# imem_loader

[config.mk]
export PLATFORM = sky130hd
export DESIGN_NAME = imem_loader
export DESIGN_NICKNAME = d
export VERILOG_FILES = /design/src/rtl/imem_loader.sv
export SDC_FILE = /design/constraint.sdc
export NUM_CORES = 1
export LEC_CHECK = 0
export ABC_AREA = 1
export CAP_MARGIN = 20
export CORE_ASPECT_RATIO = 0.9
export CORE_MARGIN = 10
export CORE_UTILIZATION = 45
export CTS_CLUSTER_SIZE = 25
export DETAILED_ROUTE_END_ITERATION = 10
export PLACE_DENSITY = 0.68
export SLEW_MARGIN = 0
export SYNTH_ARGS = -nofsm -noshare
export SYNTH_HDL_FRONTEND = slang
export SYNTH_SLANG_ARGS = --single-unit
[constraint.sdc]
create_clock -name CLK -period 2.15 [get_ports CLK]
set_input_delay 0.215 -clock CLK [delete_from_list [all_inputs] [get_ports CLK]]
set_output_delay 0.215 -clock CLK [all_outputs]
set_load 0.05 [all_outputs]
[src/rtl/imem_loader.sv]
// imem_loader: framed byte stream -> 32-bit IM writes, holds CPU while loading.
// Define IMEM_LOADER_CHECKSUM_EN to require a trailing XOR checksum byte.
module imem_loader #(
  parameter int ADDR_W     = 8,
  parameter bit BIG_ENDIAN = 1'b1,
  parameter int TIMEOUT    = 1024
) (
  input  logic              CLK,
  input  logic              RST,
  input  logic              RX_VALID,
  input  logic [7:0]        RX_DATA,
  output logic              RX_READY,
  output logic              WE,
  output logic [ADDR_W-1:0] W_ADDR,
  output logic [31:0]       W_Ins,
  output logic              CPU_HOLD,
  output logic              DONE,
  output logic              ERR
);
  localparam int NW = ADDR_W + 1;
  localparam int TW = $clog2(TIMEOUT);
  localparam logic [TW-1:0] TMAX = TW'(TIMEOUT - 1);
  localparam logic [31:0] DEPTH = 32'd1 << ADDR_W;

  typedef enum logic [2:0] {
    S_IDLE,
    S_LEN_H,
    S_LEN_L,
    S_DATA,
    S_WRITE,
`ifdef IMEM_LOADER_CHECKSUM_EN
    S_CHK,
`endif
    S_FIN
  } state_t;

  state_t        state;
  logic [7:0]    len_hi;
  logic [NW-1:0] nwords;
  logic [NW-1:0] widx;
  logic [NW-1:0] widx_inc;
  logic [1:0]    bcnt;
  logic [TW-1:0] tcnt;
  logic [15:0]   len_n;
  logic [31:0]   nxt_word;
  logic          xfer;
  logic          waiting;
  logic          tmo;
`ifdef IMEM_LOADER_CHECKSUM_EN
  logic [7:0]    chk;
`endif

  assign xfer     = RX_VALID & RX_READY;
  assign len_n    = {len_hi, RX_DATA};
  assign widx_inc = widx + NW'(1);
  assign W_ADDR   = widx[ADDR_W-1:0];
  // The word is assembled in place in W_Ins; only its WRITE-cycle value matters.
  assign nxt_word = BIG_ENDIAN ? {W_Ins[23:0], RX_DATA}
                               : {RX_DATA, W_Ins[31:8]};

`ifdef IMEM_LOADER_CHECKSUM_EN
  assign waiting = state inside {S_LEN_H, S_LEN_L, S_DATA, S_CHK};
`else
  assign waiting = state inside {S_LEN_H, S_LEN_L, S_DATA};
`endif
  assign tmo = waiting & ~xfer & (tcnt == TMAX);

  always_ff @(posedge CLK or negedge RST) begin
    if (!RST) begin
      state    <= S_IDLE;
      RX_READY <= 1'b0;
      WE       <= 1'b0;
      W_Ins    <= '0;
      CPU_HOLD <= 1'b0;
      DONE     <= 1'b0;
      ERR      <= 1'b0;
      len_hi   <= '0;
      nwords   <= '0;
      widx     <= '0;
      bcnt     <= '0;
      tcnt     <= '0;
`ifdef IMEM_LOADER_CHECKSUM_EN
      chk      <= '0;
`endif
    end else begin
      WE   <= 1'b0;
      DONE <= 1'b0;
      tcnt <= (waiting && !xfer) ? tcnt + TW'(1) : '0;
      if (tmo) begin
        state    <= S_IDLE;
        RX_READY <= 1'b1;
        ERR      <= 1'b1;
        CPU_HOLD <= 1'b0;
      end else begin
        unique case (state)
          S_IDLE: begin
            RX_READY <= 1'b1;
            if (xfer && RX_DATA == 8'hA5) begin
              state    <= S_LEN_H;
              CPU_HOLD <= 1'b1;
              ERR      <= 1'b0;
            end
          end
          S_LEN_H: begin
            if (xfer) begin
              len_hi <= RX_DATA;
              state  <= S_LEN_L;
`ifdef IMEM_LOADER_CHECKSUM_EN
              chk    <= RX_DATA;
`endif
            end
          end
          S_LEN_L: begin
            if (xfer) begin
`ifdef IMEM_LOADER_CHECKSUM_EN
              chk <= chk ^ RX_DATA;
`endif
              if (len_n == 16'd0) begin
`ifdef IMEM_LOADER_CHECKSUM_EN
                state    <= S_CHK;
`else
                state    <= S_FIN;
                RX_READY <= 1'b0;
                DONE     <= 1'b1;
`endif
              end else if (32'(len_n) > DEPTH) begin
                state    <= S_IDLE;
                ERR      <= 1'b1;
                CPU_HOLD <= 1'b0;
              end else begin
                state  <= S_DATA;
                widx   <= '0;
                bcnt   <= '0;
                nwords <= NW'(len_n);
              end
            end
          end
          S_DATA: begin
            if (xfer) begin
              W_Ins <= nxt_word;
              bcnt  <= bcnt + 2'd1;
`ifdef IMEM_LOADER_CHECKSUM_EN
              chk   <= chk ^ RX_DATA;
`endif
              if (bcnt == 2'd3) begin
                state    <= S_WRITE;
                WE       <= 1'b1;
                RX_READY <= 1'b0;
              end
            end
          end
          S_WRITE: begin
            widx <= widx_inc;
            if (widx_inc == nwords) begin
`ifdef IMEM_LOADER_CHECKSUM_EN
              state    <= S_CHK;
              RX_READY <= 1'b1;
`else
              state    <= S_FIN;
              DONE     <= 1'b1;
`endif
            end else begin
              state    <= S_DATA;
              RX_READY <= 1'b1;
            end
          end
`ifdef IMEM_LOADER_CHECKSUM_EN
          S_CHK: begin
            if (xfer) begin
              if (RX_DATA == chk) begin
                state    <= S_FIN;
                RX_READY <= 1'b0;
                DONE     <= 1'b1;
              end else begin
                state    <= S_IDLE;
                ERR      <= 1'b1;
                CPU_HOLD <= 1'b0;
              end
            end
          end
`endif
          S_FIN: begin
            state    <= S_IDLE;
            CPU_HOLD <= 1'b0;
            RX_READY <= 1'b1;
          end
          default: begin
            state    <= S_IDLE;
            RX_READY <= 1'b1;
          end
        endcase
      end
    end
  end
endmodule
==> impl_metrics.ini <==
; synthesis and place-and-route metrics
[status]
status = finished clean

[die]
pin_count = 56
taps = 99
die_h_um = 106

[setup_path]
worstReg2RegStart = widx[2]
crit_path_max_fanout = 7
critPathRequiredTime_ns = 2.40
r2r_cells = 13
crit_top_cell = nand2_1
r2r_setup_slack_ns = 0.25
rr_endpoint = RX_READY
crit_start = widx[2]

[synth]
ys_top_logic_family = simple AND/OR/NAND/NOR gates
topCellsByArea = dfrtp_1 (53%), nand2_1 (8.2%), mux2_2 (6.7%), inv_1 (5.0%), o21ai_0 (4.3%)
xor_share = 0.0155
synth_area_per_cell_sq_um = 9.11
syn_area_sq_um = 3710
yosysMostFrequentCell = nand2_1
enable_flop_cells = 0
yosysWarnings = 0
yosysTopAreaCellShare = 0.526
synthSimpleGateAreaFrac = 0.216
synthMuxAreaShare = 0.0668
syn_inst = 407
synth.top_cells.by_count = nand2_1 (81), dfrtp_1 (78), inv_1 (49)

[cells_and_area]
antenna_cells = 0
fillers = 699
area_growth_pct = 25.8
clk_share = 0.0400
seq_share = 0.419
clock_buffers = 9
top_area_cell_class = flip-flops and latches
lay_top_count = nand2_1

[cts]
cts_resized = 0
clk_pin_slew_ns = 0.09
post_cts_buffers = 0
cts.path.max_buffers = 2
cts_buffers = 9
hold_buffers = 1
cts_tree = built

[routing]
wl_met3_um = 379
viasPerCell = 5.01
routed.top_layer = met4
drt-pass1-iter-count = 4
wl_met1_um = 3430

[grt]
grt-busiest-layer = met2
antenna_found_initial = 0
grt_pass1_wl_um = 13900
grt-ovfl-total = 0
met3_usage = 0.0320
grt_pass1_vias = 2917
grt_max_degree = 46

[power_and_ir_drop]
swShare = 0.247
powerSeq_w = 0.00147
clkPwrFrac = 0.401
pg_comb_w = 0.0000741
p_seq_frac = 0.570

[sta]
period_used_share = 0.884
slew_viol_final = 0
worstMarginPinSlew_ns = 0.593
period_needed_ns = 1.90
whs_ns = 0.390

[placement]
placed_area_sq_um = 4450
hpwl_um = 6130

[flow_run]
warnings = 26
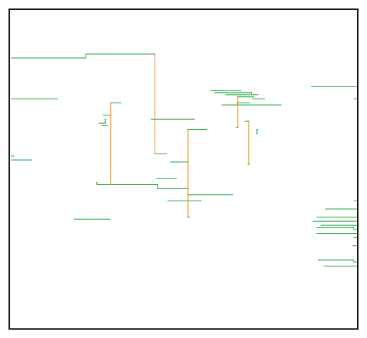
**Above:** imem_loader (routed metal, one colour a layer).
(3 px per um) Two of the layers only.
| layer | colour | wire length |
|---|---|---|
| metal 4 | orange | 114 um |
| metal 3 | green | 379 um |
DR WL/cell: 14.0 um
GRT Total Usage: 0.137
drt total wl: 8140 um
vias: 2907

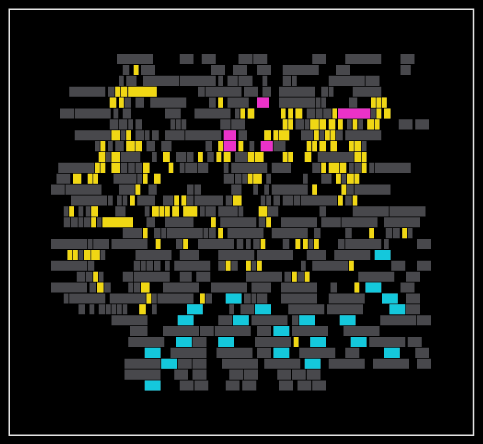
**Above:** imem_loader (gate-type map).
(4 px per um)
| family | colour | cells |
|---|---|---|
| xor and xnor cells | magenta | 5 |
| mux cells | cyan | 22 |
| nand cells | yellow | 127 |
logic share of the area: 0.318
Layout Cells excl Fill: 580


# stopwatch_time_counter

**stopwatch_time_counter: routed metal, one colour a layer**

(4 px per um) Two of the layers only.
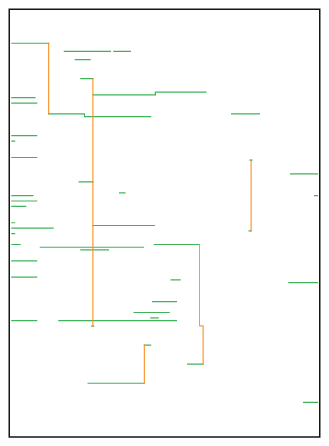
**stopwatch_time_counter: the metal 1 layer**

(4 px per um) Supply wires on this layer in grey.
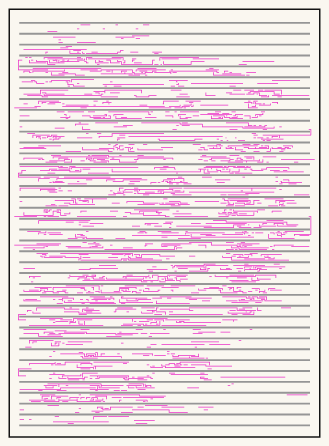
===== config.mk =====
export PLATFORM = sky130hd
export DESIGN_NAME = stopwatch_time_counter
export DESIGN_NICKNAME = d
export VERILOG_FILES = /design/src/rtl/stopwatch_time_counter.sv
export SDC_FILE = /design/constraint.sdc
export NUM_CORES = 1
export LEC_CHECK = 0
export ABC_AREA = 1
export CAP_MARGIN = 20
export CORE_ASPECT_RATIO = 1.4
export CORE_MARGIN = 2
export CORE_UTILIZATION = 50
export DETAILED_ROUTE_END_ITERATION = 10
export PLACE_DENSITY_LB_ADDON = 0.25
export SLEW_MARGIN = 15
export SYNTH_ARGS = -nofsm -noshare
export SYNTH_HDL_FRONTEND = slang
export SYNTH_SLANG_ARGS = --single-unit

===== constraint.sdc =====
create_clock -name clk -period 4.7 [get_ports clk]
set_input_delay 0.94 -clock clk [delete_from_list [all_inputs] [get_ports clk]]
set_output_delay 0.94 -clock clk [all_outputs]
set_load 0.005 [all_outputs]

===== src/rtl/stopwatch_time_counter.sv =====
// -----------------------------------------------------------------------------
// stopwatch_time_counter
//   Divides clk into centisecond ticks and counts elapsed time as BCD MM:SS.cc.
//   A lap pulse freezes the displayed value on a latched copy while the live
//   count keeps running; a second lap pulse returns the display to live time.
//
// Ports
//   clk        system clock, rising edge
//   reset_n    asynchronous active-low reset
//   run        count enable from the stopwatch controller
//   clr        synchronous clear (level), highest priority
//   lap        single-cycle lap toggle pulse
//   min_tens .. cs_ones   displayed BCD digits (lap latch or live)
//   lap_active high while the display shows the lap latch
//   overflow   sticky, set when the count wraps past 59:59.99
// -----------------------------------------------------------------------------
module stopwatch_time_counter #(
  parameter int CLK_HZ  = 50_000_000,
  parameter int TICK_HZ = 100
) (
  input  logic       clk,
  input  logic       reset_n,
  input  logic       run,
  input  logic       clr,
  input  logic       lap,
  output logic [3:0] min_tens,
  output logic [3:0] min_ones,
  output logic [3:0] sec_tens,
  output logic [3:0] sec_ones,
  output logic [3:0] cs_tens,
  output logic [3:0] cs_ones,
  output logic       lap_active,
  output logic       overflow
);

  localparam int DIV = (TICK_HZ > 0) ? (CLK_HZ / TICK_HZ) : 0;
  localparam int REM = (TICK_HZ > 0) ? (CLK_HZ % TICK_HZ) : 1;
  localparam int PW  = (DIV > 1) ? $clog2(DIV) : 1;
  localparam logic [PW-1:0] DIV_LAST = PW'(DIV - 1);

  generate
    if (DIV < 1 || REM != 0) begin : g_bad_cfg
      $error("stopwatch_time_counter: CLK_HZ/TICK_HZ must be an integer >= 1");
    end
  endgenerate

  logic [PW-1:0] r_presc;
  logic [3:0]    r_cs_ones, r_cs_tens, r_sec_ones, r_sec_tens, r_min_ones, r_min_tens;
  logic [23:0]   r_lap;
  logic          r_lap_active;
  logic          r_overflow;

  logic          w_tick;
  logic          w_c0, w_c1, w_c2, w_c3, w_c4, w_wrap;
  logic [23:0]   w_live;
  logic [23:0]   w_disp;

  assign w_tick = run && (r_presc == DIV_LAST);

  // Ripple carry chain, all resolved combinationally so one edge updates
  // every digit.
  assign w_c0   = (r_cs_ones  == 4'd9);
  assign w_c1   = w_c0 && (r_cs_tens  == 4'd9);
  assign w_c2   = w_c1 && (r_sec_ones == 4'd9);
  assign w_c3   = w_c2 && (r_sec_tens == 4'd5);
  assign w_c4   = w_c3 && (r_min_ones == 4'd9);
  assign w_wrap = w_c4 && (r_min_tens == 4'd5);

  assign w_live = {r_min_tens, r_min_ones, r_sec_tens, r_sec_ones, r_cs_tens, r_cs_ones};
  assign w_disp = r_lap_active ? r_lap : w_live;

  assign min_tens   = w_disp[23:20];
  assign min_ones   = w_disp[19:16];
  assign sec_tens   = w_disp[15:12];
  assign sec_ones   = w_disp[11:8];
  assign cs_tens    = w_disp[7:4];
  assign cs_ones    = w_disp[3:0];
  assign lap_active = r_lap_active;
  assign overflow   = r_overflow;

  always_ff @(posedge clk or negedge reset_n) begin
    if (!reset_n) begin
      r_presc      <= '0;
      r_cs_ones    <= 4'd0;
      r_cs_tens    <= 4'd0;
      r_sec_ones   <= 4'd0;
      r_sec_tens   <= 4'd0;
      r_min_ones   <= 4'd0;
      r_min_tens   <= 4'd0;
      r_lap        <= '0;
      r_lap_active <= 1'b0;
      r_overflow   <= 1'b0;
    end else if (clr) begin
      r_presc      <= '0;
      r_cs_ones    <= 4'd0;
      r_cs_tens    <= 4'd0;
      r_sec_ones   <= 4'd0;
      r_sec_tens   <= 4'd0;
      r_min_ones   <= 4'd0;
      r_min_tens   <= 4'd0;
      r_lap        <= '0;
      r_lap_active <= 1'b0;
      r_overflow   <= 1'b0;
    end else begin
      // Prescaler holds while paused so the partial tick survives a resume.
      if (run) begin
        r_presc <= w_tick ? '0 : r_presc + 1'b1;
      end
      if (w_tick) begin
        r_cs_ones <= w_c0 ? 4'd0 : r_cs_ones + 4'd1;
        if (w_c0) r_cs_tens  <= w_c1   ? 4'd0 : r_cs_tens  + 4'd1;
        if (w_c1) r_sec_ones <= w_c2   ? 4'd0 : r_sec_ones + 4'd1;
        if (w_c2) r_sec_tens <= w_c3   ? 4'd0 : r_sec_tens + 4'd1;
        if (w_c3) r_min_ones <= w_c4   ? 4'd0 : r_min_ones + 4'd1;
        if (w_c4) r_min_tens <= w_wrap ? 4'd0 : r_min_tens + 4'd1;
        if (w_wrap) r_overflow <= 1'b1;
      end
      // The latch samples the pre-edge live value, so a lap coinciding with
      // a tick captures the value before that tick.
      if (lap) begin
        if (!r_lap_active) begin
          r_lap        <= w_live;
          r_lap_active <= 1'b1;
        end else begin
          r_lap_active <= 1'b0;
        end
      end
    end
  end

endmodule


==> impl_metrics.ini <==
; synthesis and place-and-route metrics
[status]
status = finished clean

[synth]
fp_nets = 517
synth-compound-area-share = 0.0849
async_flop_share = 1.00
ys_top_logic_family = simple AND/OR/NAND/NOR gates
syn_inst = 499
synth_area_leader_cell = dfrtp_1
yosysMostFrequentCell = nand2_1

[grt]
grt-busiest-layer = met2

[cts]
worstSkewPairLatency_ns = 0.35

[routing]
wl_met1_um = 3770

[setup_path]
rr_endpoint = r_sec_tens[2]
path_class = flop to output pin

[cells_and_area]
area_growth_pct = 15.9
layout.nets = 547
regArea_sq_um = 1730

[min_path]
hold_depth = 2

[sta]
tns_ns = 0
worstMarginPinSlew_ns = 0.723

[die]
pin_count = 31
Notes on 'routed metal, one colour a layer' of stopwatch_time_counter above:
| layer | colour | wire length |
|---|---|---|
| metal 3 | green | 317 um |
| metal 4 | orange | 138 um |

Notes on 'the metal 1 layer' of stopwatch_time_counter above:
nets with wire on the layer: 485
share of all routed wire: 44%
longest straight run: 25.5 um
vias: 3330
grt met1 use: 0.276


# osc_toggle_fsm

**osc_toggle_fsm: a small window of the routed layout**

Window x 14 to 44, y 26 to 56 um. Cells in grey, sequential cells in the stronger grey; small squares are vias.
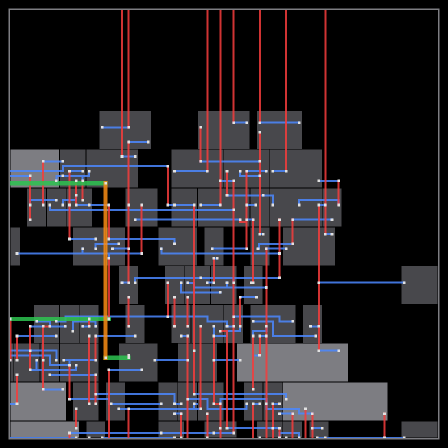
**osc_toggle_fsm: the metal 1 layer**

(6 px per um) Supply wires on this layer in grey.
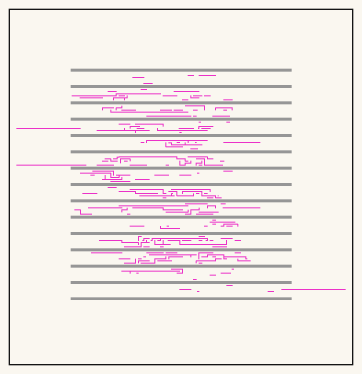
==> config.mk <==
export PLATFORM = sky130hd
export DESIGN_NAME = osc_toggle_fsm
export DESIGN_NICKNAME = d
export VERILOG_FILES = /design/src/rtl/osc_fsm_pkg.sv /design/src/rtl/osc_detect.sv /design/src/rtl/osc_toggle_fsm.sv
export SDC_FILE = /design/constraint.sdc
export NUM_CORES = 1
export LEC_CHECK = 0
export ABC_AREA = 1
export CORE_AREA = 10 10 47 49
export CTS_CLUSTER_SIZE = 40
export DETAILED_ROUTE_END_ITERATION = 10
export DIE_AREA = 0 0 57 59
export GPL_TIMING_DRIVEN = 0
export PLACE_DENSITY_LB_ADDON = 0.2
export SYNTH_ARGS = -nofsm -noshare
export SYNTH_HDL_FRONTEND = slang
export SYNTH_HIERARCHICAL = 1
export SYNTH_SLANG_ARGS = --single-unit
==> constraint.sdc <==
create_clock -name clk -period 1.5 [get_ports clk]
set_clock_uncertainty 0.1 [all_clocks]
set_input_delay 0.225 -clock clk [delete_from_list [all_inputs] [get_ports clk]]
set_output_delay 0.225 -clock clk [all_outputs]
set_load 0.005 [all_outputs]
==> src/rtl/osc_fsm_pkg.sv <==
// Shared definitions for the select-driven toggle FSM and its
// ping-pong (oscillation) detector.
package osc_fsm_pkg;

   // Smallest state width that still forms a meaningful walk.
   localparam int MIN_N_BITS = 32'sd2;

   // Classification of what happens to the oscillation history in a cycle.
   typedef enum logic [1:0] {
      STEP_IDLE     = 2'd0,   // no accepted step, no clear: hold everything
      STEP_FRESH    = 2'd1,   // accepted step that starts a new run
      STEP_REVERSAL = 2'd2,   // accepted step repeating the previous select
      STEP_CLEAR    = 2'd3    // history wipe, possibly with a step applied
   } step_kind_e;

   // Ceiling log2, never below 1 so a select port always has a bit.
   function automatic int clog2(input int value);
      int result;
      result = 32'sd1;
      for (int i = 1; i < 31; i++) begin
         if ((32'sd1 << i) < value) begin
            result = i + 32'sd1;
         end
      end
      return result;
   endfunction

endpackage

==> src/rtl/osc_detect.sv <==
// Oscillation supervisor: remembers the select of the previous accepted
// step, counts consecutive repeats of it (reversals) with saturation and
// raises a sticky flag once the count reaches the limit.
module osc_detect
   import osc_fsm_pkg::*;
#(
   parameter int SEL_W     = 1,
   parameter int CNT_W     = 4,
   parameter int OSC_LIMIT = 4
) (
   input  logic             clk,
   input  logic             rst,        // synchronous, active low
   input  logic             step_i,     // a step is being taken this cycle
   input  logic [SEL_W-1:0] sel_i,      // select of that step
   input  logic             clr_i,      // wipe history, count and flag
   output logic [CNT_W-1:0] osc_cnt_o,
   output logic             osc_o
);

   localparam logic [CNT_W-1:0] CNT_MAX   = {CNT_W{1'b1}};
   localparam logic [CNT_W-1:0] LIMIT_C   = CNT_W'(OSC_LIMIT);
   localparam logic [CNT_W-1:0] CNT_ZERO  = {CNT_W{1'b0}};
   localparam logic [SEL_W-1:0] SEL_ZERO  = {SEL_W{1'b0}};

   logic             last_valid_q, last_valid_d;
   logic [SEL_W-1:0] last_sel_q,   last_sel_d;
   logic [CNT_W-1:0] cnt_q,        cnt_d;
   logic             osc_q,        osc_d;

   step_kind_e       kind_s;
   logic [CNT_W-1:0] cnt_inc_s;

   // Decide how this cycle affects the history; a clear always wins so a
   // step taken together with a clear is never counted as a reversal.
   always_comb begin
      kind_s = STEP_IDLE;
      if (clr_i) begin
         kind_s = STEP_CLEAR;
      end else if (step_i) begin
         if (last_valid_q && (sel_i == last_sel_q)) begin
            kind_s = STEP_REVERSAL;
         end else begin
            kind_s = STEP_FRESH;
         end
      end else begin
         kind_s = STEP_IDLE;
      end
   end

   // Saturating increment of the reversal count.
   always_comb begin
      cnt_inc_s = cnt_q;
      if (cnt_q != CNT_MAX) begin
         cnt_inc_s = cnt_q + {{(CNT_W-1){1'b0}}, 1'b1};
      end else begin
         cnt_inc_s = CNT_MAX;
      end
   end

   // Next-state for history, count and sticky oscillation flag.
   always_comb begin
      last_valid_d = last_valid_q;
      last_sel_d   = last_sel_q;
      cnt_d        = cnt_q;
      osc_d        = osc_q;
      case (kind_s)
         STEP_CLEAR: begin
            cnt_d        = CNT_ZERO;
            osc_d        = 1'b0;
            last_valid_d = step_i;
            if (step_i) begin
               last_sel_d = sel_i;
            end else begin
               last_sel_d = last_sel_q;
            end
         end
         STEP_REVERSAL: begin
            cnt_d        = cnt_inc_s;
            osc_d        = osc_q | (cnt_inc_s >= LIMIT_C);
            last_valid_d = 1'b1;
            last_sel_d   = sel_i;
         end
         STEP_FRESH: begin
            // A run break resets the count but the flag stays sticky.
            cnt_d        = CNT_ZERO;
            osc_d        = osc_q;
            last_valid_d = 1'b1;
            last_sel_d   = sel_i;
         end
         STEP_IDLE: begin
            cnt_d        = cnt_q;
            osc_d        = osc_q;
         end
         default: begin
            cnt_d        = cnt_q;
            osc_d        = osc_q;
         end
      endcase
   end

   // History registers with synchronous active-low reset.
   always_ff @(posedge clk) begin
      if (!rst) begin
         last_valid_q <= 1'b0;
         last_sel_q   <= SEL_ZERO;
         cnt_q        <= CNT_ZERO;
         osc_q        <= 1'b0;
      end else begin
         last_valid_q <= last_valid_d;
         last_sel_q   <= last_sel_d;
         cnt_q        <= cnt_d;
         osc_q        <= osc_d;
      end
   end

   assign osc_cnt_o = cnt_q;
   assign osc_o     = osc_q;

endmodule

==> src/rtl/osc_toggle_fsm.sv <==
// Select-driven toggle state machine: each accepted step flips one state
// bit; a ping-pong supervisor can freeze stepping once oscillation is seen.
module osc_toggle_fsm
   import osc_fsm_pkg::*;
#(
   parameter  int N_BITS    = 2,
   parameter  int OSC_LIMIT = 4,
   parameter  int CNT_W     = 4,
   localparam int SEL_W     = clog2((N_BITS < MIN_N_BITS) ? MIN_N_BITS : N_BITS)
) (
   input  logic              clk,
   input  logic              rst,            // synchronous, active low
   input  logic              en,
   input  logic [SEL_W-1:0]  a,
   input  logic              freeze_on_osc,
   input  logic              clr_osc,
   output logic [N_BITS-1:0] state,
   output logic [SEL_W-1:0]  y,
   output logic              accept,
   output logic              err,
   output logic              osc,
   output logic [CNT_W-1:0]  osc_cnt,
   output logic              locked
);

   // One extra bit so the range check also works when N_BITS = 2**SEL_W.
   localparam logic [SEL_W:0]    N_BITS_C  = (SEL_W + 1)'(N_BITS);
   localparam logic [N_BITS-1:0] ONE_C     = {{(N_BITS-1){1'b0}}, 1'b1};
   localparam logic [N_BITS-1:0] STATE_RST = {N_BITS{1'b0}};
   localparam logic [SEL_W-1:0]  SEL_ZERO  = {SEL_W{1'b0}};

   logic [N_BITS-1:0] state_q, state_d;
   logic [N_BITS-1:0] toggle_s;
   logic              in_range_s;
   logic              err_s;
   logic              locked_s;
   logic              accept_s;
   logic [SEL_W-1:0]  y_s;
   logic              osc_s;
   logic [CNT_W-1:0]  osc_cnt_s;

   // Step acceptance, error, lock and Mealy echo of the select.
   always_comb begin
      in_range_s = ({1'b0, a} < N_BITS_C);
      err_s      = en & ~in_range_s;
      locked_s   = osc_s & freeze_on_osc;
      // A clear overrides the lock so the step that clears can be taken.
      accept_s   = en & in_range_s & (~locked_s | clr_osc);
      if (accept_s) begin
         y_s = a;
      end else begin
         y_s = SEL_ZERO;
      end
   end

   // Next state: flip the selected bit on an accepted step.
   always_comb begin
      toggle_s = ONE_C << a;
      if (accept_s) begin
         state_d = state_q ^ toggle_s;
      end else begin
         state_d = state_q;
      end
   end

   // State register; reset takes priority over every input.
   always_ff @(posedge clk) begin
      if (!rst) begin
         state_q <= STATE_RST;
      end else begin
         state_q <= state_d;
      end
   end

   osc_detect #(
      .SEL_W     (SEL_W),
      .CNT_W     (CNT_W),
      .OSC_LIMIT (OSC_LIMIT)
   ) u_osc_detect (
      .clk       (clk),
      .rst       (rst),
      .step_i    (accept_s),
      .sel_i     (a),
      .clr_i     (clr_osc),
      .osc_cnt_o (osc_cnt_s),
      .osc_o     (osc_s)
   );

   assign state   = state_q;
   assign y       = y_s;
   assign accept  = accept_s;
   assign err     = err_s;
   assign osc     = osc_s;
   assign osc_cnt = osc_cnt_s;
   assign locked  = locked_s;

endmodule

==> impl_metrics.ini <==
; synthesis and place-and-route metrics
[placement]
hpwl_um = 876
placed_area_sq_um = 659
post-place-cells = 106

[cts]
worstSkewPairLatency_ns = 0.26
hold_buffers = 0
post_cts_buffers = 0
htree_levels = 1
cts-root-buf = clkbuf_4
cts_tree = built
clk_pin_slew_ns = 0.07

[sta]
period_needed_ns = 1.46
setup_ws_ns = 0.0402
tns_ns = 0
slew_viol_final = 0

[flow_run]
drv_cap = 0

[synth]
synthMuxAreaShare = 0
ys.flop_type = dfxtp_1
synth.top_cells.by_count = nand2_1 (18), inv_1 (14), dfxtp_1 (9)
async_flop_share = 0
enable_flop_cells = 0
ys_seq_frac = 0.368

[setup_path]
path_class = input pin to output pin
cp_num_cells = 4
end_kind = output pin
crit_path_end = y
crit_family = buffers and inverters
crit_start = en
critPathSlowestCell = clkdlybuf4s50_1
crit_path_max_fanout = 3

[die]
chipArea_sq_um = 3360

[cells_and_area]
final_util = 0.508
n_all_inverters = 14
lay_top_count = nand2_1
multiInputCombCellCount = 51
comb_area_frac = 0.362
area_growth_pct = 45.5
flops = 9

[power_and_ir_drop]
pg_comb_w = 0.0000883
power_clock_w = 0.000188
powerSeq_w = 0.000259
comb_power_share = 0.165

[routing]
wl_met3_um = 63
ant_nets = 0

[grt]
gr-usage-met2 = 0.104
grt_max_degree = 8

[min_path]
holdPathEnd = u_osc_detect/last_sel_q
min-delay-start = a

[status]
status = finished clean
About 'a small window of the routed layout' of osc_toggle_fsm:
| layer | colour |
|---|---|
| metal 3 | green |
| metal 2 | red |
| metal 1 | blue |
| metal 4 | orange |
sequential cells in the window: 3
most frequent: nand2_1 (10), inv_1 (8), clkdlybuf4s50_1 (7)
cells with their middle in the window: 53

About 'the metal 1 layer' of osc_toggle_fsm:
wire length on this layer: 500 um
longest straight run: 12.9 um
share of all routed wire: 46%
nets with wire on the layer: 93


# temp_zone_monitor

### config.mk
export PLATFORM = sky130hd
export DESIGN_NAME = temp_zone_monitor
export DESIGN_NICKNAME = d
export VERILOG_FILES = /design/src/rtl/temp_zone_monitor.sv
export SDC_FILE = /design/constraint.sdc
export NUM_CORES = 1
export LEC_CHECK = 0
export ABC_CLOCK_PERIOD_IN_PS = 3100
export CORE_UTILIZATION = 51
export CTS_CLUSTER_SIZE = 24
export DETAILED_ROUTE_END_ITERATION = 10
export GPL_ROUTABILITY_DRIVEN = 0
export MAX_ROUTING_LAYER = met4
export PLACE_DENSITY_LB_ADDON = 0.1
export SLEW_MARGIN = 10
export SYNTH_ARGS = -nofsm -noshare
export SYNTH_HDL_FRONTEND = slang
export SYNTH_SLANG_ARGS = --single-unit
### constraint.sdc
create_clock -name clk -period 3.1 [get_ports clk]
set_input_delay 0.465 -clock clk [delete_from_list [all_inputs] [get_ports clk]]
set_output_delay 0.465 -clock clk [all_outputs]
set_load 0.1 [all_outputs]
### src/rtl/temp_zone_monitor.sv
// temp_zone_monitor: converts a left-justified two's-complement sensor word
// into sign + BCD hundreds/tens/units/tenths, and classifies it into
// COLD/NORMAL/HOT zones with hysteresis and a persistence filter.
// Optional feature macro: TEMP_MINMAX_EN adds clr_minmax, t_min and t_max.
//
// Handshake: sample_valid is a one-cycle strobe with no back-pressure. It is
// accepted only while busy is low (IDLE). A strobe while busy is dropped and
// sets the sticky overrun flag. out_valid pulses for one cycle when every
// result output (sign, digits, lcd_sel, zone_chg) carries the new sample.
module temp_zone_monitor #(
  parameter int FRAC_BITS = 1,
  parameter int HYST      = 1,
  parameter int PERSIST   = 3
) (
  input  logic                          clk,
  input  logic                          rst_n,
  input  logic [15:0]                   data,
  input  logic                          sample_valid,
  input  logic signed [8+FRAC_BITS-1:0] thr_lo,
  input  logic signed [8+FRAC_BITS-1:0] thr_hi,
`ifdef TEMP_MINMAX_EN
  input  logic                          clr_minmax,
  output logic signed [8+FRAC_BITS-1:0] t_min,
  output logic signed [8+FRAC_BITS-1:0] t_max,
`endif
  output logic                          busy,
  output logic                          out_valid,
  output logic                          sign,
  output logic [3:0]                    hundreds,
  output logic [3:0]                    dezena,
  output logic [3:0]                    unidade,
  output logic [3:0]                    lsb,
  output logic [1:0]                    lcd_sel,
  output logic                          zone_chg,
  output logic                          overrun,
  output logic [1:0]                    dbg_state
);

  localparam int TW = 8 + FRAC_BITS;
  localparam logic [1:0] Z_COLD = 2'd0;
  localparam logic [1:0] Z_NORM = 2'd1;
  localparam logic [1:0] Z_HOT  = 2'd2;
  localparam logic signed [TW:0] HYST_X = (TW+1)'(HYST);
  localparam logic [3:0] PERSIST_C = 4'(PERSIST);

  typedef enum logic [1:0] {
    S_IDLE  = 2'd0,
    S_CONV  = 2'd1,
    S_CLASS = 2'd2,
    S_DONE  = 2'd3
  } state_t;

  state_t                state_q, state_d;
  logic [2:0]            conv_cnt_q, conv_cnt_d;
  logic signed [TW-1:0]  t_q, t_d, lo_q, lo_d, hi_q, hi_d;
  logic [19:0]           sh_q, sh_d;  // {BCD[11:0], integer magnitude[7:0]}
  logic                  busy_q, busy_d, out_valid_q, out_valid_d;
  logic                  zone_chg_q, zone_chg_d, overrun_q, overrun_d;
  logic                  sign_q, sign_d, init_q, init_d;
  logic [3:0]            hundreds_q, hundreds_d, dezena_q, dezena_d;
  logic [3:0]            unidade_q, unidade_d, lsb_q, lsb_d;
  logic [1:0]            zone_q, zone_d, prev_q, prev_d, cand;
  logic [3:0]            pcnt_q, pcnt_d, cnt_next;

  logic signed [TW-1:0]  t_in;
  logic [TW-1:0]         mag_in, mag;
  logic signed [TW:0]    t_x, lo_x, hi_x, lo_p, hi_m;
  logic [7:0]            frac_x;
  logic                  unused_bits;

  // One double-dabble step: add 3 to any BCD digit >= 5, then shift left.
  function automatic logic [19:0] dd_step(input logic [19:0] s);
    logic [19:0] a;
    a = s;
    for (int i = 0; i < 3; i++) begin
      if (a[8+4*i +: 4] >= 4'd5) a[8+4*i +: 4] = a[8+4*i +: 4] + 4'd3;
    end
    return {a[18:0], 1'b0};
  endfunction

  assign t_in   = data[15 -: TW];
  assign mag_in = t_in[TW-1] ? -t_in : t_in;
  assign mag    = t_q[TW-1] ? -t_q : t_q;
  assign frac_x = 8'(mag[FRAC_BITS-1:0]);
  assign unused_bits = ^{data[15-TW:0], mag_in[FRAC_BITS-1:0], mag[TW-1:FRAC_BITS]};

  // Candidate zone from current zone and captured T; threshold +/- HYST in TW+1 bits.
  always_comb begin
    t_x  = (TW+1)'(t_q);
    lo_x = (TW+1)'(lo_q);
    hi_x = (TW+1)'(hi_q);
    lo_p = lo_x + HYST_X;
    hi_m = hi_x - HYST_X;
    cand = Z_NORM;
    case (zone_q)
      Z_COLD: begin
        if (t_x >= hi_x)      cand = Z_HOT;
        else if (t_x > lo_p)  cand = Z_NORM;
        else                  cand = Z_COLD;
      end
      Z_HOT: begin
        // With inverted thresholds an overlap region exists; HOT wins there.
        if ((t_x <= lo_x) && !((lo_x >= hi_x) && (t_x >= hi_x))) cand = Z_COLD;
        else if (t_x < hi_m)  cand = Z_NORM;
        else                  cand = Z_HOT;
      end
      default: begin
        if (t_x >= hi_x)      cand = Z_HOT;
        else if (t_x <= lo_x) cand = Z_COLD;
        else                  cand = Z_NORM;
      end
    endcase
  end

  // Next-state logic: capture, 8-cycle conversion, classification, result pulse.
  always_comb begin
    state_d     = state_q;
    conv_cnt_d  = conv_cnt_q;
    t_d         = t_q;
    lo_d        = lo_q;
    hi_d        = hi_q;
    sh_d        = sh_q;
    busy_d      = busy_q;
    out_valid_d = 1'b0;
    zone_chg_d  = 1'b0;
    overrun_d   = overrun_q;
    sign_d      = sign_q;
    hundreds_d  = hundreds_q;
    dezena_d    = dezena_q;
    unidade_d   = unidade_q;
    lsb_d       = lsb_q;
    zone_d      = zone_q;
    prev_d      = prev_q;
    pcnt_d      = pcnt_q;
    init_d      = init_q;
    cnt_next    = pcnt_q;
    case (state_q)
      S_IDLE: begin
        if (sample_valid) begin
          t_d        = t_in;
          lo_d       = thr_lo;
          hi_d       = thr_hi;
          sh_d       = {12'd0, mag_in[TW-1 -: 8]};
          conv_cnt_d = 3'd0;
          busy_d     = 1'b1;
          state_d    = S_CONV;
        end
      end
      S_CONV: begin
        sh_d       = dd_step(sh_q);
        conv_cnt_d = conv_cnt_q + 3'd1;
        if (conv_cnt_q == 3'd7) state_d = S_CLASS;
      end
      S_CLASS: begin
        state_d     = S_DONE;
        out_valid_d = 1'b1;
        sign_d      = t_q[TW-1] & (t_q != '0);
        hundreds_d  = sh_q[19:16];
        dezena_d    = sh_q[15:12];
        unidade_d   = sh_q[11:8];
        lsb_d       = 4'((frac_x * 8'd10) >> FRAC_BITS);
        if (init_q) begin
          zone_d = cand;
          prev_d = cand;
          pcnt_d = 4'd0;
          init_d = 1'b0;
        end else begin
          prev_d = cand;
          if (cand == zone_q)      cnt_next = 4'd0;
          else if (cand != prev_q) cnt_next = 4'd1;
          else                     cnt_next = pcnt_q + 4'd1;
          if (cnt_next == PERSIST_C) begin
            zone_d     = cand;
            pcnt_d     = 4'd0;
            zone_chg_d = 1'b1;
          end else begin
            pcnt_d = cnt_next;
          end
        end
      end
      default: begin
        state_d = S_IDLE;
        busy_d  = 1'b0;
      end
    endcase
    if (sample_valid && (state_q != S_IDLE)) overrun_d = 1'b1;
  end

  // State and registered outputs.
  always_ff @(posedge clk) begin
    if (!rst_n) begin
      state_q     <= S_IDLE;
      conv_cnt_q  <= 3'd0;
      t_q         <= '0;
      lo_q        <= '0;
      hi_q        <= '0;
      sh_q        <= '0;
      busy_q      <= 1'b0;
      out_valid_q <= 1'b0;
      zone_chg_q  <= 1'b0;
      overrun_q   <= 1'b0;
      sign_q      <= 1'b0;
      hundreds_q  <= 4'd0;
      dezena_q    <= 4'd0;
      unidade_q   <= 4'd0;
      lsb_q       <= 4'd0;
      zone_q      <= Z_NORM;
      prev_q      <= Z_NORM;
      pcnt_q      <= 4'd0;
      init_q      <= 1'b1;
    end else begin
      state_q     <= state_d;
      conv_cnt_q  <= conv_cnt_d;
      t_q         <= t_d;
      lo_q        <= lo_d;
      hi_q        <= hi_d;
      sh_q        <= sh_d;
      busy_q      <= busy_d;
      out_valid_q <= out_valid_d;
      zone_chg_q  <= zone_chg_d;
      overrun_q   <= overrun_d;
      sign_q      <= sign_d;
      hundreds_q  <= hundreds_d;
      dezena_q    <= dezena_d;
      unidade_q   <= unidade_d;
      lsb_q       <= lsb_d;
      zone_q      <= zone_d;
      prev_q      <= prev_d;
      pcnt_q      <= pcnt_d;
      init_q      <= init_d;
    end
  end

`ifdef TEMP_MINMAX_EN
  logic                 mm_load_q, mm_load_d;
  logic signed [TW-1:0] t_min_q, t_min_d, t_max_q, t_max_d;

  // Extremes tracker; a pending load (reset or clear) makes the next result load both.
  always_comb begin
    mm_load_d = mm_load_q | clr_minmax;
    t_min_d   = t_min_q;
    t_max_d   = t_max_q;
    if (state_q == S_DONE) begin
      mm_load_d = 1'b0;
      if (mm_load_q || clr_minmax) begin
        t_min_d = t_q;
        t_max_d = t_q;
      end else begin
        if (t_q < t_min_q) t_min_d = t_q;
        if (t_q > t_max_q) t_max_d = t_q;
      end
    end
  end

  // Extremes registers.
  always_ff @(posedge clk) begin
    if (!rst_n) begin
      mm_load_q <= 1'b1;
      t_min_q   <= '0;
      t_max_q   <= '0;
    end else begin
      mm_load_q <= mm_load_d;
      t_min_q   <= t_min_d;
      t_max_q   <= t_max_d;
    end
  end

  assign t_min = t_min_q;
  assign t_max = t_max_q;
`endif

  assign busy      = busy_q;
  assign out_valid = out_valid_q;
  assign sign      = sign_q;
  assign hundreds  = hundreds_q;
  assign dezena    = dezena_q;
  assign unidade   = unidade_q;
  assign lsb       = lsb_q;
  assign lcd_sel   = zone_q;
  assign zone_chg  = zone_chg_q;
  assign overrun   = overrun_q;
  assign dbg_state = state_q;

endmodule

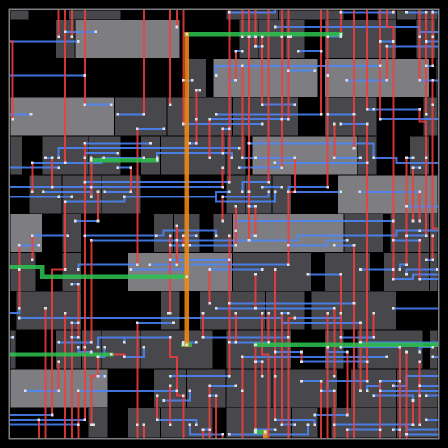
**Above:** temp_zone_monitor (a small window of the routed layout).
Window x 35 to 65, y 55 to 85 um. Cells in grey, sequential cells in the stronger grey; small squares are vias.
| layer | colour |
|---|---|
| metal 2 | red |
| metal 3 | green |
| metal 4 | orange |
| metal 1 | blue |
netlist names of flops here include: hi_q (3)
cells with their middle in the window: 68
sequential cells in the window: 9
most frequent: nand2_1 (9), ha_1 (9), dfxtp_1 (8)

==> impl_metrics.ini <==
; synthesis and place-and-route metrics
[status]
status = finished, violations left
violations = setup timing

[die]
chipArea_sq_um = 10100
pin_count = 62

[routing]
drtIter0Drc = 205
drc_errors = 0
ant_nets = 0
drt-pass1-iter-count = 5
dr_total_vias = 4405
wl_met1_um = 5540
wl_per_cell_um = 14.1

[cts]
cts_buffers = 9
clk_pin_slew_ns = 0.09
clock-sinks = 79
cts_resized = 8
cts-root-buf = clkbuf_8

[synth]
yosysTopAreaCellShare = 0.320
ys_top_logic_family = simple AND/OR/NAND/NOR gates
ys_seq_frac = 0.320
synth_area_leader_cell = dfxtp_1
synth-area-yosys_sq_um = 4940
syn_area_sq_um = 4940

[power_and_ir_drop]
power.total_w = 0.00524
power_clock_w = 0.000727
powerSeq_w = 0.00135
p_int_w = 0.00278
p_seq_frac = 0.258
power.group.top = combinational logic
clkPwrFrac = 0.139
swShare = 0.470

[min_path]
hold_depth = 2
min-delay-start = hi_q[5]

[setup_path]
end_kind = flop
worstPathArrival_ns = 3.40
path_class = flop to flop
crit_path_max_fanout = 6

[grt]
grt-ovfl-total = 0
grt_pass1_vias = 4183
grt_pass1_wl_um = 19500
use_met1 = 0.314
grt_max_degree = 48

[sta]
fmax_mhz = 318
setup_ws_ns = -0.0441
setup-violations-final = 3
clock_skew_ns = 0.0168
period_used_share = 1.01
period_needed_ns = 3.14

[cells_and_area]
antenna_cells = 0
fillers = 822
comb_area_frac = 0.534
area_growth_pct = 23.6
clk_share = 0.0307

[placement]
place_ws_ns = -0.148

[flow_run]
drv_cap = 0

# function_generator

**config.mk**
```make
export PLATFORM = sky130hd
export DESIGN_NAME = function_generator
export DESIGN_NICKNAME = d
export VERILOG_FILES = /design/src/rtl/function_generator.sv
export SDC_FILE = /design/constraint.sdc
export NUM_CORES = 1
export LEC_CHECK = 0
export CORE_MARGIN = 3
export CORE_UTILIZATION = 49
export DETAILED_ROUTE_END_ITERATION = 10
export PLACE_DENSITY = 0.68
export SYNTH_ARGS = -nofsm -noshare
export SYNTH_HDL_FRONTEND = slang
export SYNTH_SLANG_ARGS = --single-unit
```
**constraint.sdc**
```tcl
create_clock -name wb_clk_i -period 4.25 [get_ports wb_clk_i]
set_input_delay 0.425 -clock wb_clk_i [delete_from_list [all_inputs] [get_ports wb_clk_i]]
set_output_delay 0.425 -clock wb_clk_i [all_outputs]
set_load 0.02 [all_outputs]
```
**src/rtl/function_generator.sv**
```systemverilog
// -----------------------------------------------------------------------------
// function_generator
//   Wishbone-programmable arbitrary waveform generator. Firmware fills a small
//   sample RAM and programs PERIOD (clocks per sample minus one) and LAST
//   (index of the final sample). While CTRL.RUN is set the core replays
//   RAM[0..LAST] cyclically onto the 8-bit DAC bus.
//
// Ports
//   wb_clk_i, wb_rst_i     clock, asynchronous active-high reset
//   active                 project select; 0 blocks bus access and zeroes outputs
//   wbs_*                  Wishbone slave (single-cycle ack one clock after a hit)
//   dac                    current sample
//   dbg_*                  debug strobes (index zero, RUN state, DAC update,
//                          RAM-window strobe, raw bus strobe, active copy)
// -----------------------------------------------------------------------------
module function_generator #(
    parameter logic [31:0] BASE_ADDR = 32'h3000_0000,
    parameter int          RAM_DEPTH = 32,
    parameter int          AW        = 5
) (
    input  logic        wb_clk_i,
    input  logic        wb_rst_i,
    input  logic        active,
    input  logic        wbs_stb_i,
    input  logic        wbs_cyc_i,
    input  logic        wbs_we_i,
    input  logic [3:0]  wbs_sel_i,
    input  logic [31:0] wbs_adr_i,
    input  logic [31:0] wbs_dat_i,
    output logic        wbs_ack_o,
    output logic [31:0] wbs_dat_o,
    output logic [7:0]  dac,
    output logic        dbg_ram_addr_zero,
    output logic        dbg_state_run,
    output logic        dbg_dac_start,
    output logic        dbg_ram_wb_stb,
    output logic        dbg_caravel_wb_stb,
    output logic        dbg_active
);

    typedef enum logic [0:0] {
        ST_IDLE = 1'b0,
        ST_RUN  = 1'b1
    } state_t;

    localparam logic [10:0] OFF_CTRL   = 11'h000;
    localparam logic [10:0] OFF_PERIOD = 11'h004;
    localparam logic [10:0] OFF_LAST   = 11'h008;

    // Sample RAM occupies word offsets 0x400 + 4*i for i < RAM_DEPTH; the rest
    // of the upper half of the window is unmapped.
    function automatic logic is_ram_off(input logic [10:0] off);
        return off[10] && (off[9:AW+2] == {(8-AW){1'b0}}) && (off[1:0] == 2'b00);
    endfunction

    // Bus decode
    logic            bus_req_s;
    logic            win_s;
    logic            hit_s;
    logic            ram_sel_s;
    logic [10:0]     off_s;
    logic [AW-1:0]   ram_idx_s;
    logic [31:0]     rdata_s;
    logic            unused_s;

    // Bus transaction registers
    logic            ack_q;
    logic [31:0]     dat_q;
    logic            req_wr_q;
    logic [10:0]     req_off_q;
    logic [15:0]     req_dat_q;

    // Programming registers
    logic            run_q;
    logic [15:0]     period_q;
    logic [AW-1:0]   last_q;

    // Playback
    state_t          state_q;
    logic [AW-1:0]   index_q;
    logic [AW-1:0]   index_d;
    logic [15:0]     cnt_q;
    logic [7:0]      dac_q;
    logic            dac_start_q;
    logic [7:0]      ram_q [RAM_DEPTH];

    assign bus_req_s = wbs_stb_i & wbs_cyc_i;
    // BASE_ADDR is 2 KiB aligned, so the window test is a compare of the upper bits.
    assign win_s     = (wbs_adr_i[31:11] == BASE_ADDR[31:11]);
    assign off_s     = wbs_adr_i[10:0];
    assign ram_sel_s = is_ram_off(off_s);
    assign ram_idx_s = off_s[AW+1:2];
    // Blocking on ack_q keeps a still-asserted strobe from re-triggering in the ack cycle.
    assign hit_s     = bus_req_s & active & win_s & ~ack_q;
    assign unused_s  = ^{wbs_sel_i[3:1], wbs_dat_i[31:16]};

    // Read-data mux for the addressed register or RAM word
    always_comb begin
        rdata_s = 32'h0000_0000;
        if (ram_sel_s) begin
            rdata_s = {24'h00_0000, ram_q[ram_idx_s]};
        end else begin
            case (off_s)
                OFF_CTRL:   rdata_s = {31'h0000_0000, run_q};
                OFF_PERIOD: rdata_s = {16'h0000, period_q};
                OFF_LAST:   rdata_s = {{(32-AW){1'b0}}, last_q};
                default:    rdata_s = 32'h0000_0000;
            endcase
        end
    end

    // Next playback index: wrap after LAST; past LAST it free-runs and wraps at AW bits
    always_comb begin
        if (index_q == last_q) begin
            index_d = {AW{1'b0}};
        end else begin
            index_d = index_q + {{(AW-1){1'b0}}, 1'b1};
        end
    end

    // Wishbone handshake and control registers; writes commit at the end of the ack cycle
    always_ff @(posedge wb_clk_i or posedge wb_rst_i) begin
        if (wb_rst_i) begin
            ack_q     <= 1'b0;
            dat_q     <= 32'h0000_0000;
            req_wr_q  <= 1'b0;
            req_off_q <= 11'h000;
            req_dat_q <= 16'h0000;
            run_q     <= 1'b0;
            period_q  <= 16'h0000;
            last_q    <= {AW{1'b0}};
        end else begin
            ack_q <= hit_s;
            dat_q <= (hit_s && !wbs_we_i) ? rdata_s : 32'h0000_0000;
            if (hit_s) begin
                req_wr_q  <= wbs_we_i & wbs_sel_i[0];
                req_off_q <= off_s;
                req_dat_q <= wbs_dat_i[15:0];
            end
            if (ack_q && req_wr_q) begin
                case (req_off_q)
                    OFF_CTRL:   run_q    <= req_dat_q[0];
                    OFF_PERIOD: period_q <= req_dat_q;
                    OFF_LAST:   last_q   <= req_dat_q[AW-1:0];
                    default:    ; // RAM words are handled by the RAM block; others are ignored
                endcase
            end
        end
    end

    // Sample RAM write port (contents are not reset)
    always_ff @(posedge wb_clk_i) begin
        if (ack_q && req_wr_q && is_ram_off(req_off_q)) begin
            ram_q[req_off_q[AW+1:2]] <= req_dat_q[7:0];
        end
    end

    // Playback FSM; a same-cycle RAM write to index_q is seen one sample later
    always_ff @(posedge wb_clk_i or posedge wb_rst_i) begin
        if (wb_rst_i) begin
            state_q     <= ST_IDLE;
            index_q     <= {AW{1'b0}};
            cnt_q       <= 16'h0000;
            dac_q       <= 8'h00;
            dac_start_q <= 1'b0;
        end else begin
            dac_start_q <= 1'b0;
            case (state_q)
                ST_IDLE: begin
                    if (run_q) begin
                        state_q <= ST_RUN;
                        index_q <= {AW{1'b0}};
                        cnt_q   <= 16'h0000;
                    end
                end
                ST_RUN: begin
                    if (!run_q) begin
                        state_q <= ST_IDLE;
                        index_q <= {AW{1'b0}};
                        cnt_q   <= 16'h0000;
                    end else if (cnt_q == period_q) begin
                        cnt_q       <= 16'h0000;
                        dac_q       <= ram_q[index_q];
                        dac_start_q <= 1'b1;
                        index_q     <= index_d;
                    end else begin
                        cnt_q <= cnt_q + 16'd1;
                    end
                end
                default: begin
                    state_q <= ST_IDLE;
                    index_q <= {AW{1'b0}};
                    cnt_q   <= 16'h0000;
                end
            endcase
        end
    end

    assign wbs_ack_o          = ack_q;
    assign wbs_dat_o          = dat_q;
    // Deselecting the project blanks the pins but the FSM keeps running underneath.
    assign dac                = active ? dac_q : 8'h00;
    assign dbg_state_run      = active & (state_q == ST_RUN);
    assign dbg_ram_addr_zero  = active & (state_q == ST_RUN) & (index_q == {AW{1'b0}});
    assign dbg_dac_start      = active & dac_start_q;
    assign dbg_ram_wb_stb     = active & bus_req_s & win_s & ram_sel_s;
    assign dbg_caravel_wb_stb = bus_req_s;
    assign dbg_active         = active;

endmodule

```
==> impl_metrics.ini <==
; synthesis and place-and-route metrics
[cells_and_area]
final_cells = 1575
clk_share = 0.0637
multiInputCombCellCount = 586
antenna_cells = 0
comb_area_frac = 0.321
regArea_sq_um = 10100

[sta]
fmax_mhz = 324
whs_ns = 0.472
setup-violations-final = 0

[die]
taps = 442
die-width_um = 190
pin_count = 121
fp-row-count = 66

[synth]
yosysTopAreaCellShare = 0.461
synth.top_cells.by_count = edfxtp_1 (256), mux4_2 (125), dfrtp_1 (98)
async_flop_share = 0.277
ys_seq_frac = 0.608
synth-area-yosys_sq_um = 16700

[routing]
drc_errors = 0
drt-pass1-iter-count = 5
wl_per_cell_um = 26.2
routed.top_layer = met4

[placement]
gp_congestion = 0.870

[flow_run]
warnings = 46

[setup_path]
rr_endpoint = ram_q[27][7]
max_stage_delay_ns = 0.64
cp.buffers_inverters = 2
r2r_cells = 4
crit_path_end = dbg_ram_wb_stb
crit_start = wbs_adr_i[0]
worstReg2RegStart = req_off_q[8]
crit_path_max_fanout = 6

[cts]
clock-sinks = 354
cts_buffers = 39
cts_resized = 0
cts_tree = built

[grt]
grt_max_degree = 75

[status]
status = finished clean

[power_and_ir_drop]
power_clock_w = 0.00320
power.total_w = 0.00706
powerSeq_w = 0.00367
p_leak_nw = 6.01

[min_path]
holdCritPathClass = input pin to async pin
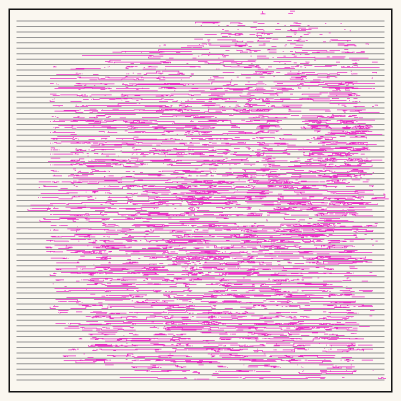
**Above:** function_generator (the metal 1 layer).
(2 px per um) Supply wires on this layer in grey.
nets with wire on the layer: 1078
share of all routed wire: 41%
wire length on this layer: 16700 um
longest straight run: 62.1 um
drt total wl: 41200 um
vias: 9831
grt met1 use: 0.329

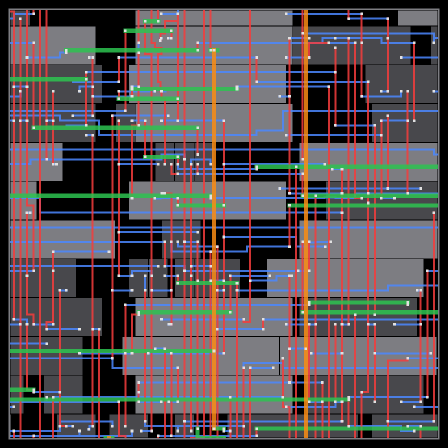
**Above:** function_generator (a small window of the routed layout).
Window x 80 to 110, y 118 to 148 um. Cells in grey, sequential cells in the stronger grey; small squares are vias.
| layer | colour |
|---|---|
| metal 3 | green |
| metal 4 | orange |
| metal 2 | red |
| metal 1 | blue |
most frequent: edfxtp_1 (13), mux4_2 (11), nor2_1 (8)
netlist names of flops here include: ram_q (13)
cells with their middle in the window: 39
sequential cells in the window: 13


# csr_unit

===== src/rtl/csr_unit.sv =====
// csr_unit: machine-mode CSR file and trap controller for the 5-stage RISC-V pipeline.
// Holds mstatus (MIE/MPIE), mtvec, mscratch, mepc, mcause and mhartid; returns the
// old CSR value combinationally and commits Zicsr writes at the next clock edge.
// Trap entry and MRET produce a PC redirect and update mstatus/mepc/mcause.
// Optional feature macro: CSR_COUNTERS_EN adds the 64-bit mcycle/minstret counters
// (0xB00/0xB80/0xB02/0xB82). Without it those addresses are unimplemented.
module csr_unit #(
    parameter logic [31:0] RESET_MTVEC = 32'h0000_0000,
    parameter logic [31:0] HART_ID     = 32'd0
) (
    input  logic        clk,
    input  logic        rst,
    input  logic        csr_en,
    input  logic [2:0]  csr_funct3,
    input  logic [11:0] csr_addr,
    input  logic [31:0] csr_wdata,
    input  logic        csr_src_zero,
    output logic [31:0] csr_rdata,
    output logic        csr_illegal,
    input  logic        instr_retire,
    input  logic        trap_req,
    input  logic [31:0] trap_cause,
    input  logic [31:0] trap_pc,
    input  logic        mret_req,
    output logic        redirect_valid,
    output logic [31:0] redirect_pc
);

    localparam logic [11:0] ADDR_MSTATUS  = 12'h300;
    localparam logic [11:0] ADDR_MTVEC    = 12'h305;
    localparam logic [11:0] ADDR_MSCRATCH = 12'h340;
    localparam logic [11:0] ADDR_MEPC     = 12'h341;
    localparam logic [11:0] ADDR_MCAUSE   = 12'h342;
    localparam logic [11:0] ADDR_MHARTID  = 12'hF14;
`ifdef CSR_COUNTERS_EN
    localparam logic [11:0] ADDR_MCYCLE    = 12'hB00;
    localparam logic [11:0] ADDR_MINSTRET  = 12'hB02;
    localparam logic [11:0] ADDR_MCYCLEH   = 12'hB80;
    localparam logic [11:0] ADDR_MINSTRETH = 12'hB82;
`endif

    // Architectural state; low two bits of mtvec/mepc are hardwired zero so not stored.
    logic        mie_q, mie_d;
    logic        mpie_q, mpie_d;
    logic [31:2] mtvec_q, mtvec_d;
    logic [31:0] mscratch_q, mscratch_d;
    logic [31:2] mepc_q, mepc_d;
    logic [31:0] mcause_q, mcause_d;
`ifdef CSR_COUNTERS_EN
    logic [63:0] mcycle_q, mcycle_d;
    logic [63:0] minstret_q, minstret_d;
`endif

    logic [31:0] mstatus_val;
    logic [31:0] old_val;
    logic [31:0] new_val;
    logic        addr_impl;
    logic        write_op;
    logic        do_write;

    // funct3[2] only selects register vs immediate operand, which arrives pre-muxed.
    logic unused_sigs;
`ifdef CSR_COUNTERS_EN
    assign unused_sigs = ^{csr_funct3[2], trap_pc[1:0]};
`else
    assign unused_sigs = ^{csr_funct3[2], trap_pc[1:0], instr_retire};
`endif

    assign mstatus_val = {19'b0, 2'b11, 3'b0, mpie_q, 3'b0, mie_q, 3'b0};

    // Address decode, read mux, illegal detection and write-value computation.
    always_comb begin
        addr_impl = 1'b1;
        old_val   = 32'd0;
        case (csr_addr)
            ADDR_MSTATUS:   old_val = mstatus_val;
            ADDR_MTVEC:     old_val = {mtvec_q, 2'b00};
            ADDR_MSCRATCH:  old_val = mscratch_q;
            ADDR_MEPC:      old_val = {mepc_q, 2'b00};
            ADDR_MCAUSE:    old_val = mcause_q;
            ADDR_MHARTID:   old_val = HART_ID;
`ifdef CSR_COUNTERS_EN
            ADDR_MCYCLE:    old_val = mcycle_q[31:0];
            ADDR_MCYCLEH:   old_val = mcycle_q[63:32];
            ADDR_MINSTRET:  old_val = minstret_q[31:0];
            ADDR_MINSTRETH: old_val = minstret_q[63:32];
`endif
            default:        addr_impl = 1'b0;
        endcase

        // RW always writes; RS/RC write only when the source operand is nonzero.
        write_op = csr_en & ((csr_funct3[1:0] == 2'b01) |
                             ((csr_funct3[1:0] == 2'b10 || csr_funct3[1:0] == 2'b11) & ~csr_src_zero));

        csr_illegal = csr_en & (~addr_impl | ((csr_addr == ADDR_MHARTID) & write_op));
        csr_rdata   = csr_illegal ? 32'd0 : old_val;

        case (csr_funct3[1:0])
            2'b01:   new_val = csr_wdata;
            2'b10:   new_val = old_val | csr_wdata;
            2'b11:   new_val = old_val & ~csr_wdata;
            default: new_val = old_val;
        endcase

        // Trap and MRET both discard a simultaneous CSR write.
        do_write = write_op & ~csr_illegal & ~trap_req & ~mret_req;
    end

    // Redirect to fetch: trap vector has priority over the MRET return address.
    always_comb begin
        redirect_valid = trap_req | mret_req;
        redirect_pc    = trap_req ? {mtvec_q, 2'b00} : {mepc_q, 2'b00};
    end

    // Next-state: trap > MRET > CSR write; counters advance independently.
    always_comb begin
        mie_d      = mie_q;
        mpie_d     = mpie_q;
        mtvec_d    = mtvec_q;
        mscratch_d = mscratch_q;
        mepc_d     = mepc_q;
        mcause_d   = mcause_q;
`ifdef CSR_COUNTERS_EN
        mcycle_d   = mcycle_q + 64'd1;
        minstret_d = instr_retire ? (minstret_q + 64'd1) : minstret_q;
`endif
        if (trap_req) begin
            mepc_d   = trap_pc[31:2];
            mcause_d = trap_cause;
            mpie_d   = mie_q;
            mie_d    = 1'b0;
        end else if (mret_req) begin
            mie_d  = mpie_q;
            mpie_d = 1'b1;
        end else if (do_write) begin
            case (csr_addr)
                ADDR_MSTATUS: begin
                    mie_d  = new_val[3];
                    mpie_d = new_val[7];
                end
                ADDR_MTVEC:     mtvec_d    = new_val[31:2];
                ADDR_MSCRATCH:  mscratch_d = new_val;
                ADDR_MEPC:      mepc_d     = new_val[31:2];
                ADDR_MCAUSE:    mcause_d   = new_val;
`ifdef CSR_COUNTERS_EN
                // A written half replaces the increment for that cycle.
                ADDR_MCYCLE:    mcycle_d   = {mcycle_q[63:32], new_val};
                ADDR_MCYCLEH:   mcycle_d   = {new_val, mcycle_q[31:0]};
                ADDR_MINSTRET:  minstret_d = {minstret_q[63:32], new_val};
                ADDR_MINSTRETH: minstret_d = {new_val, minstret_q[31:0]};
`endif
                default: ;
            endcase
        end
    end

    // State registers with synchronous reset overriding all other inputs.
    always_ff @(posedge clk) begin
        if (rst) begin
            mie_q      <= 1'b0;
            mpie_q     <= 1'b0;
            mtvec_q    <= RESET_MTVEC[31:2];
            mscratch_q <= 32'd0;
            mepc_q     <= 30'd0;
            mcause_q   <= 32'd0;
`ifdef CSR_COUNTERS_EN
            mcycle_q   <= 64'd0;
            minstret_q <= 64'd0;
`endif
        end else begin
            mie_q      <= mie_d;
            mpie_q     <= mpie_d;
            mtvec_q    <= mtvec_d;
            mscratch_q <= mscratch_d;
            mepc_q     <= mepc_d;
            mcause_q   <= mcause_d;
`ifdef CSR_COUNTERS_EN
            mcycle_q   <= mcycle_d;
            minstret_q <= minstret_d;
`endif
        end
    end

endmodule

===== config.mk =====
export PLATFORM = sky130hd
export DESIGN_NAME = csr_unit
export DESIGN_NICKNAME = d
export VERILOG_FILES = /design/src/rtl/csr_unit.sv
export SDC_FILE = /design/constraint.sdc
export NUM_CORES = 1
export LEC_CHECK = 0
export CAP_MARGIN = 10
export CORE_MARGIN = 4
export CORE_UTILIZATION = 46
export DETAILED_ROUTE_END_ITERATION = 10
export PLACE_DENSITY = 0.75
export SLEW_MARGIN = 20
export SYNTH_ARGS = -nofsm -noshare
export SYNTH_HDL_FRONTEND = slang
export SYNTH_SLANG_ARGS = --single-unit

===== constraint.sdc =====
create_clock -name clk -period 5.2 [get_ports clk]
set_input_delay 1.04 -clock clk [delete_from_list [all_inputs] [get_ports clk]]
set_output_delay 1.04 -clock clk [all_outputs]
set_load 0.005 [all_outputs]

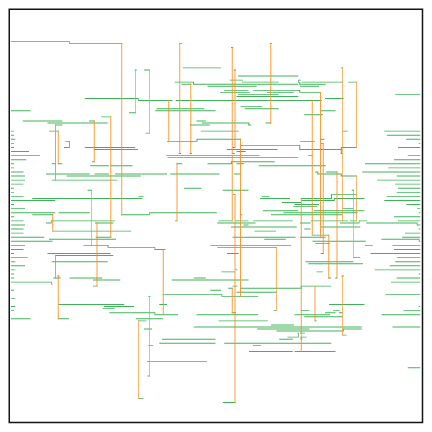
**Above:** csr_unit (routed metal, one colour a layer).
(3 px per um) Two of the layers only.
| layer | colour | wire length |
|---|---|---|
| metal 3 | green | 2670 um |
| metal 4 | orange | 1040 um |
vias: 8252
GRT Total Usage: 0.287

==> impl_metrics.ini <==
; synthesis and place-and-route metrics
[power_and_ir_drop]
p_leak_nw = 3.67
p_int_w = 0.00201
power.group.top = the clock network
power_density_nw_per_um2 = 264
power.total_w = 0.00269
swShare = 0.252
p_seq_frac = 0.376

[placement]
post-place-cells = 1319
hpwl_um = 18200
io_buffer_count = 177
place_ws_ns = 0.380

[grt]
grt_max_degree = 55
gr-usage-met2 = 0.435
grt-busiest-layer = met2
grt-ovfl-total = 0

[sta]
period_needed_ns = 4.91
whs_ns = 0.452
hold_violations = 0
tns_ns = 0
clock_skew_ns = 0.00561

[routing]
viasPerCell = 6.11
wl_met3_um = 2670
dr_wl_met2_um = 11900
wl_met1_um = 11500
drt-pass1-iter-count = 6

[cts]
clock-sinks = 126
cts_buffers = 17

[synth]
synthSimpleGateAreaFrac = 0.237
syn_inst = 983
yosysMostFrequentCell = nand2_1
ys_types = 71
synth-area-yosys_sq_um = 7690
ys_top_logic_family = AND-OR/OR-AND gates
synth.top_cells.by_count = nand2_1 (208), dfxtp_1 (126), a21oi_1 (69)
ys.flop_type = dfxtp_1
syn_area_sq_um = 7690
synth_area_leader_cell = dfxtp_1
yosysTopAreaCellShare = 0.328
topCellsByArea = dfxtp_1 (33%), nand2_1 (10%), a21oi_1 (4.5%), a211oi_1 (3.7%), mux2_2 (3.2%)

[setup_path]
r2r_cells = 5
crit_family = simple AND/OR/NAND/NOR gates
crit_top_cell = clkdlybuf4s50_1
max_stage_delay_ns = 0.63
worstReg2RegStart = mepc_q[24]

[cells_and_area]
clock_buffers = 19
clk_share = 0.0626
design_area_sq_um = 10200
layout.nets = 1240
buf_share = 0.197
seq_share = 0.247
n_all_buffers = 210

[status]
status = finished clean

[die]
taps = 216
die-width_um = 137
core_area_sq_um = 16100
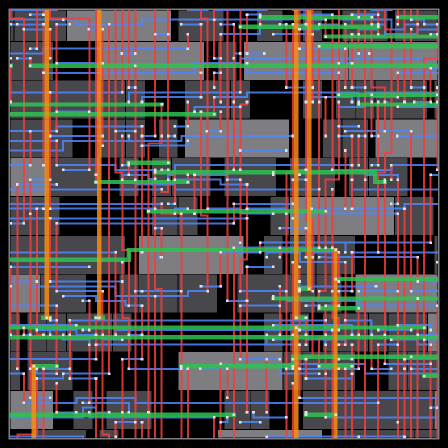
**Above:** csr_unit (a small window of the routed layout).
Window x 54 to 84, y 81 to 111 um. Cells in grey, sequential cells in the stronger grey; small squares are vias.
| layer | colour |
|---|---|
| metal 4 | orange |
| metal 1 | blue |
| metal 2 | red |
| metal 3 | green |
sequential cells in the window: 10
netlist names of flops here include: mcause_q (3), mscratch_q (3), mtvec_q (3)
cells with their middle in the window: 75
most frequent: nand2_1 (25), dfxtp_1 (10), a21oi_1 (6)


# calc1_port_driver_flat

**calc1_port_driver_flat: the metal 1 layer**

(2 px per um) Supply wires on this layer in grey.
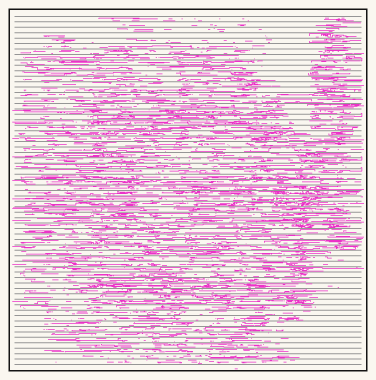
**calc1_port_driver_flat: routing congestion map**

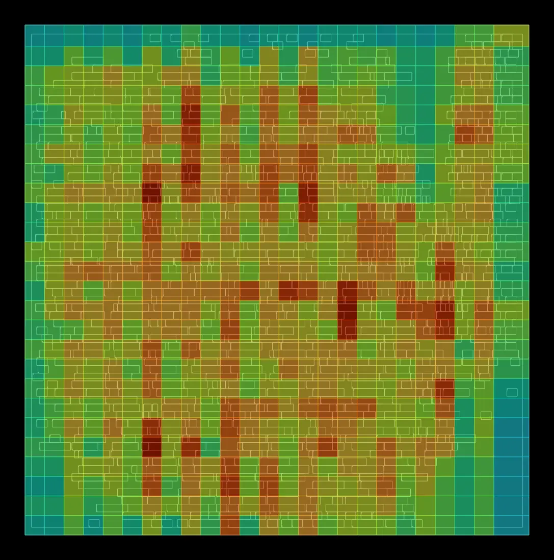
File: config.mk
export PLATFORM = sky130hd
export DESIGN_NAME = calc1_port_driver_flat
export DESIGN_NICKNAME = d
export VERILOG_FILES = /design/src/rtl/calc1_port_driver_if.sv /design/src/rtl/calc1_port_driver.sv /design/src/flat_wrapper.sv
export SDC_FILE = /design/constraint.sdc
export NUM_CORES = 1
export LEC_CHECK = 0
export ABC_CLOCK_PERIOD_IN_PS = 5300
export CORE_AREA = 2 2 176 178
export DETAILED_ROUTE_END_ITERATION = 8
export DIE_AREA = 0 0 178 180
export PLACE_DENSITY = 0.78
export SYNTH_ARGS = -nofsm -noshare
export SYNTH_HDL_FRONTEND = slang
export SYNTH_SLANG_ARGS = --single-unit
export TNS_END_PERCENT = 30
File: constraint.sdc
create_clock -name c_clk -period 5.3 [get_ports c_clk]
set_clock_uncertainty 0.2 [all_clocks]
set_input_delay 1.06 -clock c_clk [delete_from_list [all_inputs] [get_ports c_clk]]
set_output_delay 1.06 -clock c_clk [all_outputs]
set_load 0.03 [all_outputs]
File: src/rtl/calc1_port_driver_if.sv
// Purpose: bundles the transaction, calc1 request/response and result signals of one calc1 port driver.
// Latency: none (wires only).
// Backpressure: txn_valid/txn_ready on the input side, res_valid/res_ready on the result side.
// Ports (slave = driver view):
//   txn_*  : transaction offered by upstream, txn_ready back-pressures
//   req_*  : serialised request toward calc1 reqN_cmd_in/reqN_data_in
//   calc_* : response from calc1 out_respN/out_dataN
//   res_*  : captured result, held until res_ready
interface calc1_port_driver_if;
    logic        txn_valid;
    logic        txn_ready;
    logic [3:0]  txn_cmd;
    logic [31:0] txn_op1;
    logic [31:0] txn_op2;
    logic [3:0]  req_cmd_out;
    logic [31:0] req_data_out;
    logic [1:0]  calc_resp_in;
    logic [31:0] calc_data_in;
    logic        res_valid;
    logic        res_ready;
    logic [1:0]  res_resp;
    logic [31:0] res_data;
    logic        res_timeout;

    modport slave (
        input  txn_valid, txn_cmd, txn_op1, txn_op2,
        input  calc_resp_in, calc_data_in, res_ready,
        output txn_ready, req_cmd_out, req_data_out,
        output res_valid, res_resp, res_data, res_timeout
    );

    modport master (
        output txn_valid, txn_cmd, txn_op1, txn_op2,
        output calc_resp_in, calc_data_in, res_ready,
        input  txn_ready, req_cmd_out, req_data_out,
        input  res_valid, res_resp, res_data, res_timeout
    );
endinterface

File: src/rtl/calc1_port_driver.sv
// Purpose: buffers (cmd, op1, op2) transactions and drives them onto one calc1 port, returning the response.
// Latency: push at edge N puts cmd on the port after edge N+2 at the earliest; one request outstanding.
// Backpressure: txn_ready = !full (no bypass, no push on a full FIFO); result held until res_ready.
// Ports:
//   c_clk, reset : clock, asynchronous active-high reset (released synchronously inside)
//   port         : calc1_port_driver_if.slave (txn_*, req_*, calc_*, res_*)
//   busy         : FSM not IDLE or FIFO not empty
//   stray_resp   : sticky, nonzero calc_resp_in seen while no response was expected
module calc1_port_driver #(
    parameter int FIFO_DEPTH     = 4,
    parameter int TIMEOUT_CYCLES = 64,
    parameter int CNT_W          = 7
) (
    input  logic                     c_clk,
    input  logic                     reset,
    calc1_port_driver_if.slave       port,
    output logic                     busy,
    output logic                     stray_resp
);
    localparam int PTR_W = $clog2(FIFO_DEPTH);
    localparam logic [PTR_W:0]   DEPTH_C    = (PTR_W+1)'(FIFO_DEPTH);
    localparam logic [CNT_W-1:0] CNT_LAST   = CNT_W'(TIMEOUT_CYCLES - 1);

    localparam logic [2:0] S_IDLE      = 3'd0;
    localparam logic [2:0] S_ISSUE_OP1 = 3'd1;
    localparam logic [2:0] S_ISSUE_OP2 = 3'd2;
    localparam logic [2:0] S_WAIT_RESP = 3'd3;
    localparam logic [2:0] S_RESULT    = 3'd4;

    typedef struct packed {
        logic [3:0]  cmd;
        logic [31:0] op1;
        logic [31:0] op2;
    } txn_t;

    // Reset asserts asynchronously and releases two edges later, so every
    // flop below leaves reset on the same clock edge.
    logic rst_meta, rst_q;
    always_ff @(posedge c_clk or posedge reset) begin
        if (reset) begin
            rst_meta <= 1'b1;
            rst_q    <= 1'b1;
        end else begin
            rst_meta <= 1'b0;
            rst_q    <= rst_meta;
        end
    end

    txn_t             mem [FIFO_DEPTH];
    txn_t             cur;
    logic [PTR_W-1:0] wr_ptr, rd_ptr;
    logic [PTR_W:0]   count;
    logic [2:0]       state;
    logic [CNT_W-1:0] cnt;
    logic [3:0]       req_cmd_q;
    logic [31:0]      req_data_q;
    logic             res_valid_q, res_timeout_q;
    logic [1:0]       res_resp_q;
    logic [31:0]      res_data_q;
    logic             do_push, do_pop, full;

    assign full    = (count == DEPTH_C);
    // Held low through reset and the release window as well.
    assign port.txn_ready = !rst_q && !full;
    // cmd 0 is a no-op: handshaked but never stored.
    assign do_push = port.txn_valid && port.txn_ready && (port.txn_cmd != 4'd0);
    assign do_pop  = (state == S_IDLE) && (count != '0);
    assign busy    = (state != S_IDLE) || (count != '0);

    assign port.req_cmd_out  = req_cmd_q;
    assign port.req_data_out = req_data_q;
    assign port.res_valid    = res_valid_q;
    assign port.res_resp     = res_resp_q;
    assign port.res_data     = res_data_q;
    assign port.res_timeout  = res_timeout_q;

    // Storage needs no reset; occupancy is tracked by the pointers.
    always_ff @(posedge c_clk) begin
        if (do_push)
            mem[wr_ptr] <= {port.txn_cmd, port.txn_op1, port.txn_op2};
    end

    always_ff @(posedge c_clk or posedge rst_q) begin
        if (rst_q) begin
            wr_ptr <= '0;
            rd_ptr <= '0;
            count  <= '0;
        end else begin
            if (do_push) wr_ptr <= wr_ptr + 1'b1;
            if (do_pop)  rd_ptr <= rd_ptr + 1'b1;
            case ({do_push, do_pop})
                2'b10:   count <= count + 1'b1;
                2'b01:   count <= count - 1'b1;
                default: count <= count;
            endcase
        end
    end

    // The req_* registers are loaded with what the current state drives, so
    // the port shows cmd/op1 during ISSUE_OP2 and op2 during the first
    // WAIT_RESP cycle; each value is on the port for exactly one cycle.
    always_ff @(posedge c_clk or posedge rst_q) begin
        if (rst_q) begin
            state         <= S_IDLE;
            cur           <= '0;
            cnt           <= '0;
            req_cmd_q     <= '0;
            req_data_q    <= '0;
            res_valid_q   <= 1'b0;
            res_resp_q    <= '0;
            res_data_q    <= '0;
            res_timeout_q <= 1'b0;
        end else begin
            case (state)
                S_IDLE: begin
                    if (do_pop) begin
                        cur   <= mem[rd_ptr];
                        state <= S_ISSUE_OP1;
                    end
                end
                S_ISSUE_OP1: begin
                    req_cmd_q  <= cur.cmd;
                    req_data_q <= cur.op1;
                    state      <= S_ISSUE_OP2;
                end
                S_ISSUE_OP2: begin
                    req_cmd_q  <= '0;
                    req_data_q <= cur.op2;
                    cnt        <= '0;
                    state      <= S_WAIT_RESP;
                end
                S_WAIT_RESP: begin
                    req_data_q <= '0;
                    // A response on the last counted cycle beats the timeout.
                    if (port.calc_resp_in != 2'd0) begin
                        res_valid_q   <= 1'b1;
                        res_resp_q    <= port.calc_resp_in;
                        res_data_q    <= port.calc_data_in;
                        res_timeout_q <= 1'b0;
                        state         <= S_RESULT;
                    end else if (cnt == CNT_LAST) begin
                        res_valid_q   <= 1'b1;
                        res_resp_q    <= '0;
                        res_data_q    <= '0;
                        res_timeout_q <= 1'b1;
                        state         <= S_RESULT;
                    end else begin
                        cnt <= cnt + 1'b1;
                    end
                end
                S_RESULT: begin
                    if (port.res_ready) begin
                        res_valid_q   <= 1'b0;
                        res_resp_q    <= '0;
                        res_data_q    <= '0;
                        res_timeout_q <= 1'b0;
                        state         <= S_IDLE;
                    end
                end
                default: state <= S_IDLE;
            endcase
        end
    end

    always_ff @(posedge c_clk or posedge rst_q) begin
        if (rst_q)
            stray_resp <= 1'b0;
        else if ((state != S_WAIT_RESP) && (port.calc_resp_in != 2'd0))
            stray_resp <= 1'b1;
    end
endmodule
File: src/flat_wrapper.sv
// flat-port wrapper written by rule: the top's interface ports become plain ports
module calc1_port_driver_flat 
#(
    parameter int FIFO_DEPTH     = 4,
    parameter int TIMEOUT_CYCLES = 64,
    parameter int CNT_W          = 7
)
  (c_clk, reset, busy, stray_resp, port_txn_valid, port_txn_cmd, port_txn_op1, port_txn_op2, port_calc_resp_in, port_calc_data_in, port_res_ready, port_txn_ready, port_req_cmd_out, port_req_data_out, port_res_valid, port_res_resp, port_res_data, port_res_timeout);
  calc1_port_driver_if port_i ();
  input  logic c_clk;
  input  logic reset;
  output logic busy;
  output logic stray_resp;
  input wire logic [$bits(port_i.txn_valid)-1:0] port_txn_valid;
  input wire logic [$bits(port_i.txn_cmd)-1:0] port_txn_cmd;
  input wire logic [$bits(port_i.txn_op1)-1:0] port_txn_op1;
  input wire logic [$bits(port_i.txn_op2)-1:0] port_txn_op2;
  input wire logic [$bits(port_i.calc_resp_in)-1:0] port_calc_resp_in;
  input wire logic [$bits(port_i.calc_data_in)-1:0] port_calc_data_in;
  input wire logic [$bits(port_i.res_ready)-1:0] port_res_ready;
  output wire logic [$bits(port_i.txn_ready)-1:0] port_txn_ready;
  output wire logic [$bits(port_i.req_cmd_out)-1:0] port_req_cmd_out;
  output wire logic [$bits(port_i.req_data_out)-1:0] port_req_data_out;
  output wire logic [$bits(port_i.res_valid)-1:0] port_res_valid;
  output wire logic [$bits(port_i.res_resp)-1:0] port_res_resp;
  output wire logic [$bits(port_i.res_data)-1:0] port_res_data;
  output wire logic [$bits(port_i.res_timeout)-1:0] port_res_timeout;
  assign port_i.txn_valid = port_txn_valid;
  assign port_i.txn_cmd = port_txn_cmd;
  assign port_i.txn_op1 = port_txn_op1;
  assign port_i.txn_op2 = port_txn_op2;
  assign port_i.calc_resp_in = port_calc_resp_in;
  assign port_i.calc_data_in = port_calc_data_in;
  assign port_i.res_ready = port_res_ready;
  assign port_txn_ready = port_i.txn_ready;
  assign port_req_cmd_out = port_i.req_cmd_out;
  assign port_req_data_out = port_i.req_data_out;
  assign port_res_valid = port_i.res_valid;
  assign port_res_resp = port_i.res_resp;
  assign port_res_data = port_i.res_data;
  assign port_res_timeout = port_i.res_timeout;
  calc1_port_driver #(.FIFO_DEPTH(FIFO_DEPTH), .TIMEOUT_CYCLES(TIMEOUT_CYCLES), .CNT_W(CNT_W)) u_core (.c_clk(c_clk), .reset(reset), .port(port_i), .busy(busy), .stray_resp(stray_resp));
endmodule
==> impl_metrics.ini <==
; synthesis and place-and-route metrics
[power_and_ir_drop]
power_density_nw_per_um2 = 587
power_clock_w = 0.00295
swShare = 0.321
powerSeq_w = 0.00510
vdd_drop_max_mv = 0.339
p_leak_nw = 7.14

[synth]
fp_nets = 982
syn_area_sq_um = 16400
synth.top_cells.by_count = edfxtp_1 (272), dfrtp_1 (158), mux2_2 (69)
ys_seq_frac = 0.741
synth_flops = 432
syn_inst = 869
synth-area-yosys_sq_um = 16400
yosysWarnings = 0
yosysMostFrequentCell = edfxtp_1

[cts]
htree_levels = 2
cts_tree = built
cts_resized = 0
cts.path.max_buffers = 3
cts_buffers = 43

[sta]
setup-violations-final = 0
whs_ns = 0.155
hold_violations = 0
worstMarginPinSlew_ns = 1.27

[die]
fp-row-count = 64
fp_util = 0.544
taps = 396
chipArea_sq_um = 32000
die-width_um = 178

[cells_and_area]
multiInputCombCellCount = 373
n_all_inverters = 10
design_area_sq_um = 19900
comb_area_frac = 0.199
lay_top_count = edfxtp_1
largest_registers = u_core.mem x272, u_core.cur x68
layout.nets = 1160
clock_buffers = 60

[min_path]
min-delay-start = u_core.rst_meta
holdCritPathClass = flop to flop

[routing]
dr_total_vias = 8755
drt-pass1-iter-count = 6
viasPerCell = 5.92
ant_nets = 0

[setup_path]
critPathSlowestCell = dfrtp_2
rr_endpoint = u_core.port.res_data[29]
end_kind = output pin
crit_family = flip-flops

[flow_run]
warnings = 32

[status]
status = finished clean

[grt]
grt_max_degree = 121
grtUsageTotal = 0.207
grt_pass1_vias = 9003
met3_usage = 0.0393

[placement]
gp_congestion = 0.781
placed_area_sq_um = 18500
About 'the metal 1 layer' of calc1_port_driver_flat:
longest straight run: 75.0 um
main direction: horizontal

About 'routing congestion map' of calc1_port_driver_flat:
grt met1 use: 0.287
final core occ: 0.660
busiest grt layer: met2


# seq_encoder_16to4

--- src/rtl/seq_encoder_16to4_pkg.sv ---
// Shared definitions for the sequential 16-to-4 encoder: FSM state encoding and width defaults.
// SEQ_ENCODER_COUNT_EN adds the popcount helper used by the optional count output.
package seq_encoder_16to4_pkg;

    localparam int unsigned DEF_WIDTH  = 16;
    localparam int unsigned DEF_CODE_W = 4;

    typedef enum logic [1:0] {
        IDLE = 2'd0,
        EMIT = 2'd1,
        DONE = 2'd2
    } state_t;

`ifdef SEQ_ENCODER_COUNT_EN
    function automatic logic [DEF_CODE_W:0] popcount(input logic [DEF_WIDTH-1:0] w);
        logic [DEF_CODE_W:0] pc;
        pc = '0;
        for (int unsigned i = 0; i < DEF_WIDTH; i++) begin
            pc = pc + {{DEF_CODE_W{1'b0}}, w[i]};
        end
        return pc;
    endfunction
`endif

endpackage

--- src/rtl/seq_encoder_16to4_prio_enc16.sv ---
// Combinational highest-set-bit finder: code is the index of the top set bit, any flags a non-empty word.
module prio_enc16 #(
    parameter int unsigned WIDTH  = 16,
    parameter int unsigned CODE_W = 4
) (
    input  logic [WIDTH-1:0]  pending,
    output logic [CODE_W-1:0] code,
    output logic              any
);

    always_comb begin
        code = '0;
        // Ascending scan so the highest set index wins.
        for (int unsigned i = 0; i < WIDTH; i++) begin
            if (pending[i]) begin
                code = CODE_W'(i);
            end
        end
        any = |pending;
    end

endmodule

--- src/rtl/seq_encoder_16to4.sv ---
// Sequential 16-to-4 priority encoder: emits the index of every set request bit, highest first.
// Defining SEQ_ENCODER_COUNT_EN adds a count output tracking the number of codes still pending.
module seq_encoder_16to4
    import seq_encoder_16to4_pkg::*;
#(
    parameter int unsigned WIDTH  = DEF_WIDTH,
    parameter int unsigned CODE_W = DEF_CODE_W
) (
    input  logic              clk,
    input  logic              rst,
    input  logic              En,
    input  logic              load,
    input  logic [WIDTH-1:0]  W,
    output logic              in_ready,
    output logic [CODE_W-1:0] code,
    output logic              valid,
    input  logic              out_ready,
    output logic              done,
    output logic              empty
`ifdef SEQ_ENCODER_COUNT_EN
    ,
    output logic [CODE_W:0]   count
`endif
);

    state_t             state, state_nx;
    logic [WIDTH-1:0]   pending, pending_nx;
    logic [WIDTH-1:0]   cleared;
    logic               empty_nx;
    logic [CODE_W-1:0]  enc_code;
    logic               enc_any;
    logic               accept_load;
    logic               accept_code;

    prio_enc16 #(
        .WIDTH  (WIDTH),
        .CODE_W (CODE_W)
    ) u_prio (
        .pending (pending),
        .code    (enc_code),
        .any     (enc_any)
    );

    assign cleared = pending & ~(WIDTH'(1) << enc_code);

    // En=0 leaves every next-value equal to the current one, which freezes the block.
    always_comb begin
        state_nx    = state;
        pending_nx  = pending;
        empty_nx    = empty;
        in_ready    = 1'b0;
        valid       = 1'b0;
        done        = 1'b0;
        accept_load = 1'b0;
        accept_code = 1'b0;
        if (En) begin
            case (state)
                IDLE: begin
                    in_ready = 1'b1;
                    if (load) begin
                        accept_load = 1'b1;
                        pending_nx  = W;
                        empty_nx    = (W == '0);
                        state_nx    = (W == '0) ? DONE : EMIT;
                    end
                end
                EMIT: begin
                    valid = enc_any;
                    if (out_ready && enc_any) begin
                        accept_code = 1'b1;
                        pending_nx  = cleared;
                        if (cleared == '0) begin
                            state_nx = DONE;
                        end
                    end
                end
                DONE: begin
                    done     = 1'b1;
                    state_nx = IDLE;
                end
                default: state_nx = IDLE;
            endcase
        end
        code = valid ? enc_code : '0;
    end

    always_ff @(posedge clk) begin
        if (rst) begin
            state   <= IDLE;
            pending <= '0;
            empty   <= 1'b0;
        end else begin
            state   <= state_nx;
            pending <= pending_nx;
            empty   <= empty_nx;
        end
    end

`ifdef SEQ_ENCODER_COUNT_EN
    always_ff @(posedge clk) begin
        if (rst) begin
            count <= '0;
        end else if (accept_load) begin
            count <= popcount(W);
        end else if (accept_code) begin
            count <= count - 1'b1;
        end
    end
`endif

endmodule

--- config.mk ---
export PLATFORM = sky130hd
export DESIGN_NAME = seq_encoder_16to4
export DESIGN_NICKNAME = d
export VERILOG_FILES = /design/src/rtl/seq_encoder_16to4_pkg.sv /design/src/rtl/seq_encoder_16to4_prio_enc16.sv /design/src/rtl/seq_encoder_16to4.sv
export SDC_FILE = /design/constraint.sdc
export NUM_CORES = 1
export LEC_CHECK = 0
export CAP_MARGIN = 25
export CORE_MARGIN = 5
export CORE_UTILIZATION = 40
export DETAILED_ROUTE_END_ITERATION = 8
export PLACE_DENSITY = 0.62
export SKIP_LAST_GASP = 1
export SLEW_MARGIN = 20
export SYNTH_ARGS = -nofsm -noshare
export SYNTH_HDL_FRONTEND = slang
export SYNTH_SLANG_ARGS = --single-unit
export TNS_END_PERCENT = 20
--- constraint.sdc ---
create_clock -name clk -period 6.15 [get_ports clk]
set_input_delay 0.615 -clock clk [delete_from_list [all_inputs] [get_ports clk]]
set_output_delay 0.615 -clock clk [all_outputs]
set_load 0.02 [all_outputs]
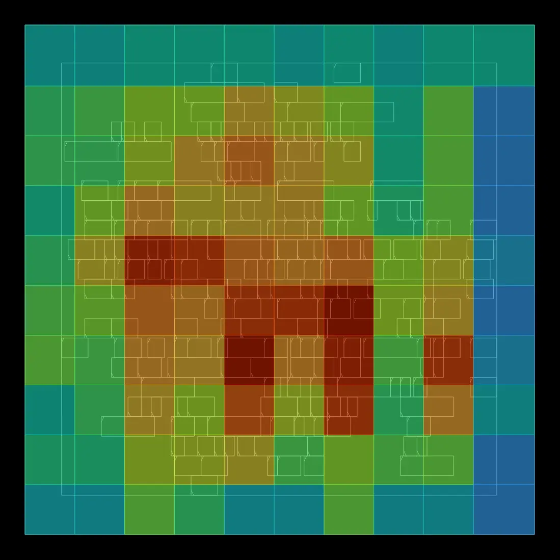
**Above:** seq_encoder_16to4 (routing congestion map).
grt met1 use: 0.228
busiest grt layer: met2

==> impl_metrics.ini <==
; synthesis and place-and-route metrics
[cells_and_area]
lay_top_count = clkdlybuf4s50_1
largest_reg_flops = 16
clk_share = 0.0261
final_util = 0.478
regArea_sq_um = 380
design_area_sq_um = 1720

[routing]
drt-pass1-iter-count = 4
dr_wl_met2_um = 1990

[synth]
synth_area_per_cell_sq_um = 7.72
enable_flop_cells = 0
synth-area-yosys_sq_um = 1470
syn_area_sq_um = 1470
synth.top_cells.by_count = a21oi_1 (22), nor2_1 (20), dfxtp_1 (19)

[power_and_ir_drop]
p_leak_nw = 0.587
p_int_w = 0.000259
clkPwrFrac = 0.209
p_seq_frac = 0.377
pg_comb_w = 0.000179

[placement]
io_buffer_count = 28
post-place-cells = 252

[min_path]
min-delay-start = empty
holdPathEnd = empty

[sta]
tns_ns = 0
setup_ws_ns = 2.93

[die]
taps = 48

[setup_path]
critPathSlowestCell = clkdlybuf4s50_1

[flow_run]
warnings = 26

[grt]
grt_max_degree = 27
met3_usage = 0.0426

[status]
status = finished clean


==> screenshots <==
The metal 1 layer.
picture 1
(3 px per um) Supply wires on this layer in grey.
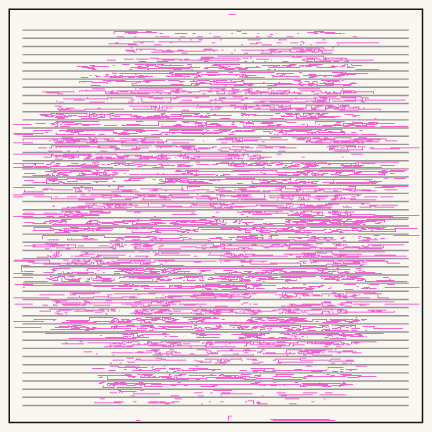
picture 2
(3 px per um) Supply wires on this layer in grey.
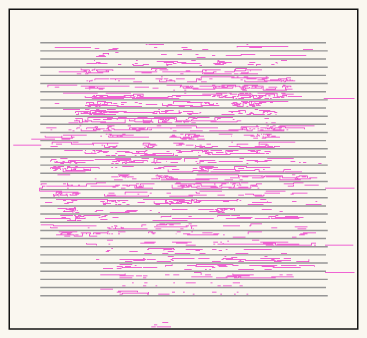
picture 3
(4 px per um) Supply wires on this layer in grey.
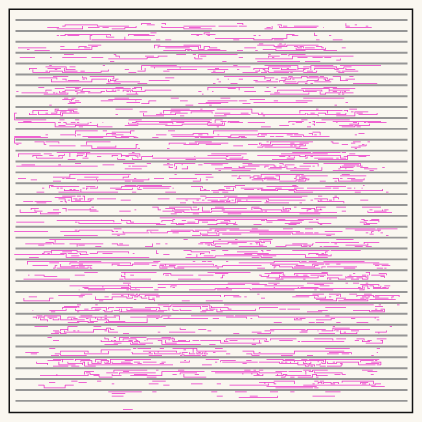
picture 4
(6 px per um) Supply wires on this layer in grey.
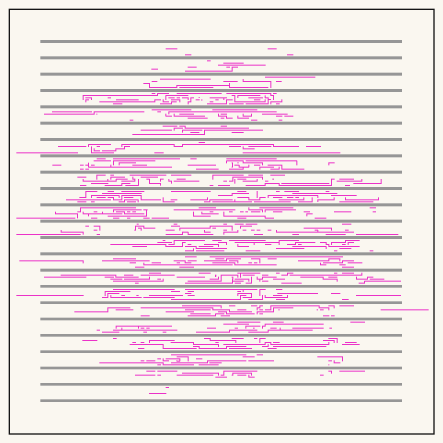
- picture 4 = seq_encoder_16to4
- picture 3 = temp_zone_monitor
- picture 1 = csr_unit
- picture 2 = imem_loader
Of these, largest die: picture 1
Of these, smallest die: picture 4

Key to picture 3:
longest straight run: 44.2 um
nets with wire on the layer: 718


## Gallery

Routed metal, one colour a layer.
shot_01.png
(6 px per um) Two of the layers only.
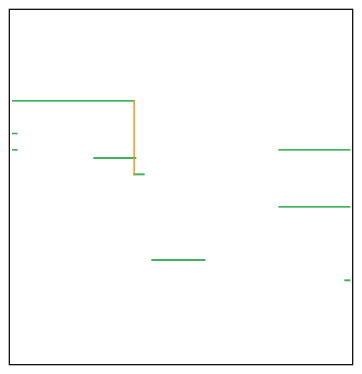
shot_02.png
(6 px per um) Two of the layers only.
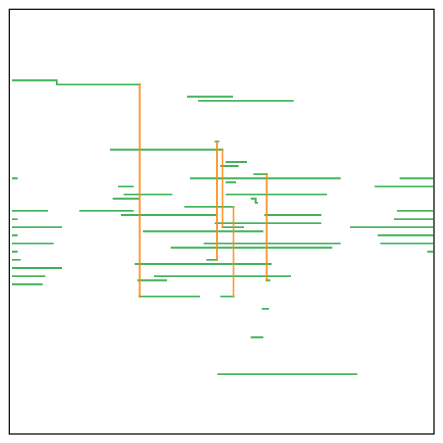
shot_03.png
(2 px per um) Two of the layers only.
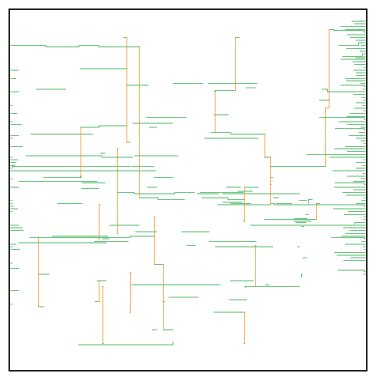
shot_04.png
(4 px per um) Two of the layers only.
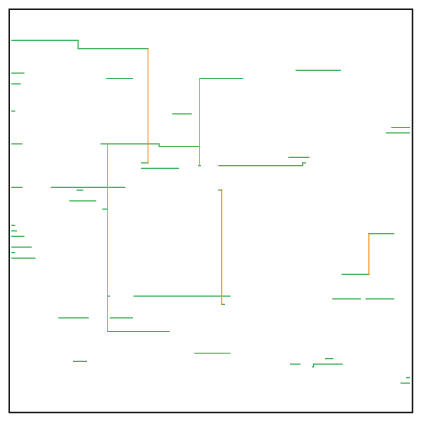
shot_05.png
(2 px per um) Two of the layers only.
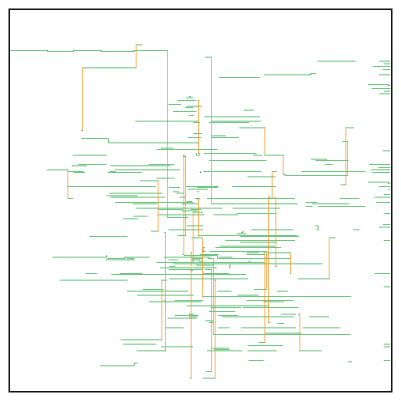
| picture | from |
|---|---|
| shot_05.png | function_generator |
| shot_04.png | temp_zone_monitor |
| shot_02.png | seq_encoder_16to4 |
| shot_03.png | calc1_port_driver_flat |
| shot_01.png | osc_toggle_fsm |
The one with the smallest die is shot_01.png.
The one with the most wire is shot_05.png.

